=== design 1 ===
Design 1, routing congestion:
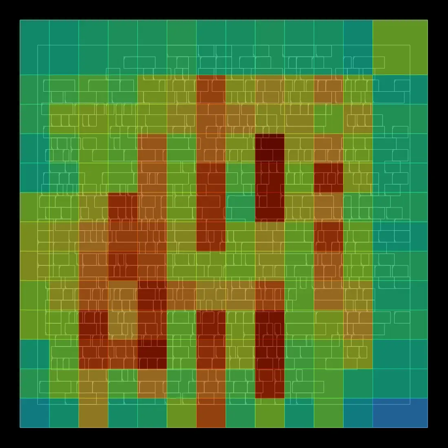

$ cat src/rtl/hazard_pkg.sv
// Shared types and constants for the pipeline hazard controller.
package hazard_pkg;

  typedef enum logic [1:0] {
    RUN      = 2'd0,
    MEM_WAIT = 2'd1,
    ERROR    = 2'd2
  } state_t;

  localparam logic [4:0] REG_ZERO = 5'd0;

endpackage

$ cat src/rtl/load_use_detect.sv
// Combinational load-use comparator: the ID instruction reads the register an
// in-flight load in EX is about to write. x0 never creates a dependency.
module load_use_detect
  import hazard_pkg::*;
(
  input  logic       mem_read,
  input  logic [4:0] rd,
  input  logic [4:0] rs1,
  input  logic [4:0] rs2,
  input  logic       uses_rs2,
  output logic       load_use
);

  assign load_use = mem_read & (rd != REG_ZERO) &
                    ((rd == rs1) | (uses_rs2 & (rd == rs2)));

endmodule

$ cat src/rtl/hazard_ctrl.sv
// Pipeline hazard controller: load-use interlock, taken-branch flush and
// data-memory wait with timeout-to-error, plus saturating stall/flush counters.
//
// state    | meaning
// RUN      | normal issue
// MEM_WAIT | data memory access outstanding
// ERROR    | memory timed out; left only by reset
module hazard_ctrl
  import hazard_pkg::*;
#(
  parameter int MEM_TIMEOUT = 64,
  parameter int CNT_W       = 32
) (
  input  logic             clk_i,
  input  logic             rst_i,
  input  logic             IDEX_MemRead_i,
  input  logic [4:0]       IDEX_Rd_i,
  input  logic [4:0]       IFID_Rs1_i,
  input  logic [4:0]       IFID_Rs2_i,
  input  logic             IFID_UsesRs2_i,
  input  logic             Branch_taken_i,
  input  logic             DMem_req_i,
  input  logic             DMem_ready_i,
  output logic             Hazard_o,
  output logic             PCWrite_o,
  output logic             IFIDWrite_o,
  output logic             IFIDFlush_o,
  output logic             MemStall_o,
  output logic             MemErr_o,
  output logic [CNT_W-1:0] StallCnt_o,
  output logic [CNT_W-1:0] FlushCnt_o
);

  localparam int                WAIT_W    = $clog2(MEM_TIMEOUT + 1);
  localparam logic [WAIT_W-1:0] WAIT_LAST = WAIT_W'(MEM_TIMEOUT - 1);

  state_t              state_q, state_d;
  logic [WAIT_W-1:0]   wait_q, wait_d;
  logic [CNT_W-1:0]    stall_cnt_q, flush_cnt_q;
  logic                mem_stall;
  logic                load_use;

  assign mem_stall = DMem_req_i & ~DMem_ready_i;

  load_use_detect u_load_use (
    .mem_read (IDEX_MemRead_i),
    .rd       (IDEX_Rd_i),
    .rs1      (IFID_Rs1_i),
    .rs2      (IFID_Rs2_i),
    .uses_rs2 (IFID_UsesRs2_i),
    .load_use (load_use)
  );

  // wait counter holds the number of stall cycles already completed in this
  // episode, so the first stall cycle (still in RUN) is counted on entry.
  always_comb begin
    state_d = state_q;
    wait_d  = '0;
    case (state_q)
      RUN: begin
        if (mem_stall) begin
          state_d = MEM_WAIT;
          wait_d  = WAIT_W'(1);
        end
      end
      MEM_WAIT: begin
        if (!mem_stall)
          state_d = RUN;
        else if (wait_q == WAIT_LAST)
          state_d = ERROR;
        else
          wait_d = wait_q + WAIT_W'(1);
      end
      ERROR:   state_d = ERROR;
      default: state_d = RUN;
    endcase
  end

  always_ff @(posedge clk_i) begin
    if (rst_i) begin
      state_q <= RUN;
      wait_q  <= '0;
    end else begin
      state_q <= state_d;
      wait_q  <= wait_d;
    end
  end

  always_comb begin
    Hazard_o    = 1'b0;
    PCWrite_o   = 1'b1;
    IFIDWrite_o = 1'b1;
    IFIDFlush_o = 1'b0;
    MemStall_o  = 1'b0;
    if (rst_i) begin
      Hazard_o    = 1'b1;
      PCWrite_o   = 1'b0;
      IFIDWrite_o = 1'b0;
    end else if (state_q == ERROR) begin
      Hazard_o    = 1'b1;
      PCWrite_o   = 1'b0;
      IFIDWrite_o = 1'b0;
      MemStall_o  = 1'b1;
    end else if (mem_stall) begin
      // EX is frozen, so any branch or load-use is re-presented after release
      PCWrite_o   = 1'b0;
      IFIDWrite_o = 1'b0;
      MemStall_o  = 1'b1;
    end else if (Branch_taken_i) begin
      Hazard_o    = 1'b1;
      IFIDFlush_o = 1'b1;
    end else if (load_use) begin
      Hazard_o    = 1'b1;
      PCWrite_o   = 1'b0;
      IFIDWrite_o = 1'b0;
    end
  end

  assign MemErr_o = (state_q == ERROR);

  always_ff @(posedge clk_i) begin
    if (rst_i) begin
      stall_cnt_q <= '0;
      flush_cnt_q <= '0;
    end else begin
      if (!PCWrite_o && (stall_cnt_q != '1))
        stall_cnt_q <= stall_cnt_q + CNT_W'(1);
      if (IFIDFlush_o && (flush_cnt_q != '1))
        flush_cnt_q <= flush_cnt_q + CNT_W'(1);
    end
  end

  assign StallCnt_o = stall_cnt_q;
  assign FlushCnt_o = flush_cnt_q;

endmodule

$ cat config.mk
export PLATFORM = sky130hd
export DESIGN_NAME = hazard_ctrl
export DESIGN_NICKNAME = d
export VERILOG_FILES = /design/src/rtl/hazard_pkg.sv /design/src/rtl/load_use_detect.sv /design/src/rtl/hazard_ctrl.sv
export SDC_FILE = /design/constraint.sdc
export NUM_CORES = 1
export LEC_CHECK = 0
export CAP_MARGIN = 20
export CORE_MARGIN = 4
export CORE_UTILIZATION = 50
export CTS_BUF_LIST = sky130_fd_sc_hd__clkbuf_16
export CTS_CLUSTER_DIAMETER = 50
export CTS_CLUSTER_SIZE = 40
export DETAILED_ROUTE_END_ITERATION = 7
export PLACE_DENSITY = 0.8
export SKIP_LAST_GASP = 1
export SLEW_MARGIN = 20
export SYNTH_ARGS = -nofsm -noshare
export SYNTH_HDL_FRONTEND = slang
export SYNTH_SLANG_ARGS = --single-unit
export TNS_END_PERCENT = 1
$ cat constraint.sdc
create_clock -name clk_i -period 7.6 [get_ports clk_i]
set_input_delay 1.9 -clock clk_i [delete_from_list [all_inputs] [get_ports clk_i]]
set_output_delay 1.9 -clock clk_i [all_outputs]
set_load 0.01 [all_outputs]
=== design 2 ===
<file path="config.mk">
export PLATFORM = sky130hd
export DESIGN_NAME = tx_framer
export DESIGN_NICKNAME = d
export VERILOG_FILES = /design/src/rtl/tx_framer.sv
export SDC_FILE = /design/constraint.sdc
export NUM_CORES = 1
export LEC_CHECK = 0
export CAP_MARGIN = 20
export CELL_PAD_IN_SITES_DETAIL_PLACEMENT = 0
export CELL_PAD_IN_SITES_GLOBAL_PLACEMENT = 1
export CORE_MARGIN = 1.5
export CORE_UTILIZATION = 43
export CTS_BUF_LIST = sky130_fd_sc_hd__clkbuf_4 sky130_fd_sc_hd__clkbuf_8 sky130_fd_sc_hd__clkbuf_16
export CTS_CLUSTER_DIAMETER = 60
export DETAILED_ROUTE_END_ITERATION = 10
export PLACE_DENSITY_LB_ADDON = 0.1
export SKIP_CTS_REPAIR_TIMING = 1
export SYNTH_ARGS = -nofsm -noshare
export SYNTH_HDL_FRONTEND = slang
export SYNTH_SLANG_ARGS = --single-unit
export TNS_END_PERCENT = 20
</file>
<file path="constraint.sdc">
create_clock -name clk_tx -period 2.6 [get_ports clk_tx]
set_clock_uncertainty 0.1 [all_clocks]
set_input_delay 0.26 -clock clk_tx [delete_from_list [all_inputs] [get_ports clk_tx]]
set_output_delay 0.26 -clock clk_tx [all_outputs]
set_load 0.005 [all_outputs]
</file>
<file path="src/rtl/tx_framer.sv">
// Asynchronous serial transmit framer: start bit, 5-8 data bits LSB first,
// optional even/odd parity, 1 or 2 stop bits, with a per-frame baud divider.
`timescale 1ns/1ps
module tx_framer #(
  parameter int unsigned DIV_0 = 10416,
  parameter int unsigned DIV_1 = 5208,
  parameter int unsigned DIV_2 = 2604,
  parameter int unsigned DIV_3 = 868
) (
  input  logic       clk_tx,
  input  logic       rst,
  input  logic [1:0] baud_sel,
  input  logic [4:0] line_control_reg,
  input  logic [7:0] tx_data,
  input  logic       tx_valid,
  output logic       tx_ready,
  output logic       serial_data_tx,
  output logic       active_flag_tx,
  output logic       transmission_done_flag,
  output logic [2:0] state_dbg
);

  // Handshake: a byte moves on a rising edge where tx_valid && tx_ready;
  // tx_ready is high only in IDLE, and tx_valid at any other time is ignored.

  localparam int unsigned DIV_A   = (DIV_0 > DIV_1) ? DIV_0 : DIV_1;
  localparam int unsigned DIV_B   = (DIV_2 > DIV_3) ? DIV_2 : DIV_3;
  localparam int unsigned DIV_MAX = (DIV_A > DIV_B) ? DIV_A : DIV_B;
  localparam int          CNT_W   = ($clog2(DIV_MAX) > 14) ? $clog2(DIV_MAX) : 14;

  typedef enum logic [2:0] {
    IDLE   = 3'd0,
    START  = 3'd1,
    DATA   = 3'd2,
    PARITY = 3'd3,
    STOP   = 3'd4
  } state_t;

  state_t           state_q, state_d;
  logic [CNT_W-1:0] cnt_q, cnt_d;
  logic [2:0]       bit_idx_q, bit_idx_d;
  logic             stop_idx_q, stop_idx_d;
  logic [7:0]       data_q, data_d;
  logic [4:0]       lcr_q, lcr_d;
  logic [1:0]       baud_q, baud_d;
  logic             serial_q, serial_d;
  logic             done_q, done_d;

  logic [CNT_W-1:0] bit_div;
  logic             bit_end;
  logic [2:0]       last_idx;
  logic [7:0]       data_mask;
  logic             parity_bit;

  always_comb begin
    bit_div = CNT_W'(DIV_0);
    case (baud_q)
      2'b00: bit_div = CNT_W'(DIV_0);
      2'b01: bit_div = CNT_W'(DIV_1);
      2'b10: bit_div = CNT_W'(DIV_2);
      2'b11: bit_div = CNT_W'(DIV_3);
      default: bit_div = CNT_W'(DIV_0);
    endcase
  end

  assign bit_end    = (cnt_q == bit_div - CNT_W'(1));
  // Word length 5..8 means the last data index is 4..7, i.e. 1 followed by lcr[1:0].
  assign last_idx   = {1'b1, lcr_q[1:0]};
  assign data_mask  = 8'hFF >> (2'd3 - lcr_q[1:0]);
  assign parity_bit = (^(data_q & data_mask)) ^ ~lcr_q[4];

  always_comb begin
    state_d    = state_q;
    cnt_d      = cnt_q;
    bit_idx_d  = bit_idx_q;
    stop_idx_d = stop_idx_q;
    data_d     = data_q;
    lcr_d      = lcr_q;
    baud_d     = baud_q;
    serial_d   = serial_q;
    done_d     = 1'b0;

    if (state_q == IDLE) begin
      serial_d = 1'b1;
      cnt_d    = '0;
      if (tx_valid) begin
        state_d  = START;
        data_d   = tx_data;
        lcr_d    = line_control_reg;
        baud_d   = baud_sel;
        serial_d = 1'b0;
      end
    end else if (!bit_end) begin
      cnt_d = cnt_q + CNT_W'(1);
    end else begin
      cnt_d = '0;
      case (state_q)
        START: begin
          state_d   = DATA;
          bit_idx_d = 3'd0;
          serial_d  = data_q[0];
        end
        DATA: begin
          if (bit_idx_q == last_idx) begin
            if (lcr_q[3]) begin
              state_d  = PARITY;
              serial_d = parity_bit;
            end else begin
              state_d    = STOP;
              stop_idx_d = 1'b0;
              serial_d   = 1'b1;
            end
          end else begin
            bit_idx_d = bit_idx_q + 3'd1;
            serial_d  = data_q[bit_idx_q + 3'd1];
          end
        end
        PARITY: begin
          state_d    = STOP;
          stop_idx_d = 1'b0;
          serial_d   = 1'b1;
        end
        STOP: begin
          if (stop_idx_q == lcr_q[2]) begin
            state_d = IDLE;
            done_d  = 1'b1;
          end else begin
            stop_idx_d = 1'b1;
          end
        end
        default: begin
          state_d  = IDLE;
          serial_d = 1'b1;
        end
      endcase
    end
  end

  always_ff @(posedge clk_tx or negedge rst) begin
    if (!rst) begin
      state_q    <= IDLE;
      cnt_q      <= '0;
      bit_idx_q  <= 3'd0;
      stop_idx_q <= 1'b0;
      data_q     <= 8'd0;
      lcr_q      <= 5'd0;
      baud_q     <= 2'd0;
      serial_q   <= 1'b1;
      done_q     <= 1'b0;
    end else begin
      state_q    <= state_d;
      cnt_q      <= cnt_d;
      bit_idx_q  <= bit_idx_d;
      stop_idx_q <= stop_idx_d;
      data_q     <= data_d;
      lcr_q      <= lcr_d;
      baud_q     <= baud_d;
      serial_q   <= serial_d;
      done_q     <= done_d;
    end
  end

  assign tx_ready               = (state_q == IDLE);
  assign active_flag_tx         = (state_q != IDLE);
  assign serial_data_tx         = serial_q;
  assign transmission_done_flag = done_q;
  assign state_dbg              = state_q;

endmodule
</file>
=== design 3 ===
## config.mk

```make
export PLATFORM = sky130hd
export DESIGN_NAME = debounced_toggle_bank
export DESIGN_NICKNAME = d
export VERILOG_FILES = /design/src/rtl/debounced_toggle_bank_pkg.sv /design/src/rtl/debounce_channel.sv /design/src/rtl/debounced_toggle_bank.sv
export SDC_FILE = /design/constraint.sdc
export NUM_CORES = 1
export LEC_CHECK = 0
export ABC_AREA = 1
export CAP_MARGIN = 20
export CORE_ASPECT_RATIO = 0.6
export CORE_UTILIZATION = 55
export CTS_CLUSTER_DIAMETER = 100
export DETAILED_ROUTE_END_ITERATION = 10
export HOLD_SLACK_MARGIN = 0.15
export PLACE_DENSITY = 0.78
export SLEW_MARGIN = 25
export SYNTH_ARGS = -nofsm -noshare
export SYNTH_HDL_FRONTEND = slang
export SYNTH_SLANG_ARGS = --single-unit
```

## constraint.sdc

```tcl
create_clock -name i_Clk -period 1.2 [get_ports i_Clk]
set_input_delay 0.3 -clock i_Clk [delete_from_list [all_inputs] [get_ports i_Clk]]
set_output_delay 0.3 -clock i_Clk [all_outputs]
set_load 0.02 [all_outputs]
```

## src/rtl/debounced_toggle_bank_pkg.sv

```systemverilog
// Shared constants and helpers for the debounced toggle bank.
// Optional release counters are enabled by DEBOUNCED_TOGGLE_BANK_EDGE_COUNT_EN.
package debounced_toggle_bank_pkg;

  typedef enum logic {
    MODE_TOGGLE = 1'b0,
    MODE_FOLLOW = 1'b1
  } mode_e;

  // Wide enough to hold the value n itself.
  function automatic int unsigned cnt_width(input int unsigned n);
    return $clog2(n + 1);
  endfunction

endpackage

```

## src/rtl/debounce_channel.sv

```systemverilog
// One switch channel: two-flop synchroniser, stability counter, debounced level and
// registered release strobe.
module debounce_channel
  import debounced_toggle_bank_pkg::*;
#(
  parameter int unsigned DEBOUNCE_CYCLES = 250000
) (
  input  logic i_Clk,
  input  logic i_Rst_L,
  input  logic i_Switch,
  output logic o_Stable,
  output logic o_Release,
  output logic o_Pulse
);

  localparam int unsigned CNT_BITS = cnt_width(DEBOUNCE_CYCLES);
  localparam logic [CNT_BITS-1:0] CNT_LAST = CNT_BITS'(DEBOUNCE_CYCLES - 1);

  logic                r_sync1;
  logic                r_sync2;
  logic                r_stable;
  logic                r_stable_d;
  logic                r_pulse;
  logic [CNT_BITS-1:0] r_cnt;
  logic [CNT_BITS-1:0] w_cnt_next;
  logic                w_stable_next;
  logic                w_release;

  // Any sample equal to the accepted level restarts the stability window.
  always_comb begin
    w_cnt_next    = '0;
    w_stable_next = r_stable;
    if (r_sync2 != r_stable) begin
      if (r_cnt == CNT_LAST) begin
        w_stable_next = r_sync2;
      end else begin
        w_cnt_next = r_cnt + 1'b1;
      end
    end
  end

  assign w_release = r_stable_d & ~r_stable;

  always_ff @(posedge i_Clk or negedge i_Rst_L) begin
    if (!i_Rst_L) begin
      r_sync1    <= 1'b0;
      r_sync2    <= 1'b0;
      r_stable   <= 1'b0;
      r_stable_d <= 1'b0;
      r_pulse    <= 1'b0;
      r_cnt      <= '0;
    end else begin
      r_sync1    <= i_Switch;
      r_sync2    <= r_sync1;
      r_stable   <= w_stable_next;
      r_stable_d <= r_stable;
      r_pulse    <= w_release;
      r_cnt      <= w_cnt_next;
    end
  end

  assign o_Stable  = r_stable;
  assign o_Release = w_release;
  assign o_Pulse   = r_pulse;

endmodule

```

## src/rtl/debounced_toggle_bank.sv

```systemverilog
// Multi-channel debounced switch bank with per-channel TOGGLE/FOLLOW LED drive.
// Define DEBOUNCED_TOGGLE_BANK_EDGE_COUNT_EN to add per-channel release counters on o_Count.
module debounced_toggle_bank
  import debounced_toggle_bank_pkg::*;
#(
  parameter int unsigned NUM_CH          = 4,
  parameter int unsigned DEBOUNCE_CYCLES = 250000,
  parameter int unsigned CNT_W           = 8
) (
  input  logic                    i_Clk,
  input  logic                    i_Rst_L,
  input  logic [NUM_CH-1:0]       i_Switch,
  input  logic [NUM_CH-1:0]       i_Mode,
  output logic [NUM_CH-1:0]       o_Switch,
  output logic [NUM_CH-1:0]       o_Pulse,
  output logic [NUM_CH-1:0]       o_LED
`ifdef DEBOUNCED_TOGGLE_BANK_EDGE_COUNT_EN
  ,
  output logic [NUM_CH*CNT_W-1:0] o_Count
`endif
);

  logic [NUM_CH-1:0] w_stable;
  logic [NUM_CH-1:0] w_release;
  logic [NUM_CH-1:0] r_led;
  logic [NUM_CH-1:0] w_led_next;

  for (genvar g = 0; g < NUM_CH; g++) begin : g_ch
    debounce_channel #(
      .DEBOUNCE_CYCLES(DEBOUNCE_CYCLES)
    ) u_channel (
      .i_Clk    (i_Clk),
      .i_Rst_L  (i_Rst_L),
      .i_Switch (i_Switch[g]),
      .o_Stable (w_stable[g]),
      .o_Release(w_release[g]),
      .o_Pulse  (o_Pulse[g])
    );
  end

  // Mode is applied on the same edge it is seen, so a coincident release obeys the new mode.
  always_comb begin
    w_led_next = r_led;
    for (int k = 0; k < NUM_CH; k++) begin
      if (mode_e'(i_Mode[k]) == MODE_FOLLOW) begin
        w_led_next[k] = w_stable[k];
      end else begin
        w_led_next[k] = r_led[k] ^ w_release[k];
      end
    end
  end

  always_ff @(posedge i_Clk or negedge i_Rst_L) begin
    if (!i_Rst_L) begin
      r_led <= '0;
    end else begin
      r_led <= w_led_next;
    end
  end

  assign o_Switch = w_stable;
  assign o_LED    = r_led;

`ifdef DEBOUNCED_TOGGLE_BANK_EDGE_COUNT_EN
  logic [NUM_CH*CNT_W-1:0] r_count;

  // Counts wrap naturally at 2^CNT_W.
  always_ff @(posedge i_Clk or negedge i_Rst_L) begin
    if (!i_Rst_L) begin
      r_count <= '0;
    end else begin
      for (int k = 0; k < NUM_CH; k++) begin
        if (o_Pulse[k]) begin
          r_count[k*CNT_W +: CNT_W] <= r_count[k*CNT_W +: CNT_W] + 1'b1;
        end
      end
    end
  end

  assign o_Count = r_count;
`endif

endmodule

```

Design 2, clock network drawn from the DEF:
Drawn at 4 px/micron.
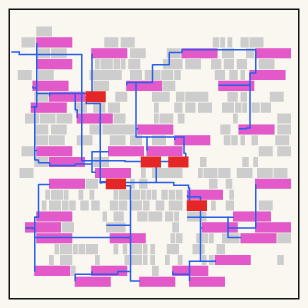
[magenta] flip-flops | count: 38
[blue] clock wires | length: 503 microns
[red] cells driving clock nets | count: 5
flops lie: spread over the die
routed clock nets: 6
Power Clock: 0.469 mW
Worst-Skew Late Latency: 280 ps
Clock power frac: 0.190

Design 2, routed metal per tile:
Drawn at 4 px/micron. 14 x 14 tiles, from white (low) to dark blue (high), scaled to the fullest tile. Values are wire area over tile area, all layers added.
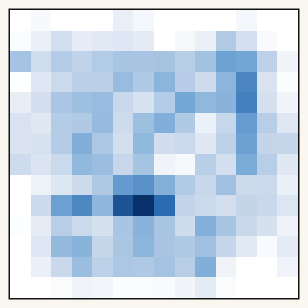
fullest tile: 0.51
mean over tiles: 0.12
nearly empty tiles: 13%
GRT Total Usage: 0.175
total routed wirelength: 4030 microns
DR vias: 1480

==> results.txt, design 2 <==
CP Cell Sequence = ha_1, mux4_2, mux2_2, a211oi_1, a211oi_1, mux2_2
DP Worst Slack = 345 ps
Failing checks = negative hold slack
HPWL Detailed = 2930 microns
Top layer in use = met4
Hold WS = -15.2 ps
HP Class = primary input to async pin
RSZ-0062 raised after global routing = false
Switching power total = 0.852 mW
Total Nets Final = 241
CP bufs+invs = 0
Crit path DAT = 2360 ps
Share of layout cells above drive strength 1 = 0.153
Adder Area Share = 0.0122
Via density = 5.40
Placed insts = 266
Logic area = 0.00105 sq mm
Yosys stat chip area = 0.00205 sq mm
Levels on crit path = 6
Crit Path Class = flop to flop
Synth Net Count = 215
Most numerous logic cell after layout = dfrtp_1
Fin. Hold Viols = 26
Cell Count, Final, Fillers Out = 274
M2 GR Usage = 0.281
Die extent in x = 72.0 microns
Area fraction in xor and xnor cells = 0.103
First-pass GRT wire length = 7100 microns
Cell family with most CP delay = multiplexers
Syn. warnings = 0
Setup_tns = 0 ps
Status = finished, violations left
Sequential Power Share = 0.405
WL met2 = 1810 microns
Post-Syn Area = 0.00205 sq mm
Area after DPL = 0.00233 sq mm
==> design 2: layout make-up <==
cell class	count	area share
tap	52	0.0267
inverter	5	0.00770
sequential	38	0.391
multi-input combinational	146	0.430
timing repair buffer	25	0.0996
clock buffer	8	0.0452
==> design 2: cell families (layout without fill, tap and decap cells) <==
group,after synthesis,count (layout)
xor+xnor,24,24
mux,22,22
fa+ha+maj,2,2
simple gates,76,76
flops,38,38
compound gates,22,22
buf+inv,11,38
==> design 2: flip-flops by register name, summed over array words and instances, names as in the netlist <==
signal                  flops
state_dbg                   3
stop_idx_q                  1
transmission_done_flag      1
data_q                      8
bit_idx_q                   3
baud_q                      2
cnt_q                      14
lcr_q                       5
serial_data_tx              1
==> design 2: cell usage after synthesis, drive strengths merged <==
master    n
nor4b     1
clkbuf    2
o31ai     2
o32a      1
dfrtp    37
nor3      5
o21ai     8
inv       5
dfstp     1
a21boi    1
mux4      2
and2      1
a211oi    2
o21bai    1
a21oi     1
nor2     25
o41ai     1
nand3    10
mux2i     3
a31oi     2
and3      5
nand2b    4
mux2     17
nor3b     2
nand4b    1
nor2b     4
xor2      6
a211o     2
xnor2    18
nand4     1
nand2    15
ha        2
nor4      1
nand3b    1
buf       4
a2111oi   1
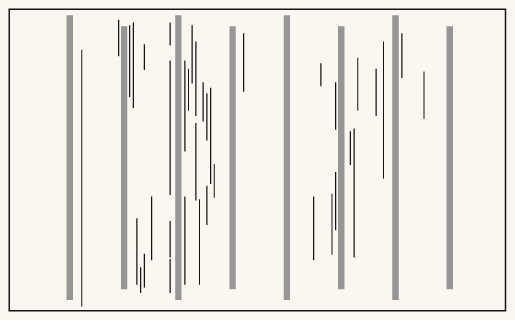
Design 3: the metal 4 layer
Drawn at 4 px/micron. Supply wires on this layer in gray.
longest straight run: 63.9 microns
nets with wire on the layer: 37
main direction: vertical
DR vias: 4850
total routed wirelength: 15800 microns

Design 3, logic cells by family:
Drawn at 6 px/micron.
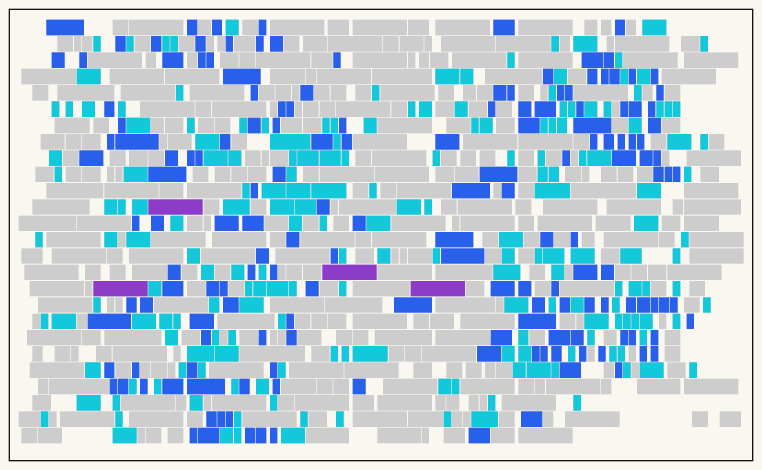
[blue] NAND gates | cells: 163 | where: spread over the die
[purple] adder and majority cells | cells: 4
[cyan] NOR gates | cells: 190 | where: spread over the die
Cell Count, Final, Fillers Out: 839
most numerous logic cell after layout: buf_4
combinational share of cell area: 0.415

==> results.txt, design 3 <==
Status = finished, violations left
Failing checks = negative setup slack
Post-synth top cells = nor2_1 (150), dfrtp_1 (96), nand2_1 (86), nand3_1 (51), inv_1 (47)
Root buffer cell = clkbuf_16
IR drop worst, VDD = 941 uV
Area after DPL = 0.00584 sq mm
Combinational share of power = 0.075
First-pass GRT wire length = 21800 microns
Hold bufs inserted after CTS = 1
Initial antenna violation count = 0
Worst Slack Setup Final = -273 ps
Syn avg cell area = 8.36 sq um
Critical-path top delay cell = dfrtp_1
Max_slew headroom = 0.773
Chip area = 0.00927 sq mm
Critical path endpoint category = flop
Largest register FFs = 72
CORE AREA = 0.00856 sq mm
Final setup vio count = 71
design 3: layer usage:
| metal | vias up | track usage | wire, microns |
|---|---|---|---|
| li1 | 2126 | - | - |
| met1 | 2347 | 0.395 | 6360 |
| met3 | 81 | 0.0742 | 1110 |
| met4 | 0 | 0.141 | 606 |
| met2 | 296 | 0.523 | 7720 |
| met5 | - | 0 | 0 |
design 3: layout make-up:
type                            instances  area [sq um]  share of cell area
Tap cell                              112           140              0.0195
Sequential cell                        96          2420               0.336
Timing Repair Buffer                  138          1130               0.157
Clock buffer                           10           229              0.0319
Inverter                               52           205              0.0285
Multi-Input combinational cell        426          2980               0.415
Clock inverter                          5          82.6              0.0115
design 3: power groups by stage:
| stage | combinational (mW) | sequential (mW) | clock, mW |
|---|---|---|---|
| 2_1_floorplan | 0.129 | 3.42 | 0 |
| 5_1_grt | 0.578 | 3.37 | 3.25 |
| 4_1_cts | 0.432 | 3.36 | 3.09 |
| 3_3_place_gp | 0.362 | 3.40 | 0 |
| 6_report | 0.526 | 3.37 | 3.11 |
| 3_5_place_dp | 0.375 | 3.40 | 0 |
Design 1, logic cells by family:
Drawn at 6 px/micron.
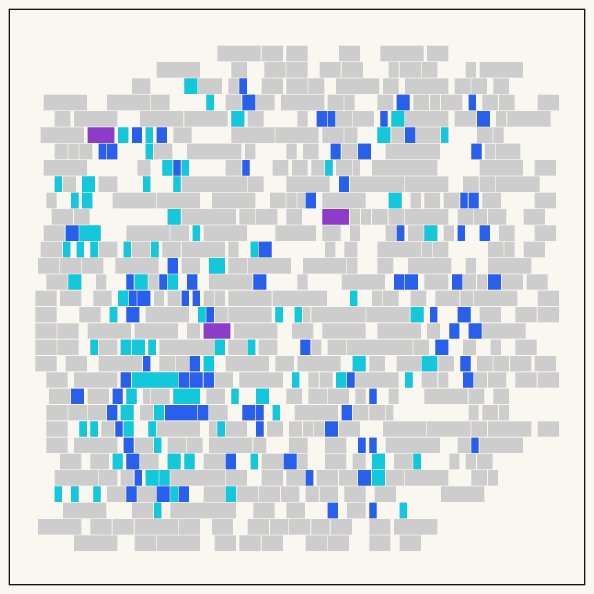
[blue] NAND gates | cells: 84
[purple] adder and majority cells | cells: 3
[cyan] NOR gates | cells: 82
combinational share of cell area: 0.434
most numerous logic cell after layout: clkdlybuf4s50_1

Design 1, the metal 4 layer:
Drawn at 4 px/micron. Supply wires on this layer in gray.
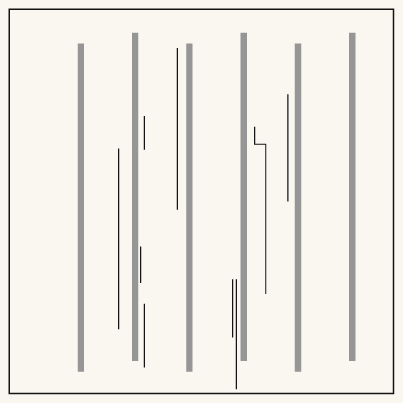
longest straight run: 44.9 microns
wire length on this layer: 230 microns
DR vias: 3801
total routed wirelength: 10100 microns

## Picture notes: 'routing congestion' of design 1
Layout Utilization: 0.693
WL/cell: 15.7 microns

==> results.txt, design 1 <==
Status = finished, final reports clean
CP max stage delay = 600 ps
Most frequent cells in the layout = clkdlybuf4s50_1 (90), dfxtp_1 (73), nor2_1 (42)
Critical R2R Launch = StallCnt_o[0]
Buffer share of cell area = 0.182
Combinational share of power = 0.056
Clock Path Buffers = 2
Yosys cell count = 457
Setup_tns = 0 ps
Total Nets Final = 563
Via density = 5.93
Hold EP = StallCnt_o[27]
Critical-path top delay cell = clkdlybuf4s50_1
Die Y = 95.7 microns
Seq cells post-synth = 73
Remaining DRCs = 0
CP bufs+invs = 2
Syn avg cell area = 8.41 sq um
CTS tree = built
CP dominant cell by count = clkdlybuf4s50_1
-- design 1: registers in the layout, summed over array words and instances, names as in the netlist --
register,count
state_q,2
StallCnt_o,32
FlushCnt_o,32
wait_q,7
-- design 1: metal layers --
metal | up-vias | routed length [microns] | track usage | share of wire
met5 | - | 0 | 0 | 0
met4 | 0 | 229 | 0.0995 | 0.023
met3 | 21 | 652 | 0.0529 | 0.065
met2 | 119 | 4950 | 0.373 | 0.49
met1 | 1794 | 4250 | 0.289 | 0.42
li1 | 1867 | - | - | -
-- design 1: synth_stat cells, types with 2 or more instances --
cell / n
nand3_1: 32
and4_1: 6
or3_1: 7
buf_2: 2
mux2i_1: 2
dfxtp_1: 73
nor3b_1: 2
o21ai_1: 3
ha_1: 3
o21ai_0: 9
buf_6: 4
inv_1: 4
nor4_1: 11
a21oi_1: 35
and2_1: 4
nand4_1: 19
xnor2_1: 36
nor2_1: 42
nor3_1: 16
nor2_2: 2
xor2_1: 2
nor2b_1: 6
or4_1: 29
nand2_1: 29
nand2b_1: 3
o31ai_1: 26
or2_2: 2
and4_4: 2
and3_1: 12
mux2_1: 3
clkbuf_1: 11
buf_4: 6

==> notes/layouts.md <==
Pictures saved along the way, in no particular order.

Layout detail.
shot_01.png
Window x 47 to 77, y 8 to 38 microns. Cells in gray, sequential cells in the stronger gray; small squares are vias.
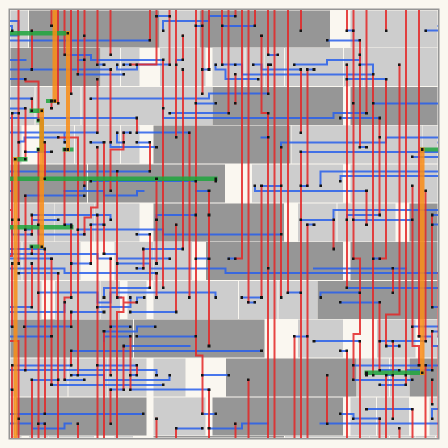
shot_02.png
Window x 21 to 51, y 7 to 37 microns. Cells in gray, sequential cells in the stronger gray; small squares are vias.
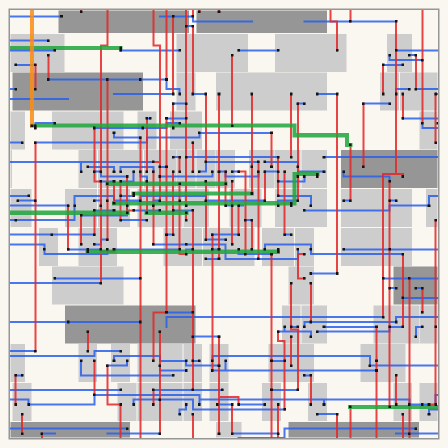
shot_03.png
Window x 33 to 63, y 14 to 44 microns. Cells in gray, sequential cells in the stronger gray; small squares are vias.
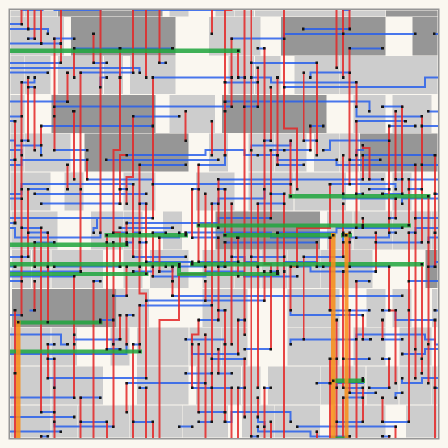
| picture | from |
|---|---|
| shot_02.png | design 2 |
| shot_03.png | design 1 |
| shot_01.png | design 3 |


=== design 4 ===
**config.mk**
```make
export PLATFORM = sky130hd
export DESIGN_NAME = gray_serial_tx
export DESIGN_NICKNAME = d
export VERILOG_FILES = /design/src/rtl/gray_cdc_pkg.sv /design/src/rtl/cdc_sync_bit.sv /design/src/rtl/gray_serial_tx.sv
export SDC_FILE = /design/constraint.sdc
export NUM_CORES = 1
export LEC_CHECK = 0
export ABC_AREA = 1
export CORE_MARGIN = 2
export CORE_UTILIZATION = 25
export DETAILED_ROUTE_END_ITERATION = 10
export PLACE_DENSITY = 0.5
export SETUP_SLACK_MARGIN = 0.15
export SYNTH_ARGS = -nofsm -noshare
export SYNTH_HDL_FRONTEND = slang
export SYNTH_SLANG_ARGS = --single-unit
```
**constraint.sdc**
```tcl
create_clock -name clk -period 1.18 [get_ports clk]
set_input_delay 0.236 -clock clk [delete_from_list [all_inputs] [get_ports clk]]
set_output_delay 0.236 -clock clk [all_outputs]
set_load 0.03 [all_outputs]
```
**src/rtl/gray_cdc_pkg.sv**
```systemverilog
// Shared definitions for the serial Gray-code CDC link (transmitter and receiver).
package gray_cdc_pkg;

  // Frame length shared with the serial Gray receiver.
  localparam int GRAY_DATA_W = 9;

  // Widest word the bin2gray helper handles; callers narrow the result.
  localparam int GRAY_MAX_W = 32;

  typedef enum logic [1:0] {
    ST_IDLE     = 2'd0,
    ST_SHIFT    = 2'd1,
    ST_WAIT_ACK = 2'd2
  } tx_state_e;

  // Binary to reflected Gray code. Zero-extended inputs give correct low bits.
  function automatic logic [GRAY_MAX_W-1:0] bin2gray(input logic [GRAY_MAX_W-1:0] bin);
    return bin ^ (bin >> 1);
  endfunction

endpackage

```
**src/rtl/cdc_sync_bit.sv**
```systemverilog
// Multi-flop synchroniser for a single asynchronous level, cleared by reset.
module cdc_sync_bit #(
  parameter int STAGES = 2
) (
  input  logic clk,
  input  logic reset,
  input  logic d_i,
  output logic q_o
);

  logic [STAGES-1:0] sync_q;

  // Shift the asynchronous level through the flop chain.
  always_ff @(posedge clk) begin
    if (reset) begin
      sync_q <= '0;
    end else begin
      sync_q <= {sync_q[STAGES-2:0], d_i};
    end
  end

  assign q_o = sync_q[STAGES-1];

endmodule

```
**src/rtl/gray_serial_tx.sv**
```systemverilog
// Serial Gray-code CDC transmitter: accepts a binary word, shifts its Gray code
// out MSB-first under an active-low frame enable, then waits for the receiver
// acknowledge (or a timeout) before accepting the next word.
//
//   state       | meaning
//   ------------+-------------------------------------------------------------
//   ST_IDLE     | in_ready=1, waiting for in_valid
//   ST_SHIFT    | frame in flight, bit bit_cnt_q on a_gray_data, a_clk_en=0
//   ST_WAIT_ACK | frame sent, waiting for b_done rising edge or timeout
module gray_serial_tx
  import gray_cdc_pkg::*;
#(
  parameter int DATA_W      = GRAY_DATA_W,
  parameter int SYNC_STAGES = 2,
  parameter int ACK_TIMEOUT = 255
) (
  input  logic              clk,
  input  logic              reset,
  input  logic              in_valid,
  output logic              in_ready,
  input  logic [DATA_W-1:0] in_data,
  output logic              a_gray_data,
  output logic              a_clk_en,
  input  logic              b_done,
  output logic              busy,
  output logic              timeout_err
);

  localparam int BIT_CNT_W = $clog2(DATA_W + 1);
  localparam int TMO_W     = $clog2(ACK_TIMEOUT + 1);

  localparam logic [BIT_CNT_W-1:0] LAST_BIT = BIT_CNT_W'(DATA_W - 1);
  localparam logic [TMO_W-1:0]     LAST_TMO = TMO_W'(ACK_TIMEOUT - 1);

  tx_state_e             state_q, state_d;
  logic [DATA_W-1:0]     shreg_q, shreg_d;
  logic [BIT_CNT_W-1:0]  bit_cnt_q, bit_cnt_d;
  logic [TMO_W-1:0]      tmo_cnt_q, tmo_cnt_d;
  logic                  a_gray_data_q, a_gray_data_d;
  logic                  a_clk_en_q, a_clk_en_d;
  logic                  busy_q, busy_d;
  logic                  timeout_err_q, timeout_err_d;
  logic                  done_sync;
  logic                  done_sync_d1_q;
  logic                  ack;
  logic [DATA_W-1:0]     gray_w;

  cdc_sync_bit #(
    .STAGES (SYNC_STAGES)
  ) u_done_sync (
    .clk   (clk),
    .reset (reset),
    .d_i   (b_done),
    .q_o   (done_sync)
  );

  assign gray_w   = DATA_W'(bin2gray(GRAY_MAX_W'(in_data)));
  assign ack      = done_sync & ~done_sync_d1_q;
  assign in_ready = (state_q == ST_IDLE);

  // Next-state, shift and counter logic. The MSB goes out on the accept edge,
  // so the shift register holds the remaining bits already left-aligned.
  always_comb begin
    state_d       = state_q;
    shreg_d       = shreg_q;
    bit_cnt_d     = bit_cnt_q;
    tmo_cnt_d     = tmo_cnt_q;
    a_gray_data_d = 1'b0;
    a_clk_en_d    = 1'b1;
    timeout_err_d = 1'b0;
    unique case (state_q)
      ST_IDLE: begin
        if (in_valid) begin
          state_d       = ST_SHIFT;
          a_gray_data_d = gray_w[DATA_W-1];
          shreg_d       = gray_w << 1;
          bit_cnt_d     = '0;
          a_clk_en_d    = 1'b0;
        end
      end
      ST_SHIFT: begin
        if (bit_cnt_q == LAST_BIT) begin
          state_d   = ST_WAIT_ACK;
          tmo_cnt_d = '0;
        end else begin
          bit_cnt_d     = bit_cnt_q + BIT_CNT_W'(1);
          a_gray_data_d = shreg_q[DATA_W-1];
          shreg_d       = shreg_q << 1;
          a_clk_en_d    = 1'b0;
        end
      end
      ST_WAIT_ACK: begin
        // An acknowledge arriving on the last timeout cycle still counts.
        if (ack) begin
          state_d = ST_IDLE;
        end else if (tmo_cnt_q == LAST_TMO) begin
          state_d       = ST_IDLE;
          timeout_err_d = 1'b1;
        end else begin
          tmo_cnt_d = tmo_cnt_q + TMO_W'(1);
        end
      end
      default: begin
        state_d = ST_IDLE;
      end
    endcase
    busy_d = (state_d != ST_IDLE);
  end

  // State and registered outputs; reset abandons any frame in flight.
  always_ff @(posedge clk) begin
    if (reset) begin
      state_q        <= ST_IDLE;
      shreg_q        <= '0;
      bit_cnt_q      <= '0;
      tmo_cnt_q      <= '0;
      a_gray_data_q  <= 1'b0;
      a_clk_en_q     <= 1'b1;
      busy_q         <= 1'b0;
      timeout_err_q  <= 1'b0;
      done_sync_d1_q <= 1'b0;
    end else begin
      state_q        <= state_d;
      shreg_q        <= shreg_d;
      bit_cnt_q      <= bit_cnt_d;
      tmo_cnt_q      <= tmo_cnt_d;
      a_gray_data_q  <= a_gray_data_d;
      a_clk_en_q     <= a_clk_en_d;
      busy_q         <= busy_d;
      timeout_err_q  <= timeout_err_d;
      done_sync_d1_q <= done_sync;
    end
  end

  assign a_gray_data = a_gray_data_q;
  assign a_clk_en    = a_clk_en_q;
  assign busy        = busy_q;
  assign timeout_err = timeout_err_q;

endmodule

```
=== design 5 ===
`config.mk`:
```
export PLATFORM = sky130hd
export DESIGN_NAME = key_command_arbiter
export DESIGN_NICKNAME = d
export VERILOG_FILES = /design/src/rtl/key_command_arbiter.sv
export SDC_FILE = /design/constraint.sdc
export NUM_CORES = 1
export LEC_CHECK = 0
export ABC_AREA = 1
export ABC_CLOCK_PERIOD_IN_PS = 3500
export CAP_MARGIN = 0
export CORE_MARGIN = 4
export CORE_UTILIZATION = 41
export DETAILED_ROUTE_END_ITERATION = 6
export PLACE_DENSITY = 0.66
export SYNTH_ARGS = -nofsm -noshare
export SYNTH_HDL_FRONTEND = slang
export SYNTH_SLANG_ARGS = --single-unit
export TNS_END_PERCENT = 30
```
`constraint.sdc`:
```
create_clock -name clock -period 3.5 [get_ports clock]
set_input_delay 1.05 -clock clock [delete_from_list [all_inputs] [get_ports clock]]
set_output_delay 1.05 -clock clock [all_outputs]
set_load 0.03 [all_outputs]
```
`src/rtl/key_command_arbiter.sv`:
```
// Two-player keyboard command arbiter: per-player FIFOs, round-robin selection,
// valid/ready presentation to game logic and a fixed cooldown after every accepted command.
module key_command_arbiter #(
  parameter int DEPTH  = 4,
  parameter int GAP    = 8,
  parameter int DROP_W = 8
) (
  input  logic              clock,
  input  logic              reset,
  input  logic              p0_valid,
  input  logic [2:0]        p0_cmd,
  input  logic              p1_valid,
  input  logic [2:0]        p1_cmd,
  output logic              cmd_valid,
  input  logic              cmd_ready,
  output logic [2:0]        cmd_data,
  output logic              cmd_player,
  output logic [DROP_W-1:0] drop_count,
  output logic              busy
);

  localparam int PW = $clog2(DEPTH);
  localparam int CW = (GAP > 1) ? $clog2(GAP) : 1;
  localparam logic [PW:0] FULL = (PW+1)'(DEPTH);
  localparam logic [2:0]  MAX_CODE = 3'd5;

  typedef enum logic [1:0] {IDLE, PRESENT, COOLDOWN} state_t;

  state_t            state;
  logic [CW-1:0]     cool;
  logic              last;

  logic [2:0]        mem    [2][DEPTH];
  logic [PW-1:0]     rd_ptr [2];
  logic [PW-1:0]     wr_ptr [2];
  logic [PW:0]       count  [2];
  logic [2:0]        in_cmd [2];
  logic [1:0]        in_valid;

  logic [1:0]        push;
  logic [1:0]        drop;
  logic [1:0]        pop;
  logic [1:0]        nonempty;
  logic              select;
  logic              sel;
  logic [DROP_W:0]   drop_sum;

  assign in_cmd[0] = p0_cmd;
  assign in_cmd[1] = p1_cmd;
  assign in_valid  = {p1_valid, p0_valid};

  // NOTE: every signal written here gets a value on every path first, so no latch is inferred.
  always_comb begin
    push     = '0;
    drop     = '0;
    nonempty = '0;
    for (int i = 0; i < 2; i++) begin
      nonempty[i] = (count[i] != '0);
      // Fullness uses the registered count: a pop this cycle does not free the slot.
      push[i] = in_valid[i] && (in_cmd[i] <= MAX_CODE) && (count[i] != FULL);
      drop[i] = in_valid[i] && (in_cmd[i] <= MAX_CODE) && (count[i] == FULL);
    end
    select   = (state == IDLE) && (nonempty != 2'b00);
    sel      = (nonempty == 2'b11) ? ~last : nonempty[1];
    pop      = {select && sel, select && !sel};
    drop_sum = {1'b0, drop_count} + (DROP_W+1)'(drop[0]) + (DROP_W+1)'(drop[1]);
  end

  // NOTE: the FIFO storage is not reset; emptiness is defined by the counts alone.
  always_ff @(posedge clock) begin
    for (int i = 0; i < 2; i++) begin
      if (push[i]) mem[i][wr_ptr[i]] <= in_cmd[i];
    end
  end

  // NOTE: sequential state uses non-blocking assignments so all registers update from pre-edge values.
  always_ff @(posedge clock) begin
    if (reset) begin
      for (int i = 0; i < 2; i++) begin
        rd_ptr[i] <= '0;
        wr_ptr[i] <= '0;
        count[i]  <= '0;
      end
      drop_count <= '0;
    end else begin
      for (int i = 0; i < 2; i++) begin
        if (push[i]) wr_ptr[i] <= wr_ptr[i] + 1'b1;
        if (pop[i])  rd_ptr[i] <= rd_ptr[i] + 1'b1;
        count[i] <= count[i] + (PW+1)'(push[i]) - (PW+1)'(pop[i]);
      end
      drop_count <= drop_sum[DROP_W] ? '1 : drop_sum[DROP_W-1:0];
    end
  end

  always_ff @(posedge clock) begin
    if (reset) begin
      state      <= IDLE;
      cool       <= '0;
      last       <= 1'b1;
      cmd_valid  <= 1'b0;
      cmd_data   <= '0;
      cmd_player <= 1'b0;
    end else begin
      case (state)
        IDLE: begin
          if (select) begin
            cmd_data   <= mem[sel][rd_ptr[sel]];
            cmd_player <= sel;
            cmd_valid  <= 1'b1;
            last       <= sel;
            state      <= PRESENT;
          end
        end
        PRESENT: begin
          if (cmd_ready) begin
            cmd_valid <= 1'b0;
            if (GAP > 0) begin
              cool  <= CW'(GAP - 1);
              state <= COOLDOWN;
            end else begin
              state <= IDLE;
            end
          end
        end
        COOLDOWN: begin
          if (cool == '0) state <= IDLE;
          else            cool  <= cool - 1'b1;
        end
        default: state <= IDLE;
      endcase
    end
  end

  assign busy = (nonempty != 2'b00) || (state != IDLE);

endmodule

```
=== design 6 ===
<file path="config.mk">
export PLATFORM = sky130hd
export DESIGN_NAME = pe_net_interface
export DESIGN_NICKNAME = d
export VERILOG_FILES = /design/src/rtl/noc_pkg.sv /design/src/rtl/noc_fifo.sv /design/src/rtl/pe_net_interface.sv
export SDC_FILE = /design/constraint.sdc
export NUM_CORES = 1
export LEC_CHECK = 0
export CORE_MARGIN = 4
export CORE_UTILIZATION = 48
export DETAILED_ROUTE_END_ITERATION = 8
export GPL_ROUTABILITY_DRIVEN = 1
export GPL_TIMING_DRIVEN = 1
export PLACE_DENSITY_LB_ADDON = 0.12
export SLEW_MARGIN = 20
export SYNTH_ARGS = -nofsm -noshare
export SYNTH_HDL_FRONTEND = slang
export SYNTH_HIERARCHICAL = 1
export SYNTH_SLANG_ARGS = --single-unit
</file>
<file path="constraint.sdc">
create_clock -name i_sclk -period 2.4 [get_ports i_sclk]
set_input_delay 0.36 -clock i_sclk [delete_from_list [all_inputs] [get_ports i_sclk]]
set_output_delay 0.36 -clock i_sclk [all_outputs]
set_load 0.005 [all_outputs]
</file>
<file path="src/rtl/noc_pkg.sv">
// rtl/noc_pkg.sv - shared NoC flit widths, field positions and address extraction
package noc_pkg;

  localparam int DataWidthDef = 34;
  localparam int AddrWidthDef = 2;
  localparam int AddrMsbDef = DataWidthDef - 1;
  localparam int AddrLsbDef = DataWidthDef - AddrWidthDef;
  localparam int PayloadMsbDef = AddrLsbDef - 1;
  localparam int PayloadLsbDef = 0;

  // Upper bounds so one function serves every flit width in the network
  localparam int MaxFlitWidth = 64;
  localparam int MaxAddrWidth = 8;

  function automatic logic [MaxAddrWidth-1:0] flitAddr(
    input logic [MaxFlitWidth-1:0] flit,
    input int dataWidth,
    input int addrWidth
  );
    logic [MaxFlitWidth-1:0] shifted;
    logic [MaxAddrWidth-1:0] mask;
    shifted = flit >> (dataWidth - addrWidth);
    mask = (MaxAddrWidth'(1) << addrWidth) - MaxAddrWidth'(1);
    return shifted[MaxAddrWidth-1:0] & mask;
  endfunction

endpackage

</file>
<file path="src/rtl/noc_fifo.sv">
// rtl/noc_fifo.sv - power-of-two depth valid/ready FIFO, readies gated by reset
module noc_fifo #(
  parameter int Width = 34,
  parameter int Depth = 4
) (
  input  logic             clk,
  input  logic             resetn,
  input  logic [Width-1:0] pushData,
  input  logic             pushValid,
  output logic             pushReady,
  output logic [Width-1:0] popData,
  output logic             popValid,
  input  logic             popReady
);

  localparam int PtrWidth = $clog2(Depth);
  localparam int CntWidth = $clog2(Depth + 1);

  logic [Width-1:0]    mem [Depth];
  logic [PtrWidth-1:0] wrPtr;
  logic [PtrWidth-1:0] rdPtr;
  logic [CntWidth-1:0] count;
  logic                doPush;
  logic                doPop;

  // Full blocks a push even when a pop frees a slot in the same cycle
  assign pushReady = resetn && (count != CntWidth'(Depth));
  assign popValid  = resetn && (count != '0);
  assign popData   = mem[rdPtr];
  assign doPush    = pushValid && pushReady;
  assign doPop     = popValid && popReady;

  always_ff @(posedge clk) begin
    if (!resetn) begin
      wrPtr <= '0;
      rdPtr <= '0;
      count <= '0;
      for (int i = 0; i < Depth; i++) mem[i] <= '0;
    end else begin
      if (doPush) begin
        mem[wrPtr] <= pushData;
        wrPtr <= wrPtr + 1'b1;
      end
      if (doPop) rdPtr <= rdPtr + 1'b1;
      if (doPush && !doPop) count <= count + 1'b1;
      else if (!doPush && doPop) count <= count - 1'b1;
    end
  end

endmodule

</file>
<file path="src/rtl/pe_net_interface.sv">
// rtl/pe_net_interface.sv - PE endpoint: TX flit queue to leaf switch, filtered RX buffer to PE
module pe_net_interface
  import noc_pkg::*;
#(
  parameter int DataWidth = DataWidthDef,
  parameter int AddrWidth = AddrWidthDef,
  parameter int MyAddr    = 0,
  parameter int TxDepth   = 4
) (
  input  logic                           i_sclk,
  input  logic                           i_reset,
  input  logic [DataWidth-AddrWidth-1:0] i_pe_tx_data,
  input  logic [AddrWidth-1:0]           i_pe_tx_dest,
  input  logic                           i_pe_tx_valid,
  output logic                           o_pe_tx_ready,
  output logic [DataWidth-1:0]           o_net_data,
  output logic                           o_net_data_valid,
  input  logic                           i_net_data_ready,
  input  logic [DataWidth-1:0]           i_net_data,
  input  logic                           i_net_data_valid,
  output logic                           o_net_data_ready,
  output logic [DataWidth-AddrWidth-1:0] o_pe_rx_data,
  output logic                           o_pe_rx_valid,
  input  logic                           i_pe_rx_ready,
  output logic                           o_misroute,
  output logic [15:0]                    o_tx_count,
  output logic [15:0]                    o_rx_count
);

  localparam int PayloadWidth = DataWidth - AddrWidth;

  logic addrMatch;
  logic netAccept;
  logic rxPushReady;

  noc_fifo #(.Width(DataWidth), .Depth(TxDepth)) txFifo (
    .clk      (i_sclk),
    .resetn   (i_reset),
    .pushData ({i_pe_tx_dest, i_pe_tx_data}),
    .pushValid(i_pe_tx_valid),
    .pushReady(o_pe_tx_ready),
    .popData  (o_net_data),
    .popValid (o_net_data_valid),
    .popReady (i_net_data_ready)
  );

  assign addrMatch = flitAddr(MaxFlitWidth'(i_net_data), DataWidth, AddrWidth)
                     == MaxAddrWidth'(MyAddr);
  assign o_net_data_ready = rxPushReady;
  assign netAccept = i_net_data_valid && rxPushReady;

  // Only flits for this endpoint are written; misaddressed flits are still consumed
  noc_fifo #(.Width(PayloadWidth), .Depth(2)) rxFifo (
    .clk      (i_sclk),
    .resetn   (i_reset),
    .pushData (i_net_data[PayloadWidth-1:0]),
    .pushValid(i_net_data_valid && addrMatch),
    .pushReady(rxPushReady),
    .popData  (o_pe_rx_data),
    .popValid (o_pe_rx_valid),
    .popReady (i_pe_rx_ready)
  );

  always_ff @(posedge i_sclk) begin
    if (!i_reset) begin
      o_misroute <= 1'b0;
      o_tx_count <= '0;
      o_rx_count <= '0;
    end else begin
      o_misroute <= netAccept && !addrMatch;
      if (o_net_data_valid && i_net_data_ready) o_tx_count <= o_tx_count + 16'd1;
      if (o_pe_rx_valid && i_pe_rx_ready) o_rx_count <= o_rx_count + 16'd1;
    end
  end

endmodule
</file>
Design 4, logic cells by family:
Drawn at 8 px/micron.
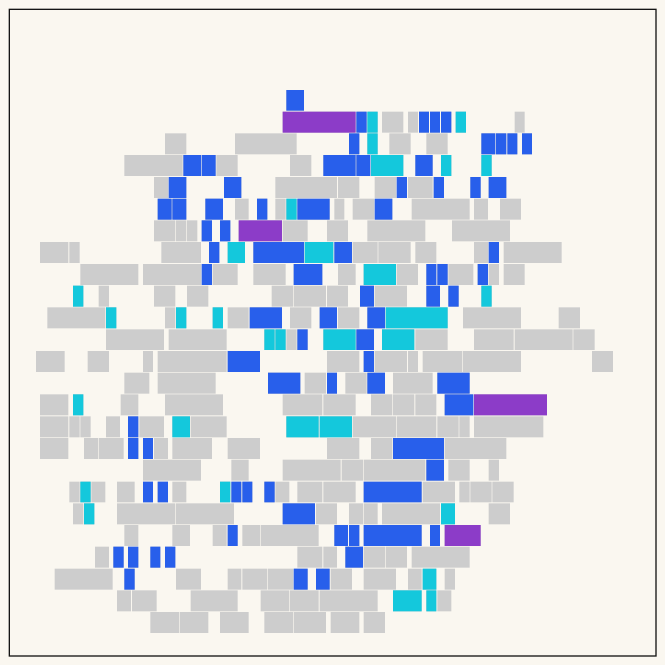
[blue] NAND gates | cells: 78
[purple] adder and majority cells | cells: 4
[cyan] NOR gates | cells: 31
combinational share of cell area: 0.411
most numerous logic cell after layout: buf_4
Cell Count, Final, Fillers Out: 355

Design 4, routing congestion:
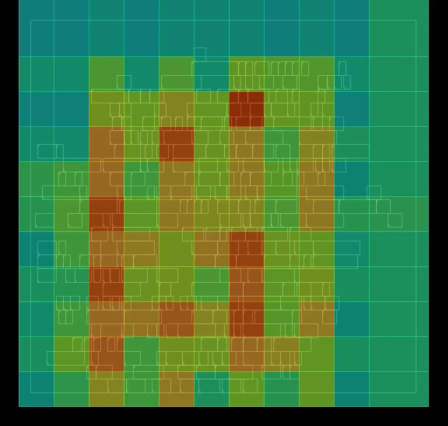
M1 GR Usage: 0.182
GRT Total Usage: 0.138
Layout Utilization: 0.453

==> results.txt, design 4 <==
Fin. Hold Viols = 0
Post-Syn Area = 0.00147 sq mm
Failing checks = negative setup slack
Worst Slack Setup Final = -199 ps
Status = finished, violations left
Worst-Skew Late Latency = 280 ps
Final setup vio count = 24
FP Util = 0.264
DR vias = 1565
IO buf count = 17
MI comb cells = 155
Crit Path Class = flop to flop
Dominant kind of cell by area = logic gates
Final-layout clock-cell area share = 0.0401
Flop Count = 29
Total grt overflow = 0
CP max stage delay = 360 ps
design 4: placed cells by master, fill, tap and decap left out, types with 3 or more instances in the layout:
cell / n
nand2_2: 13
nor2_1: 18
buf_6: 13
dfxtp_2: 4
inv_2: 6
a21oi_1: 11
buf_4: 41
a21oi_2: 8
o21ai_2: 4
a31oi_1: 3
nand2_4: 7
dfxtp_1: 23
nand3_1: 10
clkbuf_8: 7
inv_1: 15
o21ai_1: 6
clkdlybuf4s50_1: 12
nor2_4: 6
nand2_1: 40
design 4: per-layer routing:
layer  vias to the layer above  track usage  part of all wire
li1                        831            -                 -
met1                       710        0.182              0.51
met2                        19        0.218              0.46
met3                         5       0.0315             0.025
met4                         0       0.0542             0.013
met5                         -            0                 0
design 4: worst min-delay path, delay by kind of cell (launching register included):
kind                   cells  cell delay, ps
buffers and inverters      1              40
flip-flops                 1             300
AND/OR/NAND/NOR            1              30
design 4: how the worst min path moves through the flow:
stage,end,cells after the start,slack (ps)
final,u_done_sync.sync_q[1],2,400
after global routing,u_done_sync.sync_q[1],2,430
after CTS,u_done_sync.sync_q[1],2,410
after detailed placement,u_done_sync.sync_q[1],2,400
after global placement,u_done_sync.sync_q[1],2,390
after floorplan,u_done_sync.sync_q[0],2,340
Design 6, routing congestion:
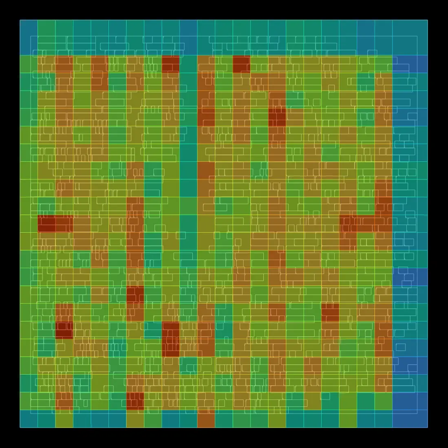
Layout Utilization: 0.633
GRT Total Usage: 0.187
met3 Usage GRT: 0.0454
WL/cell: 18.7 microns

Design 6, the metal 4 layer:
Drawn at 3 px/micron. Supply wires on this layer in gray.
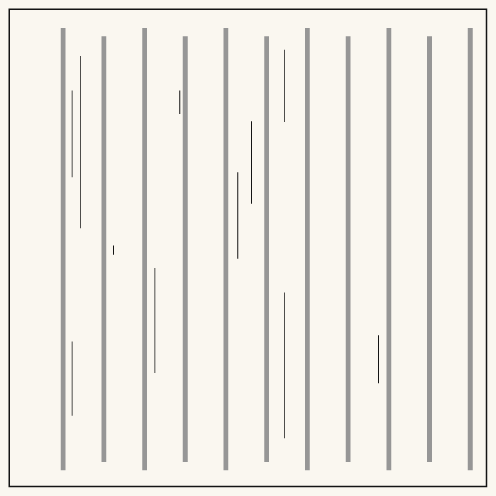
wire length on this layer: 299 microns
share of all routed wire: 1.2%
nets with wire on the layer: 6
main direction: vertical
DR vias: 6772
total routed wirelength: 24100 microns

==> results.txt, design 6 <==
Status = finished, final reports clean
Total power = 11.4 mW
Origin of the worst min-delay path = i_reset
M1 GR Usage = 0.236
Routed Antenna Nets = 0
Hold WS = 381 ps
1st-iter DRT viols = 347
Hold EP = txFifo/count[1]
Tap Cells = 280
Yosys stat chip area = 0.0109 sq mm
Rows = 54
Sequential Power Share = 0.455
Clkbuf count = 31
Max_slew headroom = 0.345
Max Clock Freq = 0.427 GHz
Initial antenna violation count = 1
Cts bufs inserted = 27
Flop Count = 247
Hold bufs inserted after CTS = 0
First-pass GRT wire length = 37000 microns
WHS Path Cells = 4
Critical R2R Launch = txFifo/count[1]
Vias in the first global route = 7139
Crit Path Class = flop to output port
Top FF cell, synth = edfxtp_1
Fin. Hold Viols = 0
CTS tree = built
Largest net degree at the start of global routing = 37
Max-area cell share = 0.552
Min Clock Period, post-route = 2340 ps
IR drop worst, VDD = 449 uV
Fill count = 1653
Syn. warnings = 6
Worst reg2reg path depth = 8
design 6: flip-flops by register name, indices dropped and copies added (netlist names), named ones only:
name / flops
txFifo/count: 3
o_tx_count: 16
txFifo/mem: 136
txFifo/rdPtr: 2
rxFifo/wrPtr: 1
rxFifo/count: 2
o_misroute: 1
txFifo/wrPtr: 2
o_rx_count: 16
rxFifo/mem: 64
rxFifo/rdPtr: 1
design 6: logic make-up after synthesis:
family	synth area share
buffers and inverters	0.0293
AND-OR/OR-AND	0.0146
AND/OR/NAND/NOR	0.180
flip-flops	0.638
multiplexers	0.107
XOR/XNOR	0.0241
adder cells (fa/ha/maj)	0.00644
design 6: metal layers:
metal | part of all wire | vias to the layer above
met5 | 0.00054 | -
met1 | 0.41 | 3354
met2 | 0.51 | 180
met3 | 0.066 | 28
met4 | 0.012 | 2
li1 | - | 3208
design 6: worst max path at each step:
stage	endpoint	startpoint	depth (start not counted)	slack, ps
CTS	o_net_data[31]	flop	4	0.5
global placement	txFifo/count[2]	i_reset	9	-10
finish	o_net_data[10]	flop	4	60
floorplan	txFifo/mem[2][0]	txFifo/count[0]	3	60
global route	o_net_data[10]	flop	4	-3
detailed placement	txFifo/count[2]	i_reset	9	-110
Design 5, logic cells by family:
Drawn at 6 px/micron.
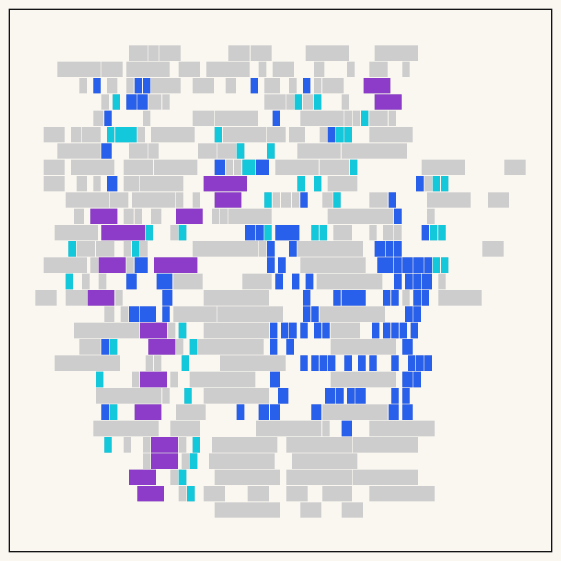
[blue] NAND gates | cells: 103
[cyan] NOR gates | cells: 43
[purple] adder and majority cells | cells: 18
combinational share of cell area: 0.325
Cell Count, Final, Fillers Out: 424
most numerous logic cell after layout: nand2_1

==> results.txt, design 5 <==
Status = finished, final reports clean
Total grt overflow = 0
Share of layout cells above drive strength 1 = 0.0663
Chip area = 0.00813 sq mm
Required time of the critical path = 3760 ps
Invs w/o clock = 55
CP Cell Sequence = clkdlybuf4s50_1, nand2_1, nand3b_1, fa_1, inv_1, ha_1, nand3_1, nor3_2, nand3_1, buf_4, a21oi_1
Origin of the worst min-delay path = cmd_valid
Vias in the first global route = 1919
Post-cts resize count = 0
Critical R2R Launch = count[0][5]
Adder Area Share = 0.0896
Worst-Skew Late Latency = 330 ps
# diodes = 0
Seq cells post-synth = 57
Final period util = 0.853
Tool warning count = 32
IO buf count = 24
Clk_skew = 8.12 ps
First-pass GRT wire length = 8450 microns
Yosys stat chip area = 0.00277 sq mm
Fill count = 633
WL met2 = 2420 microns
Num ports = 25
Die Y = 90.1 microns
Die extent in x = 90.1 microns
Setup_tns = 0 ps
MI comb cells = 193
Critical path endpoint category = flop
Cell Type Count = 27
Clock Path Buffers = 2
Int Pwr = 1.57 mW
Seq share, synth = 0.528
Reg2reg setup slack = 1130 ps
Hold WS = 464 ps
Layout Utilization = 0.507
Top FF cell, synth = edfxtp_1
RSZ-0062 raised after global routing = false
Area leader, netlist = edfxtp_1
Worst-path fanout max = 5
Crit path DAT = 3250 ps
[design 5: worst max-delay path by stage]
stage	start	to	slack, ps	cells after the start
5_1_grt	p1_cmd[1]	drop_count[1]	330	11
3_3_place_gp	p1_cmd[1]	drop_count[7]	280	11
6_report	p1_cmd[2]	drop_count[0]	520	11
2_1_floorplan	p1_cmd[2]	drop_count[7]	820	10
3_5_place_dp	p1_cmd[1]	drop_count[0]	170	11
4_1_cts	p1_cmd[2]	drop_count[0]	520	11
[design 5: registers in the layout (all words and copies together) (netlist names)]
signal      cells
mem            24
drop_count      8
count           6
rd_ptr          4
wr_ptr          4
cmd_data        3
cool            3
state           2
cmd_player      1
cmd_valid       1
last            1
[design 5: power by group through the flow]
stage	Clock, mW	Sequential (mW)	Combinational, mW
3_5_place_dp	0	0.937	1.06
5_1_grt	0.637	0.938	1.22
3_3_place_gp	0	0.934	1.05
2_1_floorplan	0	0.972	0.797
6_report	0.595	0.921	1.05
4_1_cts	0.607	0.923	1.07
[design 5: critical path, delay by kind of cell]
kind                       cells  cell delay (ps)
adders and majority gates      2              600
buffers and inverters          3              760
and+or+nand+nor                5              750
AOI/OAI and AO/OA              1              110

==> gallery <==
Layout detail.
picture 1
Window x 30 to 60, y 12 to 42 microns. Cells in gray, sequential cells in the stronger gray; small squares are vias.
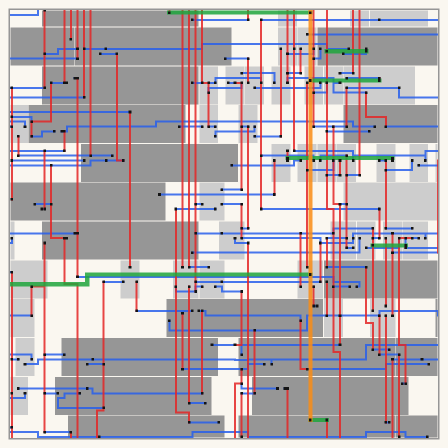
picture 2
Window x 64 to 94, y 33 to 63 microns. Cells in gray, sequential cells in the stronger gray; small squares are vias.
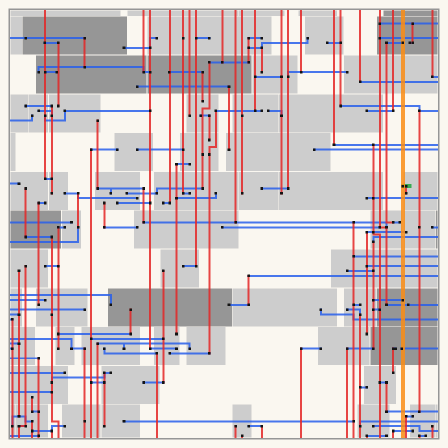
picture 3
Window x 25 to 55, y 9 to 39 microns. Cells in gray, sequential cells in the stronger gray; small squares are vias.
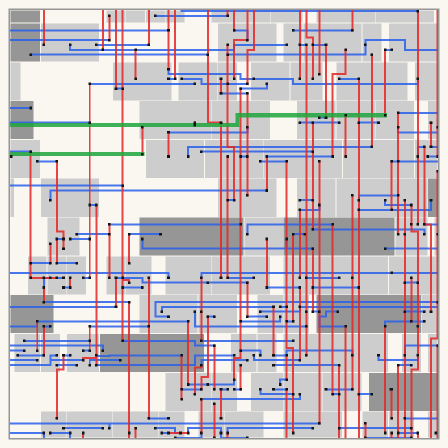
| from | picture |
|---|---|
| design 4 | picture 3 |
| design 6 | picture 2 |
| design 5 | picture 1 |

Key to picture 2:
[green] met3
[red] met2
[orange] met4
[blue] met1
netlist names of flops here include: txFifo/wrPtr (2)
cells with their middle in the window: 46
most frequent: buf_4 (8), buf_12 (6), and2_1 (5)
sequential cells in the window: 4


=== design 7 ===
Design 7, routed metal per tile:
Drawn at 1 px/micron. 30 x 30 tiles, from white (low) to dark blue (high), scaled to the fullest tile. Values are wire area over tile area, all layers added.
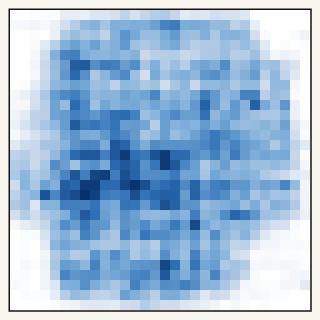

### src/rtl/u_rf.sv
// ============================================================================
// u_rf -- integer register file (XLEN x NREG), two read ports, one write port
//
// Purpose:
//   Architectural register file on the far side of the u_exe rf interface.
//   The array is plain non-reset storage, as an SRAM macro would be. After
//   every reset an init FSM scrubs entries 1..NREG-1 to zero, one per cycle.
//   rf_ready goes high once the scrub is done. Entry 0 is x0. It is never
//   stored and always reads as zero.
//
// Ports:
//   clk       in   1     clock, rising edge
//   rstn      in   1     asynchronous active-low reset
//   rf_rs1_a  in   AW    read port 1 address
//   rf_rs2_a  in   AW    read port 2 address
//   rf_rs1_o  out  XLEN  read port 1 data (combinational)
//   rf_rs2_o  out  XLEN  read port 2 data (combinational)
//   rf_rd_e   in   1     write enable
//   rf_rd_a   in   AW    write address
//   rf_rd_i   in   XLEN  write data
//   rf_ready  out  1     scrub done; reads valid, writes accepted
//   rf_wr_cnt out  16    committed writes to x1..x(NREG-1), wraps
//
// Configuration:
//   RF_BYPASS_EN  defined   -> write-first: a read of the register being
//                              written this cycle returns rf_rd_i
//                 undefined -> read-first: a read returns the old contents
// ============================================================================
`timescale 1ns/1ps
module u_rf #(
    parameter int XLEN = 32,
    parameter int NREG = 32,
    parameter int AW   = 5
) (
    input  logic            clk,
    input  logic            rstn,
    input  logic [AW-1:0]   rf_rs1_a,
    input  logic [AW-1:0]   rf_rs2_a,
    output logic [XLEN-1:0] rf_rs1_o,
    output logic [XLEN-1:0] rf_rs2_o,
    input  logic            rf_rd_e,
    input  logic [AW-1:0]   rf_rd_a,
    input  logic [XLEN-1:0] rf_rd_i,
    output logic            rf_ready,
    output logic [15:0]     rf_wr_cnt
);

    typedef enum logic {S_INIT, S_RUN} state_t;

    state_t          r_state;
    logic [AW-1:0]   r_idx;
    logic            r_ready;
    logic [15:0]     r_wr_cnt;
    logic [XLEN-1:0] r_mem [NREG];

    logic            w_run;
    logic            w_wr;
    logic [XLEN-1:0] w_rs1;
    logic [XLEN-1:0] w_rs2;

    assign w_run = (r_state == S_RUN);
    // Accepted write: only in RUN and never to x0.
    assign w_wr  = w_run && rf_rd_e && (rf_rd_a != '0);

    // Control FSM. rf_ready is registered alongside the state. It rises on
    // the same edge that scrubs the last entry.
    always_ff @(posedge clk or negedge rstn) begin
        if (!rstn) begin
            r_state  <= S_INIT;
            r_idx    <= AW'(1);
            r_ready  <= 1'b0;
            r_wr_cnt <= '0;
        end else begin
            case (r_state)
                S_INIT: begin
                    if (r_idx == AW'(NREG-1)) begin
                        r_state <= S_RUN;
                        r_ready <= 1'b1;
                    end else begin
                        r_idx <= r_idx + AW'(1);
                    end
                end
                S_RUN: begin
                    if (w_wr)
                        r_wr_cnt <= r_wr_cnt + 16'd1;
                end
                default: begin
                    r_state <= S_INIT;
                    r_ready <= 1'b0;
                end
            endcase
        end
    end

    // Storage has no reset, like an SRAM. The scrub writes zeros through the
    // same port that RUN writes use.
    always_ff @(posedge clk) begin
        if (r_state == S_INIT)
            r_mem[r_idx] <= '0;
        else if (w_wr)
            r_mem[rf_rd_a] <= rf_rd_i;
    end

    // Read ports. They are forced to zero during INIT and for x0. Entry 0 is
    // never written, so it must never be read either.
    always_comb begin
        w_rs1 = '0;
        w_rs2 = '0;
        if (w_run && (rf_rs1_a != '0)) w_rs1 = r_mem[rf_rs1_a];
        if (w_run && (rf_rs2_a != '0)) w_rs2 = r_mem[rf_rs2_a];
`ifdef RF_BYPASS_EN
        // Write-first. w_wr already excludes INIT and x0.
        if (w_wr && (rf_rd_a == rf_rs1_a)) w_rs1 = rf_rd_i;
        if (w_wr && (rf_rd_a == rf_rs2_a)) w_rs2 = rf_rd_i;
`endif
    end

    assign rf_rs1_o  = w_rs1;
    assign rf_rs2_o  = w_rs2;
    assign rf_ready  = r_ready;
    assign rf_wr_cnt = r_wr_cnt;

endmodule

### config.mk
export PLATFORM = sky130hd
export DESIGN_NAME = u_rf
export DESIGN_NICKNAME = d
export VERILOG_FILES = /design/src/rtl/u_rf.sv
export SDC_FILE = /design/constraint.sdc
export NUM_CORES = 1
export LEC_CHECK = 0
export CORE_UTILIZATION = 55
export DETAILED_ROUTE_END_ITERATION = 7
export PLACE_DENSITY = 0.75
export REMOVE_ABC_BUFFERS = 1
export SETUP_SLACK_MARGIN = 0.05
export SYNTH_ARGS = -nofsm -noshare
export SYNTH_HDL_FRONTEND = slang
export SYNTH_SLANG_ARGS = --single-unit
### constraint.sdc
create_clock -name clk -period 5.6 [get_ports clk]
set_clock_uncertainty 0.05 [all_clocks]
set_input_delay 0.56 -clock clk [delete_from_list [all_inputs] [get_ports clk]]
set_output_delay 0.56 -clock clk [all_outputs]
set_load 0.1 [all_outputs]
=== design 8 ===
**src/rtl/demux_1to9_buf_if.sv**
```systemverilog
// demux_1to9_buf_if: producer-side and channel-side handshake bundle for demux_1to9_buf
interface demux_1to9_buf_if #(
    parameter int WIDTH = 1,
    parameter int CNT_W = 8
);
    logic             in_valid;
    logic             in_ready;
    logic [3:0]       in_sel;
    logic [WIDTH-1:0] in_data;
    logic [8:0]       out_valid;
    logic [8:0]       out_ready;
    logic [9*WIDTH-1:0] out_data;
    logic             sel_err;
    logic [CNT_W-1:0] drop_cnt;

    modport master (
        output in_valid, in_sel, in_data, out_ready,
        input  in_ready, out_valid, out_data, sel_err, drop_cnt
    );
    modport slave (
        input  in_valid, in_sel, in_data, out_ready,
        output in_ready, out_valid, out_data, sel_err, drop_cnt
    );
endinterface

```
**src/rtl/demux_1to9_buf.sv**
```systemverilog
// demux_1to9_buf: routes a tagged word stream to 9 one-entry buffered channels; optional DEMUX_BROADCAST_EN makes sel 15 a broadcast
module demux_1to9_buf #(
    parameter int WIDTH = 1,
    parameter int CNT_W = 8
) (
    input logic clk,
    input logic rst,
    demux_1to9_buf_if.slave bus
);
    logic [8:0]         valid_q;
    logic [9*WIDTH-1:0] data_q;
    logic               err_q;
    logic [CNT_W-1:0]   drop_q;
    logic [15:0]        free;
    logic               sel_ok;
    logic               bcast;
    logic               accept;
    logic               drop;
    logic [8:0]         load;

    always_comb begin
        free   = {7'd0, ~valid_q | bus.out_ready};
        sel_ok = bus.in_sel < 4'd9;
`ifdef DEMUX_BROADCAST_EN
        bcast  = bus.in_sel == 4'd15;
`else
        bcast  = 1'b0;
`endif
        bus.in_ready = rst ? 1'b0 : bcast ? &free[8:0] : sel_ok ? free[bus.in_sel] : 1'b1;
        accept = bus.in_valid & bus.in_ready;
        drop   = accept & ~sel_ok & ~bcast;
        load   = !accept ? 9'd0 : bcast ? 9'h1FF : sel_ok ? 9'd1 << bus.in_sel : 9'd0;
    end

    always_ff @(posedge clk) begin
        if (rst) begin
            valid_q <= '0;
            data_q  <= '0;
            err_q   <= 1'b0;
            drop_q  <= '0;
        end else begin
            for (int k = 0; k < 9; k++) begin
                if (load[k]) begin
                    valid_q[k]                <= 1'b1;
                    data_q[k*WIDTH +: WIDTH]  <= bus.in_data;
                end else if (bus.out_ready[k]) begin
                    valid_q[k] <= 1'b0;
                end
            end
            err_q <= drop;
            if (drop && drop_q != '1)
                drop_q <= drop_q + CNT_W'(1);
        end
    end

    assign bus.out_valid = valid_q;
    assign bus.out_data  = data_q;
    assign bus.sel_err   = err_q;
    assign bus.drop_cnt  = drop_q;
endmodule

```
**src/flat_wrapper.sv**
```systemverilog
// flat-port wrapper written by rule: the top's interface ports become plain ports
module demux_1to9_buf_flat 
#(
    parameter int WIDTH = 1,
    parameter int CNT_W = 8
)
  (clk, rst, bus_in_valid, bus_in_sel, bus_in_data, bus_out_ready, bus_in_ready, bus_out_valid, bus_out_data, bus_sel_err, bus_drop_cnt);
  demux_1to9_buf_if #(.WIDTH(WIDTH), .CNT_W(CNT_W)) bus_i ();
  input logic clk;
  input logic rst;
  input wire logic [$bits(bus_i.in_valid)-1:0] bus_in_valid;
  input wire logic [$bits(bus_i.in_sel)-1:0] bus_in_sel;
  input wire logic [$bits(bus_i.in_data)-1:0] bus_in_data;
  input wire logic [$bits(bus_i.out_ready)-1:0] bus_out_ready;
  output wire logic [$bits(bus_i.in_ready)-1:0] bus_in_ready;
  output wire logic [$bits(bus_i.out_valid)-1:0] bus_out_valid;
  output wire logic [$bits(bus_i.out_data)-1:0] bus_out_data;
  output wire logic [$bits(bus_i.sel_err)-1:0] bus_sel_err;
  output wire logic [$bits(bus_i.drop_cnt)-1:0] bus_drop_cnt;
  assign bus_i.in_valid = bus_in_valid;
  assign bus_i.in_sel = bus_in_sel;
  assign bus_i.in_data = bus_in_data;
  assign bus_i.out_ready = bus_out_ready;
  assign bus_in_ready = bus_i.in_ready;
  assign bus_out_valid = bus_i.out_valid;
  assign bus_out_data = bus_i.out_data;
  assign bus_sel_err = bus_i.sel_err;
  assign bus_drop_cnt = bus_i.drop_cnt;
  demux_1to9_buf #(.WIDTH(WIDTH), .CNT_W(CNT_W)) u_core (.clk(clk), .rst(rst), .bus(bus_i));
endmodule
```
**config.mk**
```make
export PLATFORM = sky130hd
export DESIGN_NAME = demux_1to9_buf_flat
export DESIGN_NICKNAME = d
export VERILOG_FILES = /design/src/rtl/demux_1to9_buf_if.sv /design/src/rtl/demux_1to9_buf.sv /design/src/flat_wrapper.sv
export SDC_FILE = /design/constraint.sdc
export NUM_CORES = 1
export LEC_CHECK = 0
export ABC_CLOCK_PERIOD_IN_PS = 2100
export CORE_UTILIZATION = 44
export DETAILED_ROUTE_END_ITERATION = 16
export PLACE_DENSITY = 0.77
export REMOVE_ABC_BUFFERS = 1
export SYNTH_ARGS = -nofsm -noshare
export SYNTH_HDL_FRONTEND = slang
export SYNTH_SLANG_ARGS = --single-unit
```
**constraint.sdc**
```tcl
create_clock -name clk -period 2.1 [get_ports clk]
set_clock_uncertainty 0.1 [all_clocks]
set_input_delay 0.42 -clock clk [delete_from_list [all_inputs] [get_ports clk]]
set_output_delay 0.42 -clock clk [all_outputs]
set_load 0.05 [all_outputs]
```
=== design 9 ===
`src/rtl/spi_arb_pkg.sv`:
```
// Shared types and constants for the SPI transfer arbiter.
// ID_W is sized for the largest supported requester count so every instance can share it.
package spi_arb_pkg;

    typedef enum logic [2:0] {
        IDLE      = 3'd0,
        WAIT_BUSY = 3'd1,
        WAIT_DONE = 3'd2,
        RESP      = 3'd3,
        ABORT     = 3'd4
    } state_t;

    localparam int MAX_REQ = 8;
    localparam int ID_W    = $clog2(MAX_REQ);

    localparam int              WD_W   = 20;
    localparam logic [WD_W-1:0] WD_MAX = '1;

endpackage

```
`src/rtl/spi_xfer_arbiter_rr_pick.sv`:
```
// Combinational round-robin picker.
// It returns the first set request found searching upward from rr_ptr, wrapping around.
module rr_pick
    import spi_arb_pkg::*;
#(
    parameter int NUM_REQ = 4
) (
    input  logic [NUM_REQ-1:0] req,
    input  logic [ID_W-1:0]    rr_ptr,
    output logic [ID_W-1:0]    id,
    output logic [NUM_REQ-1:0] onehot,
    output logic               any
);

    int idx;

    // Scan from the farthest offset down, so the closest hit to rr_ptr is written last.
    always_comb begin
        id     = '0;
        onehot = '0;
        any    = 1'b0;
        idx    = 0;
        for (int k = NUM_REQ - 1; k >= 0; k--) begin
            idx = int'(rr_ptr) + k;
            if (idx >= NUM_REQ) idx = idx - NUM_REQ;
            if (req[idx]) begin
                id          = ID_W'(idx);
                onehot      = '0;
                onehot[idx] = 1'b1;
                any         = 1'b1;
            end
        end
    end

endmodule

```
`src/rtl/spi_xfer_arbiter.sv`:
```
// Shares one spi_master between several requesters: round-robin arbitration,
// master launch, completion tracking and a per-wait-state watchdog.
module spi_xfer_arbiter
    import spi_arb_pkg::*;
#(
    parameter int NUM_REQ        = 4,
    parameter int DATA_WIDTH     = 32,
    parameter int NUM_SLAVES     = 8,
    parameter int SLV_IDX_W      = 3,
    parameter int TIMEOUT_CYCLES = 65535
) (
    input  logic                            clk,
    input  logic                            rst,
    input  logic [NUM_REQ-1:0]              req,
    input  logic [NUM_REQ*SLV_IDX_W-1:0]    req_slv,
    input  logic [NUM_REQ*DATA_WIDTH-1:0]   req_tx_data,
    output logic [NUM_REQ-1:0]              gnt,
    output logic [NUM_REQ-1:0]              done,
    output logic [NUM_REQ-1:0]              err,
    output logic [DATA_WIDTH-1:0]           rsp_rx_data,
    output logic                            m_start,
    output logic [DATA_WIDTH-1:0]           m_tx_data,
    output logic [NUM_SLAVES-1:0]           m_ss_sel,
    input  logic                            m_busy,
    input  logic                            m_irq,
    input  logic [DATA_WIDTH-1:0]           m_rx_data
);

    state_t                 state, state_next;
    logic [ID_W-1:0]        rr_ptr, cur_id, pick_id, next_ptr;
    logic [NUM_REQ-1:0]     cur_onehot, pick_onehot;
    logic                   pick_any, pick_ok, slv_bad;
    logic [SLV_IDX_W-1:0]   pick_slv;
    logic [DATA_WIDTH-1:0]  pick_tx;
    logic [NUM_SLAVES-1:0]  pick_ss;
    logic [WD_W-1:0]        wd;
    logic                   wd_expired;

    rr_pick #(.NUM_REQ(NUM_REQ)) u_pick (
        .req    (req),
        .rr_ptr (rr_ptr),
        .id     (pick_id),
        .onehot (pick_onehot),
        .any    (pick_any)
    );

    assign pick_slv   = req_slv[int'(pick_id) * SLV_IDX_W +: SLV_IDX_W];
    assign pick_tx    = req_tx_data[int'(pick_id) * DATA_WIDTH +: DATA_WIDTH];
    assign pick_ok    = 32'(pick_slv) < 32'(NUM_SLAVES);
    assign wd_expired = 32'(wd) >= 32'(TIMEOUT_CYCLES);
    assign next_ptr   = (cur_id == ID_W'(NUM_REQ - 1)) ? '0 : cur_id + 1'b1;

    // An out-of-range index decodes to no select line at all.
    always_comb begin
        pick_ss = '0;
        for (int i = 0; i < NUM_SLAVES; i++)
            pick_ss[i] = (32'(pick_slv) == 32'(i));
    end

    always_comb begin
        state_next = state;
        gnt        = '0;
        done       = '0;
        err        = '0;
        case (state)
            IDLE: begin
                if (pick_any && !m_busy) state_next = WAIT_BUSY;
            end
            WAIT_BUSY: begin
                gnt = cur_onehot;
                if (slv_bad)         state_next = ABORT;
                else if (m_irq)      state_next = RESP;
                else if (m_busy)     state_next = WAIT_DONE;
                else if (wd_expired) state_next = ABORT;
            end
            WAIT_DONE: begin
                gnt = cur_onehot;
                // Completion is checked first so it beats a simultaneous watchdog expiry.
                if (m_irq || !m_busy) state_next = RESP;
                else if (wd_expired)  state_next = ABORT;
            end
            RESP: begin
                gnt        = cur_onehot;
                done       = cur_onehot;
                state_next = IDLE;
            end
            ABORT: begin
                gnt        = cur_onehot;
                done       = cur_onehot;
                err        = cur_onehot;
                state_next = IDLE;
            end
            default: state_next = IDLE;
        endcase
    end

    always_ff @(posedge clk) begin
        if (rst) begin
            state       <= IDLE;
            rr_ptr      <= '0;
            cur_id      <= '0;
            cur_onehot  <= '0;
            slv_bad     <= 1'b0;
            wd          <= '0;
            m_start     <= 1'b0;
            m_tx_data   <= '0;
            m_ss_sel    <= '0;
            rsp_rx_data <= '0;
        end else begin
            state   <= state_next;
            m_start <= 1'b0;
            if (state_next != state)
                wd <= '0;
            else if (wd != WD_MAX)
                wd <= wd + 1'b1;
            case (state)
                IDLE: begin
                    if (state_next == WAIT_BUSY) begin
                        cur_id     <= pick_id;
                        cur_onehot <= pick_onehot;
                        slv_bad    <= !pick_ok;
                        m_tx_data  <= pick_tx;
                        m_ss_sel   <= pick_ss;
                        m_start    <= pick_ok;
                    end
                end
                WAIT_BUSY, WAIT_DONE: begin
                    if (state_next == RESP)
                        rsp_rx_data <= m_rx_data;
                    else if (state_next == ABORT)
                        rsp_rx_data <= '0;
                end
                RESP, ABORT: begin
                    m_tx_data <= '0;
                    m_ss_sel  <= '0;
                    rr_ptr    <= next_ptr;
                end
                default: ;
            endcase
        end
    end

endmodule

```
`config.mk`:
```
export PLATFORM = sky130hd
export DESIGN_NAME = spi_xfer_arbiter
export DESIGN_NICKNAME = d
export VERILOG_FILES = /design/src/rtl/spi_arb_pkg.sv /design/src/rtl/spi_xfer_arbiter_rr_pick.sv /design/src/rtl/spi_xfer_arbiter.sv
export SDC_FILE = /design/constraint.sdc
export NUM_CORES = 1
export LEC_CHECK = 0
export ABC_AREA = 1
export ABC_CLOCK_PERIOD_IN_PS = 7700
export CORE_MARGIN = 5
export CORE_UTILIZATION = 48
export CTS_BUF_LIST = sky130_fd_sc_hd__clkbuf_2 sky130_fd_sc_hd__clkbuf_4 sky130_fd_sc_hd__clkbuf_8
export DETAILED_ROUTE_END_ITERATION = 8
export PLACE_DENSITY = 0.89
export SLEW_MARGIN = 20
export SYNTH_ARGS = -nofsm -noshare
export SYNTH_HDL_FRONTEND = slang
export SYNTH_HIERARCHICAL = 1
export SYNTH_SLANG_ARGS = --single-unit
```
`constraint.sdc`:
```
create_clock -name clk -period 7.7 [get_ports clk]
set_input_delay 0.77 -clock clk [delete_from_list [all_inputs] [get_ports clk]]
set_output_delay 0.77 -clock clk [all_outputs]
set_load 0.05 [all_outputs]
```

==> layout pictures side by side <==
Routing congestion.
panel A
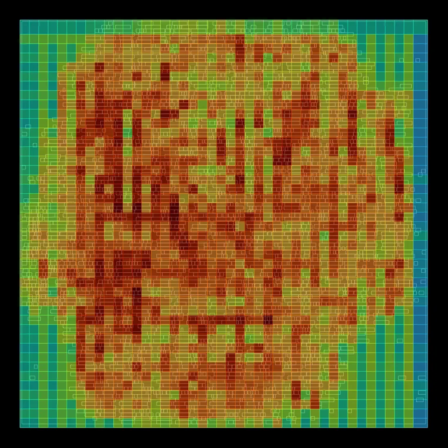
panel B
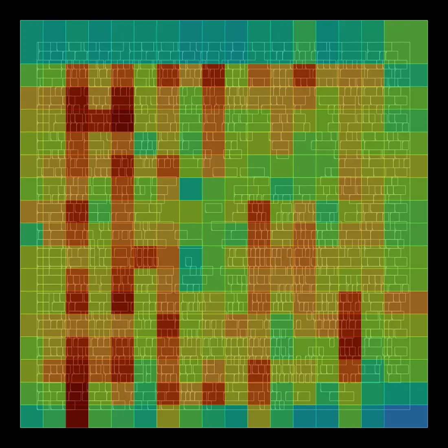
panel C
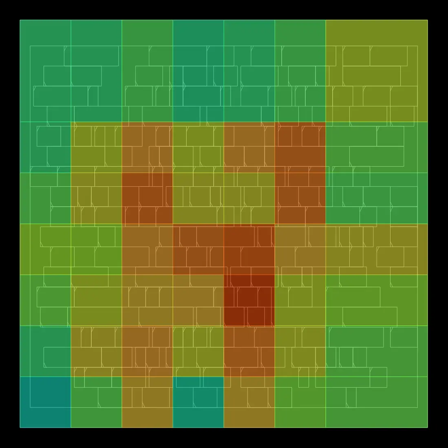
- panel C = design 8
- panel A = design 7
- panel B = design 9
Of these, highest track usage: panel A

Design 7, logic cells by family:
Drawn at 2 px/micron.
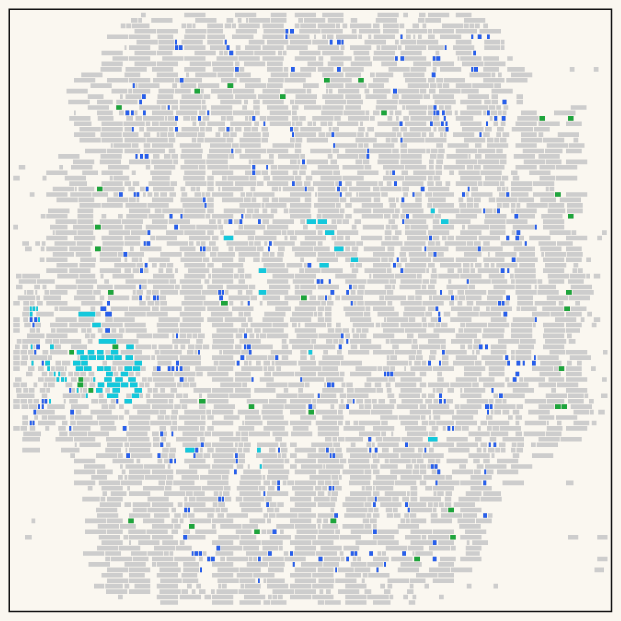
[cyan] NOR gates | cells: 73 | where: middle left
[green] AND-OR and OR-AND gates | cells: 37 | where: spread over the die
[blue] NAND gates | cells: 307
Cell Count, Final, Fillers Out: 4328
combinational share of cell area: 0.304
most numerous logic cell after layout: edfxtp_1

## Picture notes: 'routed metal per tile' of design 7
densest ninth of the die: center
mean over tiles: 0.29
fullest tile: 0.74
WL/cell: 34.7 microns
total routed wirelength: 150000 microns

==> results.txt, design 7 <==
Largest register FFs = 1024
HP Class = primary input to async pin
# diodes = 1
Largest reg by FF count = r_mem
Syn. warnings = 0
Yosys cell count = 2958
Fill count = 6078
Yosys stat chip area = 0.0489 sq mm
Top area cell types = edfxtp_1 (63%), mux4_2 (12%), mux2i_1 (11%)
CP dominant cell by count = buf_4
GRT Total Usage = 0.332
Worst reg2reg path depth = 5
CTS tree = built
Area leader, netlist = edfxtp_1
Buffer share of cell area = 0.0374
Tool warning count = 26
Crit path to = rf_rs1_o[1]
Rows = 109
Die extent in x = 300 microns
Clock Path Buffers = 3
CORE AREA = 0.0882 sq mm
Critical path endpoint category = output port
MI comb cells = 1672
Most common cell in the synthesized netlist = edfxtp_1
Area fraction in xor and xnor cells = 0.00322
Cts bufs inserted = 105
FP Util = 0.555
Vias in the first global route = 31.7k
Share of layout cells above drive strength 1 = 0.208
Tap Cells = 1165
Status = finished, final reports clean
Post-Syn Area = 0.0489 sq mm
H-tree level count = 3
Crit path DAT = 4030 ps
IO buf count = 130
Drt pass-1 iters = 6
Placed insts = 4128
Worst setup SP type = flop
Remaining DRCs = 0
MUX share of area = 0.223
design 7: worst max-delay path: cells and delay by family, from the launching register on:
family	cells	cell delay, ps
AND/OR/NAND/NOR	4	1440
buffers and inverters	3	1100
flip-flops	1	780
design 7: report_power, final:
| group | total [mW] | switching (mW) | internal, mW |
|---|---|---|---|
| registers | 8.69 | 0.0352 | 8.66 |
| clock network | 7.16 | 3.04 | 4.12 |
| logic | 1.97 | 1.43 | 0.539 |
design 7: metrics by stage:
step / power [mW] / setup WS, ps / hold slack (ps) / area (sq um)
4_1_cts: 17.8 / 1100 / 417 / 55200
6_report: 17.8 / 959 / 410 / 55200
2_1_floorplan: 9.99 / 851 / 214 / 47800
3_5_place_dp: 10.8 / 1440 / 401 / 51700
3_3_place_gp: 10.8 / 1590 / 401 / 51700
5_1_grt: 18.2 / 948 / 441 / 55200
design 7: routing by layer:
metal | routed length (microns) | up-vias | GRT usage | part of all wire
li1 | - | 12458 | - | -
met1 | 54400 | 16214 | 0.452 | 0.36
met2 | 68200 | 2605 | 0.501 | 0.45
met3 | 20700 | 494 | 0.0931 | 0.14
met4 | 6790 | 0 | 0.147 | 0.045
met5 | 0 | - | 0 | 0
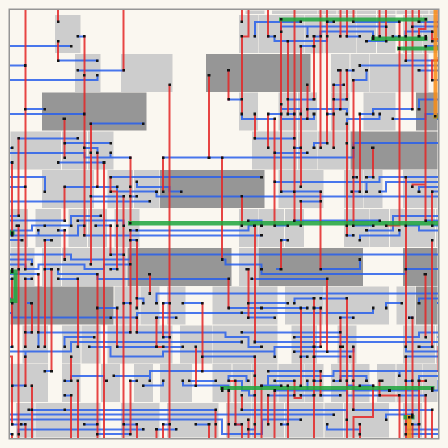
Design 9: layout detail
Window x 47 to 77, y 22 to 52 microns. Cells in gray, sequential cells in the stronger gray; small squares are vias.
[orange] met4
[blue] met1
[red] met2
[green] met3
most frequent: nand2_1 (15), nor2_1 (14), inv_1 (11)
sequential cells in the window: 7
cells with their middle in the window: 95
netlist names of flops here include: wd (3), cur_id (2), rr_ptr (2)

==> results.txt, design 9 <==
Levels on crit path = 16
Remaining DRCs = 0
Cell Type Count = 34
Status = finished, final reports clean
Max Clock Freq = 0.233 GHz
Tap Cells = 172
Repair and plain buffers = 269
Dominant comb cell = simple AND/OR/NAND/NOR gates
FF-to-FF End = m_ss_sel[3]
Post-synth top cells = nor2_1 (131), nand3_1 (127), o21ai_0 (123), dfxtp_1 (106), nand2_1 (88)
Synth Net Count = 1109
Yosys stat chip area = 0.00619 sq mm
Async SR Flop Fraction = 0
GRT Total Usage = 0.260
RePlAce Congestion = 0.994
MI comb cells = 685
Required time of the critical path = 7990 ps
Total routed wirelength = 21100 microns
Crit path from = rr_ptr[0]
Seq share, synth = 0.343
HPWL Detailed = 15500 microns
Hold bufs inserted after CTS = 0
And+or+nand+nor area frac = 0.301
Final setup vio count = 0
CP Cell Sequence = inv_2, ha_1, inv_1, nand3_4, nand2_4, nor2_2, o21ai_0, nand2_2, buf_4, inv_2, o21ai_0, o22ai_1, nand2_1, nand2_1, o21ai_0, o211a_1
Buffer share of cell area = 0.298
WHS Path Cells = 2
Die Y = 124 microns
Flop share of the area = 0.236
Clock slew seen by the registers of the worst setup and hold paths = 110 ps
[design 9: state kept, by name, indices dropped and copies added (netlist names)]
signal,count
m_ss_sel,8
m_start,1
wd,20
m_tx_data,32
state,3
cur_onehot,4
cur_id,3
rsp_rx_data,32
rr_ptr,3
[design 9: placed cells by master, fill, tap and decap left out, drive strengths merged]
master,Yosys,final
nor3,7,7
inv,58,63
nor4,2,2
o211a,4,4
nand4,5,5
nand3,132,132
clkinv,3,4
clkdlybuf4s50,0,264
o211ai,1,1
xnor2,4,4
o22ai,33,33
diode,0,2
buf,30,5
nand2,106,106
clkbuf,32,9
o21ai,127,127
dfxtp,106,106
nor2,148,148
a21oi,88,88
ha,15,15
xor2,13,13
clkinvlp,0,1
[design 9: per-stage QoR]
stage          cells  hold slack (ps)   util  worst slack (ps)  cell area, sq um
2_1_floorplan    914              470      -              4910              6190
3_3_place_gp    1293              467  0.696              3520              8790
3_5_place_dp    1293              472  0.696              3430              8790
4_1_cts         1309              489  0.713              3420              8990
5_1_grt         1310              505  0.713              2960              9000
6_report        1311              487  0.713              3410              9000
Design 8, logic cells by family:
Drawn at 10 px/micron.
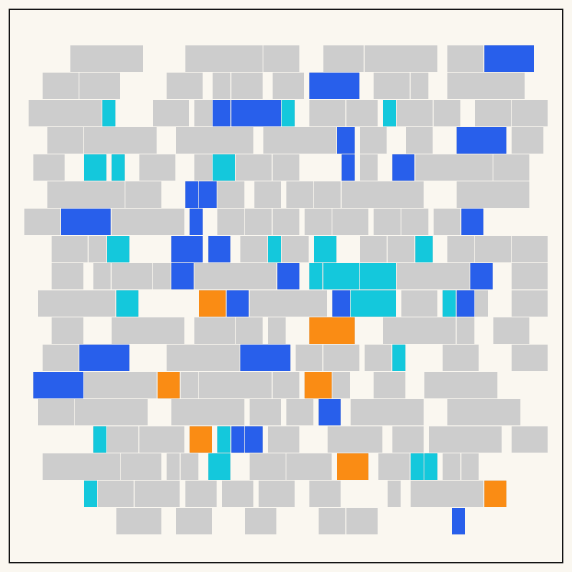
[orange] AND and OR gates | cells: 7
[blue] NAND gates | cells: 28
[cyan] NOR gates | cells: 23
most numerous logic cell after layout: clkdlybuf4s50_1
Cell Count, Final, Fillers Out: 224
combinational share of cell area: 0.375

==> results.txt, design 8 <==
Hold bufs inserted after CTS = 0
Status = finished, violations left
Placed insts = 218
Total power = 0.908 mW
Final-layout clock-cell area share = 0.0141
Remaining DRCs = 0
Worst-Skew Late Latency = 330 ps
Logic area = 732 sq um
Worst Slack Setup Final = -90.2 ps
Die extent in x = 55.2 microns
Worst-path fanout max = 2
Total grt overflow = 0
Adder Area Share = 0.0101
Hold WS = 349 ps
Syn avg cell area = 9.36 sq um
Routed Antenna Nets = 0
Final setup vio count = 1
Worst reg2reg path depth = 5
RePlAce Congestion = 0.825
HPWL Detailed = 2420 microns
Failing checks = negative setup slack
DP Worst Slack = -458 ps
Seq share, synth = 0.434
Async SR Flop Fraction = 0
Tool warning count = 27
CP Cell Sequence = dlygate4sd2_1, nand2b_4, mux4_2, nor3b_2, nor3_2, buf_12
Largest net degree at the start of global routing = 24
Critical path endpoint category = output port
CP max stage delay = 470 ps
Most Crowded Layer GR = met2
Post-synthesis compound-gate area fraction = 0.111
FP Util = 0.485
M2 GR Usage = 0.446
Clkbuf count = 3
Post-synth top cells = dfxtp_1 (27), nor2_1 (13), a21oi_1 (12), nand2b_1 (9), nand4_1 (7)
CTS tree = built
Met3 Usage GRT = 0.0246
Final period util = 1.04
Hold EP = u_core.bus.out_valid[7]
Min Clock Period, post-route = 2190 ps
Layout Utilization = 0.760
-- design 8: power by group --
part           switching (mW)  internal, mW  leakage, nW
registers             0.00503         0.519        0.222
clock network           0.162        0.0716       0.0177
logic                  0.0781        0.0720        0.622
total                   0.245         0.663        0.861
-- design 8: worst register-to-register path, cell delays in order, from the launching register on --
cell and delay (ps):
dfxtp_2 380, nand2b_4 60, mux4_2 490, buf_4 170, nand4b_1 140, mux2_1 340
-- design 8: cells in the final DEF, fill, tap and decap left out, drive strengths merged --
cell type and count:
nor3b 1, nand4b 1, nor3 3, xor2 2
or4 1, dlygate4sd2 12, buf 22, clkinv 1
clkdlybuf4s50 25, o31ai 1, o21ai 3, and4bb 1
nand2b 9, a41o 1, and2b 1, dfxtp 27
inv 3, o311ai 1, clkdlybuf4s15 2, xnor2 2
and3 1, dlymetal6s2s 3, o211ai 1, nand3 6
a21oi 12, nor2b 6, o311a 1, a2111oi 1
clkbuf 3, nand2 5, or3 2, nand4 7
mux2i 6, ha 1, nor2 13, mux2 4
and4 1, mux4 2
-- design 8: flip-flops by register name, indices dropped and copies added, names as in the netlist --
register	flops
u_core.bus.out_data	9
u_core.bus.out_valid	9
u_core.bus.drop_cnt	8
u_core.bus.sel_err	1

=== design 10 ===
Design 10, logic cells by family:
Drawn at 3 px/micron.
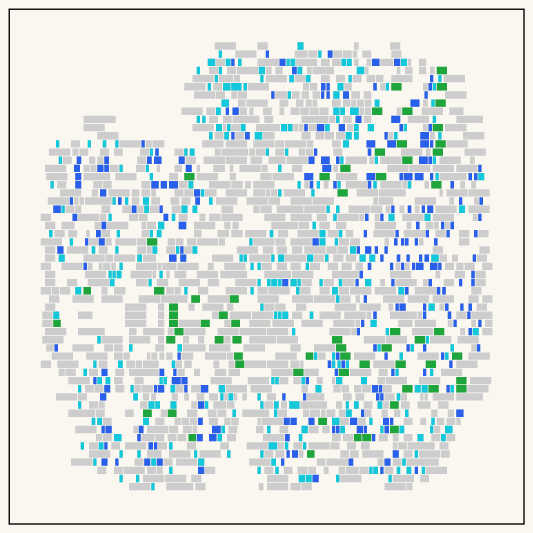

===== src/rtl/multi_timer_pkg.sv =====
// multi_timer_pkg: shared mode encodings, default sizes and channel-select width helper.
package multi_timer_pkg;
    localparam logic MODE_ONESHOT = 1'b0;
    localparam logic MODE_PERIODIC = 1'b1;
    localparam int DEF_WIDTH = 16;
    localparam int DEF_NUM_CH = 4;
    function automatic int ch_width(input int n);
        return (n > 1) ? $clog2(n) : 1;
    endfunction
endpackage


===== src/rtl/multi_timer_if.sv =====
// multi_timer_if: config, control and status bundle of the multi-channel timer.
interface multi_timer_if
    import multi_timer_pkg::*;
#(
    parameter int NUM_CH = DEF_NUM_CH,
    parameter int WIDTH = DEF_WIDTH,
    parameter int CH_W = ch_width(NUM_CH)
);
    logic cfg_we;
    logic [CH_W-1:0] cfg_ch;
    logic [WIDTH-1:0] cfg_period;
    logic cfg_periodic;
    logic [NUM_CH-1:0] start;
    logic [NUM_CH-1:0] stop;
    logic [NUM_CH-1:0] irq_ack;
    logic [NUM_CH-1:0] timeout_pulse;
    logic [NUM_CH-1:0] irq_pending;
    logic [NUM_CH-1:0] running;
    logic irq;
    modport master (
        output cfg_we, cfg_ch, cfg_period, cfg_periodic, start, stop, irq_ack,
        input timeout_pulse, irq_pending, running, irq
    );
    modport slave (
        input cfg_we, cfg_ch, cfg_period, cfg_periodic, start, stop, irq_ack,
        output timeout_pulse, irq_pending, running, irq
    );
endinterface


===== src/rtl/multi_timer_channel.sv =====
// timer_channel: one timer with shadow/active period and mode, counter, sticky pending flag.
module timer_channel
    import multi_timer_pkg::*;
#(
    parameter int WIDTH = DEF_WIDTH
) (
    input  logic             clk,
    input  logic             reset_n,
    input  logic             tick,
    input  logic             cfg_we,
    input  logic [WIDTH-1:0] cfg_period,
    input  logic             cfg_periodic,
    input  logic             start,
    input  logic             stop,
    input  logic             irq_ack,
    output logic             timeout_pulse,
    output logic             pending,
    output logic             running
);
    logic [WIDTH-1:0] period_cfg, period_act, count, period_nxt;
    logic mode_cfg, mode_act, mode_nxt, load, expire;
    // Shadow values are seen write-through so a same-cycle write feeds start and reload.
    always_comb begin
        period_nxt = cfg_we ? cfg_period : period_cfg;
        mode_nxt = cfg_we ? cfg_periodic : mode_cfg;
        load = start && !stop && period_nxt != '0;
        expire = running && tick && !stop && !load && count == period_act - 1'b1;
    end
    always_ff @(posedge clk) begin
        if (!reset_n) begin
            period_cfg <= '0;
            period_act <= '0;
            mode_cfg <= MODE_ONESHOT;
            mode_act <= MODE_ONESHOT;
            count <= '0;
            running <= 1'b0;
            pending <= 1'b0;
            timeout_pulse <= 1'b0;
        end else begin
            period_cfg <= period_nxt;
            mode_cfg <= mode_nxt;
            timeout_pulse <= expire;
            pending <= expire || (pending && !irq_ack);
            if (stop) begin
                running <= 1'b0;
            end else if (load) begin
                period_act <= period_nxt;
                mode_act <= mode_nxt;
                count <= '0;
                running <= 1'b1;
            end else if (expire) begin
                count <= '0;
                running <= mode_act == MODE_PERIODIC;
                if (mode_act == MODE_PERIODIC && period_nxt != '0) begin
                    period_act <= period_nxt;
                    mode_act <= mode_nxt;
                end
            end else if (running && tick) begin
                count <= count + 1'b1;
            end
        end
    end
endmodule


===== src/rtl/multi_timer.sv =====
// multi_timer: NUM_CH independent one-shot/periodic timers with sticky irq flags.
// Optional shared tick prescaler enabled by MULTI_TIMER_PRESCALER_EN.
module multi_timer
    import multi_timer_pkg::*;
#(
    parameter int NUM_CH = DEF_NUM_CH,
    parameter int WIDTH = DEF_WIDTH,
    parameter int CH_W = ch_width(NUM_CH),
    parameter int PRESCALE = 100
) (
    input logic clk,
    input logic reset_n,
    multi_timer_if.slave bus
);
    logic tick;
    logic [NUM_CH-1:0] pulse, pend, run;
    if (NUM_CH < 1 || NUM_CH > 16 || WIDTH < 1 || PRESCALE < 1) begin : g_bad_param
        $error("multi_timer: parameter out of range");
    end
`ifdef MULTI_TIMER_PRESCALER_EN
    localparam int PRE_W = (PRESCALE > 1) ? $clog2(PRESCALE) : 1;
    logic [PRE_W-1:0] pre;
    assign tick = pre == PRE_W'(PRESCALE - 1);
    always_ff @(posedge clk) begin
        if (!reset_n) pre <= '0;
        else pre <= tick ? '0 : pre + 1'b1;
    end
`else
    assign tick = 1'b1;
`endif
    for (genvar i = 0; i < NUM_CH; i++) begin : g_ch
        timer_channel #(.WIDTH(WIDTH)) u_ch (
            .clk(clk),
            .reset_n(reset_n),
            .tick(tick),
            .cfg_we(bus.cfg_we && bus.cfg_ch == CH_W'(i)),
            .cfg_period(bus.cfg_period),
            .cfg_periodic(bus.cfg_periodic),
            .start(bus.start[i]),
            .stop(bus.stop[i]),
            .irq_ack(bus.irq_ack[i]),
            .timeout_pulse(pulse[i]),
            .pending(pend[i]),
            .running(run[i])
        );
    end
    assign bus.timeout_pulse = pulse;
    assign bus.irq_pending = pend;
    assign bus.running = run;
    assign bus.irq = |pend;
endmodule


===== src/flat_wrapper.sv =====
// flat-port wrapper written by rule: the top's interface ports become plain ports
module multi_timer_flat import multi_timer_pkg::*;
#(
    parameter int NUM_CH = DEF_NUM_CH,
    parameter int WIDTH = DEF_WIDTH,
    parameter int CH_W = ch_width(NUM_CH),
    parameter int PRESCALE = 100
)
  (clk, reset_n, bus_cfg_we, bus_cfg_ch, bus_cfg_period, bus_cfg_periodic, bus_start, bus_stop, bus_irq_ack, bus_timeout_pulse, bus_irq_pending, bus_running, bus_irq);
  multi_timer_if #(.NUM_CH(NUM_CH), .WIDTH(WIDTH), .CH_W(CH_W)) bus_i ();
  input logic clk;
  input logic reset_n;
  input wire logic [$bits(bus_i.cfg_we)-1:0] bus_cfg_we;
  input wire logic [$bits(bus_i.cfg_ch)-1:0] bus_cfg_ch;
  input wire logic [$bits(bus_i.cfg_period)-1:0] bus_cfg_period;
  input wire logic [$bits(bus_i.cfg_periodic)-1:0] bus_cfg_periodic;
  input wire logic [$bits(bus_i.start)-1:0] bus_start;
  input wire logic [$bits(bus_i.stop)-1:0] bus_stop;
  input wire logic [$bits(bus_i.irq_ack)-1:0] bus_irq_ack;
  output wire logic [$bits(bus_i.timeout_pulse)-1:0] bus_timeout_pulse;
  output wire logic [$bits(bus_i.irq_pending)-1:0] bus_irq_pending;
  output wire logic [$bits(bus_i.running)-1:0] bus_running;
  output wire logic [$bits(bus_i.irq)-1:0] bus_irq;
  assign bus_i.cfg_we = bus_cfg_we;
  assign bus_i.cfg_ch = bus_cfg_ch;
  assign bus_i.cfg_period = bus_cfg_period;
  assign bus_i.cfg_periodic = bus_cfg_periodic;
  assign bus_i.start = bus_start;
  assign bus_i.stop = bus_stop;
  assign bus_i.irq_ack = bus_irq_ack;
  assign bus_timeout_pulse = bus_i.timeout_pulse;
  assign bus_irq_pending = bus_i.irq_pending;
  assign bus_running = bus_i.running;
  assign bus_irq = bus_i.irq;
  multi_timer #(.NUM_CH(NUM_CH), .WIDTH(WIDTH), .CH_W(CH_W), .PRESCALE(PRESCALE)) u_core (.clk(clk), .reset_n(reset_n), .bus(bus_i));
endmodule

===== config.mk =====
export PLATFORM = sky130hd
export DESIGN_NAME = multi_timer_flat
export DESIGN_NICKNAME = d
export VERILOG_FILES = /design/src/rtl/multi_timer_pkg.sv /design/src/rtl/multi_timer_if.sv /design/src/rtl/multi_timer_channel.sv /design/src/rtl/multi_timer.sv /design/src/flat_wrapper.sv
export SDC_FILE = /design/constraint.sdc
export NUM_CORES = 1
export LEC_CHECK = 0
export ABC_CLOCK_PERIOD_IN_PS = 4700
export CAP_MARGIN = 20
export CORE_MARGIN = 10
export CORE_UTILIZATION = 50
export DETAILED_ROUTE_END_ITERATION = 8
export PLACE_DENSITY = 0.68
export SYNTH_ARGS = -nofsm -noshare
export SYNTH_HDL_FRONTEND = slang
export SYNTH_SLANG_ARGS = --single-unit

===== constraint.sdc =====
create_clock -name clk -period 4.7 [get_ports clk]
set_input_delay 0.94 -clock clk [delete_from_list [all_inputs] [get_ports clk]]
set_output_delay 0.94 -clock clk [all_outputs]
set_load 0.01 [all_outputs]

=== design 11 ===
===== src/rtl/pipe_hazard_ctrl.sv =====
// pipe_hazard_ctrl: per-cycle advance/hold/bubble sequencer for the five-stage CPU.
// Rev 1.0 - load-use stalls, memory freeze with timeout, branch flush, halt drain.
`default_nettype none

module pipe_hazard_ctrl #(
    parameter int LOAD_LAT    = 1,
    parameter int MEM_TIMEOUT = 255,
    parameter int CNT_W       = 16
) (
    input  logic             clk,
    input  logic             rst_n,
    input  logic [3:0]       IF_ID_r1,
    input  logic [3:0]       IF_ID_r2,
    input  logic             IF_ID_use1,
    input  logic             IF_ID_use2,
    input  logic             IF_ID_hlt,
    input  logic [3:0]       ID_EX_wr,
    input  logic             ID_EX_memrd,
    input  logic             branch_taken,
    input  logic             mem_busy,
    output logic             pc_write,
    output logic             IF_ID_write,
    output logic             IF_ID_flush,
    output logic             ID_EX_write,
    output logic             ID_EX_flush,
    output logic             EX_MEM_write,
    output logic             MEM_WB_flush,
    output logic             halted,
    output logic             mem_err,
    output logic [CNT_W-1:0] stall_cycles
);

    typedef enum logic [1:0] {
        ST_RUN    = 2'd0,
        ST_LUSE   = 2'd1,
        ST_DRAIN  = 2'd2,
        ST_HALTED = 2'd3
    } state_t;

    localparam logic [2:0] LAT_INIT = 3'(LOAD_LAT - 1);
    localparam logic [7:0] TIMEOUT  = 8'(MEM_TIMEOUT);

    state_t           state_q, state_d;
    logic [2:0]       lat_cnt_q, lat_cnt_d;
    logic [7:0]       wait_cnt_q, wait_cnt_d;
    logic [1:0]       drain_cnt_q, drain_cnt_d;
    logic             mem_err_q, mem_err_d;
    logic [CNT_W-1:0] stall_q, stall_d;

    logic pc_w, ifid_w, ifid_f, idex_w, idex_f, exmem_w, memwb_f, halt_o;
    logic hazard;

    // Register 0 is hard-wired zero, so a load targeting it never creates a dependency.
    assign hazard = ID_EX_memrd && (ID_EX_wr != 4'd0) &&
                    ((IF_ID_use1 && (IF_ID_r1 == ID_EX_wr)) ||
                     (IF_ID_use2 && (IF_ID_r2 == ID_EX_wr)));

    always_ff @(posedge clk or negedge rst_n) begin
        if (!rst_n) begin
            state_q     <= ST_RUN;
            lat_cnt_q   <= 3'd0;
            wait_cnt_q  <= 8'd0;
            drain_cnt_q <= 2'd0;
            mem_err_q   <= 1'b0;
            stall_q     <= '0;
        end else begin
            state_q     <= state_d;
            lat_cnt_q   <= lat_cnt_d;
            wait_cnt_q  <= wait_cnt_d;
            drain_cnt_q <= drain_cnt_d;
            mem_err_q   <= mem_err_d;
            stall_q     <= stall_d;
        end
    end

    always_comb begin
        pc_w        = 1'b1;
        ifid_w      = 1'b1;
        ifid_f      = 1'b0;
        idex_w      = 1'b1;
        idex_f      = 1'b0;
        exmem_w     = 1'b1;
        memwb_f     = 1'b0;
        halt_o      = 1'b0;
        state_d     = state_q;
        lat_cnt_d   = lat_cnt_q;
        drain_cnt_d = drain_cnt_q;
        wait_cnt_d  = 8'd0;
        mem_err_d   = mem_err_q;

        if (state_q == ST_HALTED) begin
            pc_w    = 1'b0;
            ifid_w  = 1'b0;
            idex_w  = 1'b0;
            exmem_w = 1'b0;
            halt_o  = 1'b1;
        end else if (mem_busy) begin
            pc_w    = 1'b0;
            ifid_w  = 1'b0;
            idex_w  = 1'b0;
            exmem_w = 1'b0;
            memwb_f = 1'b1;
            wait_cnt_d = (wait_cnt_q == 8'hFF) ? wait_cnt_q : wait_cnt_q + 8'd1;
            if (wait_cnt_d >= TIMEOUT) begin
                mem_err_d = 1'b1;
            end
        end else if (branch_taken && (state_q != ST_DRAIN)) begin
            ifid_f    = 1'b1;
            idex_f    = 1'b1;
            state_d   = ST_RUN;
            lat_cnt_d = 3'd0;
        end else begin
            unique case (state_q)
                ST_RUN: begin
                    if (hazard) begin
                        pc_w   = 1'b0;
                        ifid_w = 1'b0;
                        idex_f = 1'b1;
                        if (LOAD_LAT > 1) begin
                            state_d   = ST_LUSE;
                            lat_cnt_d = LAT_INIT;
                        end
                    end else if (IF_ID_hlt) begin
                        pc_w        = 1'b0;
                        ifid_f      = 1'b1;
                        state_d     = ST_DRAIN;
                        drain_cnt_d = 2'd3;
                    end
                end
                ST_LUSE: begin
                    pc_w   = 1'b0;
                    ifid_w = 1'b0;
                    idex_f = 1'b1;
                    if (lat_cnt_q <= 3'd1) begin
                        state_d   = ST_RUN;
                        lat_cnt_d = 3'd0;
                    end else begin
                        lat_cnt_d = lat_cnt_q - 3'd1;
                    end
                end
                ST_DRAIN: begin
                    pc_w   = 1'b0;
                    ifid_f = 1'b1;
                    idex_f = 1'b1;
                    if (drain_cnt_q <= 2'd1) begin
                        state_d     = ST_HALTED;
                        drain_cnt_d = 2'd0;
                    end else begin
                        drain_cnt_d = drain_cnt_q - 2'd1;
                    end
                end
                default: begin
                    state_d = state_q;
                end
            endcase
        end

        stall_d = stall_q;
        if (!pc_w && (state_q != ST_HALTED) && (stall_q != {CNT_W{1'b1}})) begin
            stall_d = stall_q + CNT_W'(1);
        end
    end

    // Reset forces every stage to hold/bubble without waiting for a clock.
    assign pc_write     = rst_n & pc_w;
    assign IF_ID_write  = rst_n & ifid_w;
    assign IF_ID_flush  = ~rst_n | ifid_f;
    assign ID_EX_write  = rst_n & idex_w;
    assign ID_EX_flush  = ~rst_n | idex_f;
    assign EX_MEM_write = rst_n & exmem_w;
    assign MEM_WB_flush = ~rst_n | memwb_f;
    assign halted       = rst_n & halt_o;
    assign mem_err      = mem_err_q;
    assign stall_cycles = stall_q;

endmodule

`default_nettype wire


===== config.mk =====
export PLATFORM = sky130hd
export DESIGN_NAME = pipe_hazard_ctrl
export DESIGN_NICKNAME = d
export VERILOG_FILES = /design/src/rtl/pipe_hazard_ctrl.sv
export SDC_FILE = /design/constraint.sdc
export NUM_CORES = 1
export LEC_CHECK = 0
export CORE_ASPECT_RATIO = 1.5
export CORE_UTILIZATION = 31
export DETAILED_ROUTE_END_ITERATION = 10
export GPL_TIMING_DRIVEN = 0
export HOLD_SLACK_MARGIN = 0.12
export PLACE_DENSITY_LB_ADDON = 0.1
export SLEW_MARGIN = 20
export SYNTH_ARGS = -nofsm -noshare
export SYNTH_HDL_FRONTEND = slang
export SYNTH_SLANG_ARGS = --single-unit

===== constraint.sdc =====
create_clock -name clk -period 2.2 [get_ports clk]
set_clock_uncertainty 0.15 [all_clocks]
set_input_delay 0.44 -clock clk [delete_from_list [all_inputs] [get_ports clk]]
set_output_delay 0.44 -clock clk [all_outputs]
set_load 0.03 [all_outputs]

Design 11, logic cells by family:
Drawn at 6 px/micron.
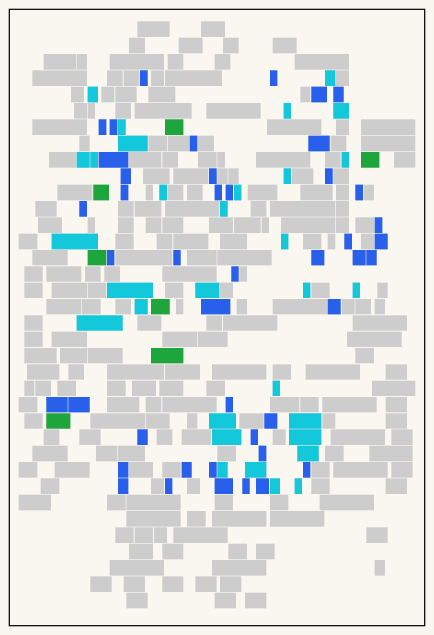
[green] AND-OR and OR-AND gates | cells: 7
[cyan] NOR gates | cells: 31
[blue] NAND gates | cells: 44
most numerous logic cell after layout: dfrtp_1
combinational share of cell area: 0.472
Cell Count, Final, Fillers Out: 370

Design 11, layout detail:
Window x 19 to 49, y 16 to 46 microns. Cells in gray, sequential cells in the stronger gray; small squares are vias.
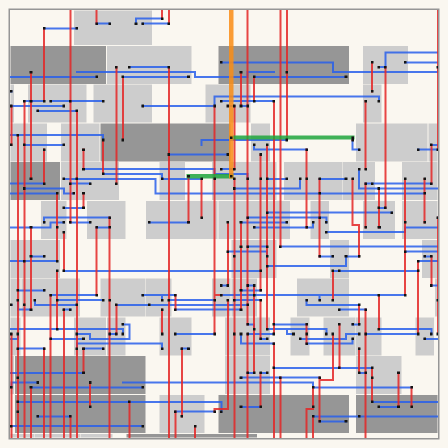
[red] met2
[blue] met1
[green] met3
[orange] met4
netlist names of flops here include: stall_cycles (7)
sequential cells in the window: 7
cells with their middle in the window: 48
most frequent: nand2_1 (6), dfrtp_1 (6), xor2_1 (4)

==> results.txt, design 11 <==
Status = finished, violations left
Failing checks = negative setup slack
Worst reg2reg path depth = 8
Fill count = 639
Chip area = 0.00707 sq mm
Seq share, synth = 0.384
Num ports = 45
Syn avg cell area = 9.36 sq um
H-tree level count = 2
CTS tree = built
Origin of the worst min-delay path = mem_err
Synth Net Count = 253
Reg2reg setup slack = -20 ps
Rows = 36
Min Clock Period, post-route = 2480 ps
WL met2 = 2730 microns
Dominant comb cell = simple AND/OR/NAND/NOR gates
Die Y = 102 microns
Final setup vio count = 6
Yosys stat chip area = 0.00209 sq mm
Initial antenna violation count = 0
Worst Slack Setup Final = -279 ps
FP Util = 0.322
M1 GR Usage = 0.198
Yosys cell count = 223
[design 11: through the flow]
stage	instance area [sq um]	setup WS [ps]	power (mW)	hold WS, ps	setup TNS [ps]
final	3240	-279	3.34	316	-986
after detailed placement	2700	-1290	2.31	173	-17590
after CTS	3080	-336	3.17	324	-1110
after global routing	3240	-345	3.57	346	-1420
after floorplan	2150	-94.3	1.86	-5.59	-351
after global placement	2680	-1930	2.31	302	-41710
[design 11: cell type report]
cell class	instances	area, sq um	area share
multi-input combinational	175	1530	0.472
sequential	32	805	0.248
timing repair buffer	66	626	0.193
tap	76	95.1	0.0293
clock buffer	5	68.8	0.0212
clock inverter	3	42.5	0.0131
buffer	5	42.5	0.0131
inverter	8	32.5	0.0100
[design 11: worst max-delay path, stage by stage]
cell and delay [ps]:
buf_8 90, o41a_1 450, nand3_2 100, nor4_4 40
or2_4 290, o21a_1 200, o21ai_4 130, buf_6 140
[design 11: timing repair]
action	in CTS	in global routing
endpoints found under the setup margin	28	24
pin swaps	20	14
hold buffers	3	0
gates resized	112	31
buffers inserted	11	7
hold endpoints to repair	9	0
Design 10, routing congestion:
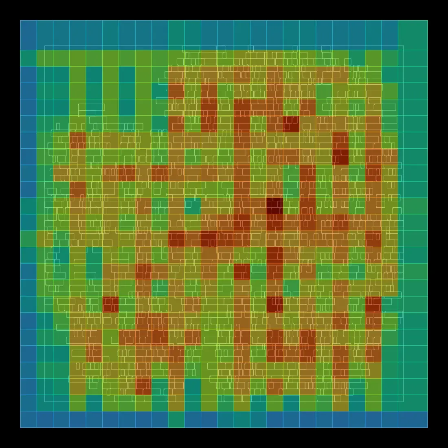
Layout Utilization: 0.566
M2 GR Usage: 0.278

## Picture notes: 'logic cells by family' of design 10
[green] AND-OR and OR-AND gates | cells: 63
[blue] NAND gates | cells: 235
[cyan] NOR gates | cells: 279
Cell Count, Final, Fillers Out: 1654
combinational share of cell area: 0.523
most numerous logic cell after layout: dfxtp_1

==> results.txt, design 10 <==
Worst reg2reg path depth = 9
Dominant kind of cell by area = logic gates
Required time of the critical path = 5100 ps
Crit Path Class = flop to flop
Status = finished, final reports clean
Clock power frac = 0.396
Max Clock Freq = 0.249 GHz
And+or+nand+nor area frac = 0.285
Share of layout cells above drive strength 1 = 0.0665
RePlAce Congestion = 0.916
Area leader, netlist = dfxtp_1
Routed Antenna Nets = 0
DR vias = 9829
Switching power total = 1.38 mW
CP Cell Sequence = inv_1, ha_1, or3b_1, or4_1, a2111oi_1, nand4b_1, or4_1, o31ai_4, mux2_1
Initial antenna violation count = 1
First-pass GRT wire length = 47400 microns
Invs w/o clock = 18
Area fraction in xor and xnor cells = 0.103
PwrDens = 378 mW/mm^2
Seq cells post-synth = 212
Largest net degree at the start of global routing = 72
Top layer in use = met4
Fin. Hold Viols = 0
Origin of the worst min-delay path = u_core.g_ch[1].u_ch.pending
-- design 10: Yosys cell counts, drive strengths merged (4+ instances only) --
| library cell | count |
|---|---|
| dfxtp | 212 |
| inv | 18 |
| nand2b | 12 |
| o22ai | 5 |
| or4 | 20 |
| a22o | 15 |
| and3 | 34 |
| buf | 27 |
| nand4 | 34 |
| a31oi | 9 |
| nor4 | 39 |
| nand3 | 22 |
| nand4b | 16 |
| clkbuf | 69 |
| o31ai | 8 |
| and2 | 26 |
| nand3b | 13 |
| a211oi | 5 |
| o21ai | 31 |
| o21bai | 4 |
| and4 | 11 |
| o21a | 5 |
| nor2b | 13 |
| nor3 | 47 |
| or3b | 5 |
| nor2 | 167 |
| a21oi | 46 |
| ha | 8 |
| nand2 | 138 |
| a221o | 32 |
| or2 | 4 |
| xnor2 | 77 |
| mux2 | 23 |
| or3 | 12 |
| nor3b | 9 |
| mux2i | 41 |
| a2111oi | 5 |
| xor2 | 57 |
-- design 10: cells by family after synthesis --
logic type | Yosys count
adders and majority gates | 8
buffers and inverters | 114
AOI/OAI and AO/OA | 196
and+or+nand+nor | 630
muxes | 65
DFF | 212
xor gates and xnor gates | 134

==> notes/layouts.md <==
Pictures saved along the way, in no particular order.

Routed metal per tile.
Plate I
Drawn at 4 px/micron. 14 x 20 tiles, from white (low) to dark blue (high), scaled to the fullest tile. Values are wire area over tile area, all layers added.
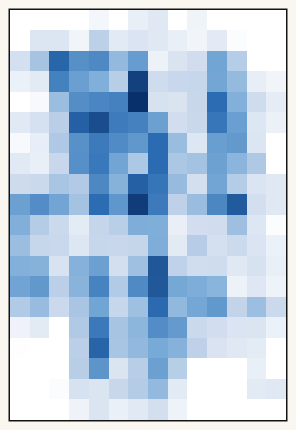
Plate II
Drawn at 2 px/micron. 34 x 34 tiles, from white (low) to dark blue (high), scaled to the fullest tile. Values are wire area over tile area, all layers added.
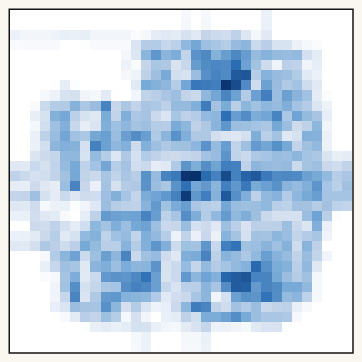
Plate I comes from design 11.
Plate II comes from design 10.
Of these, largest die: Plate II

Key to Plate I:
densest ninth of the die: center
tiles over half the peak: 23%
fullest tile: 0.39
emptiest ninth of the die: lower right



## Gallery

Layout detail.
image #1
Window x 135 to 165, y 75 to 105 microns. Cells in gray, sequential cells in the stronger gray; small squares are vias.
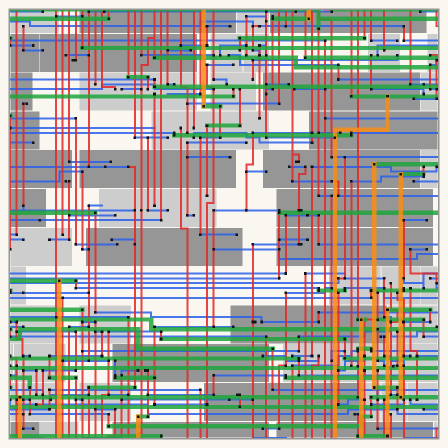
image #2
Window x 71 to 101, y 36 to 66 microns. Cells in gray, sequential cells in the stronger gray; small squares are vias.
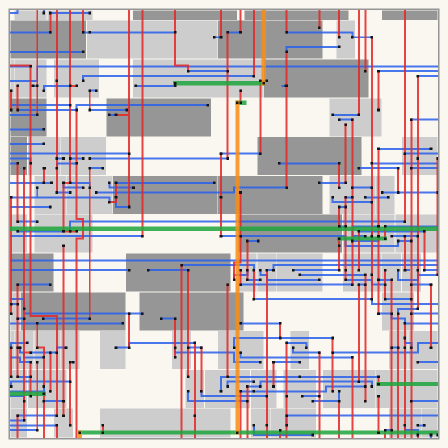
image #3
Window x 13 to 43, y 2 to 32 microns. Cells in gray, sequential cells in the stronger gray; small squares are vias.
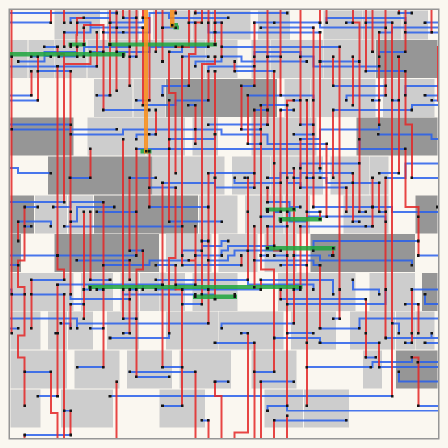
image #2 -> design 10
image #3 -> design 8
image #1 -> design 7

Key to image #1:
[green] met3
[red] met2
[orange] met4
[blue] met1
most frequent: edfxtp_1 (13), mux2i_1 (9), mux4_2 (4)
netlist names of flops here include: r_mem (13)
sequential cells in the window: 13
cells with their middle in the window: 37


==> notes/layouts.md <==
Pictures saved along the way, in no particular order.

Logic cells by family.
(a)
Drawn at 4 px/micron.
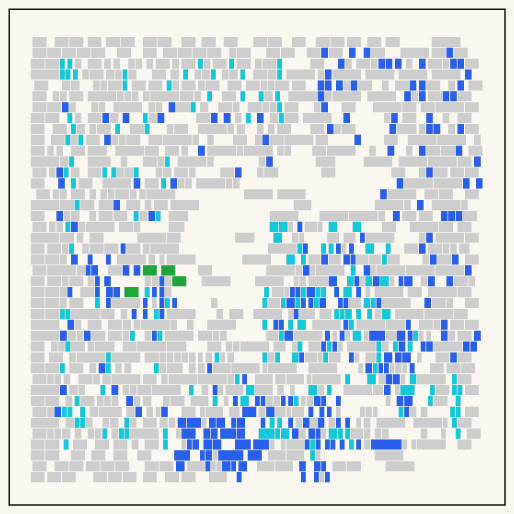
(b)
Drawn at 4 px/micron.
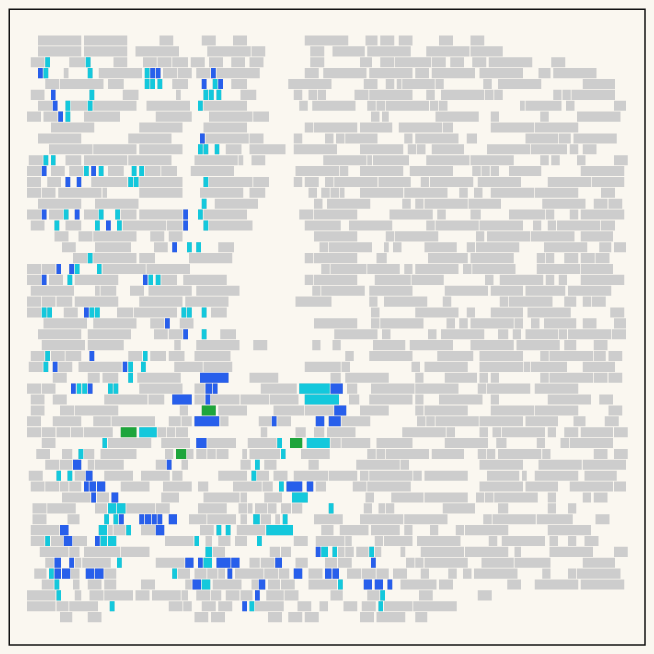
(c)
Drawn at 8 px/micron.
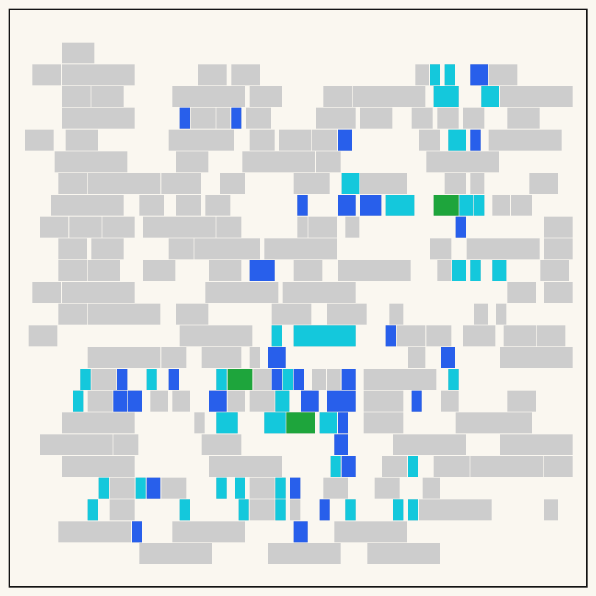
(c) is design 2.
(a) is design 9.
(b) is design 6.
- largest die: (b)
- fewest cells: (c)

Key to (c):
[blue] NAND gates | cells: 32
[cyan] NOR gates | cells: 38
[green] AND-OR and OR-AND gates | cells: 3

No activity file was given, so power comes from the tool's default toggle rates.
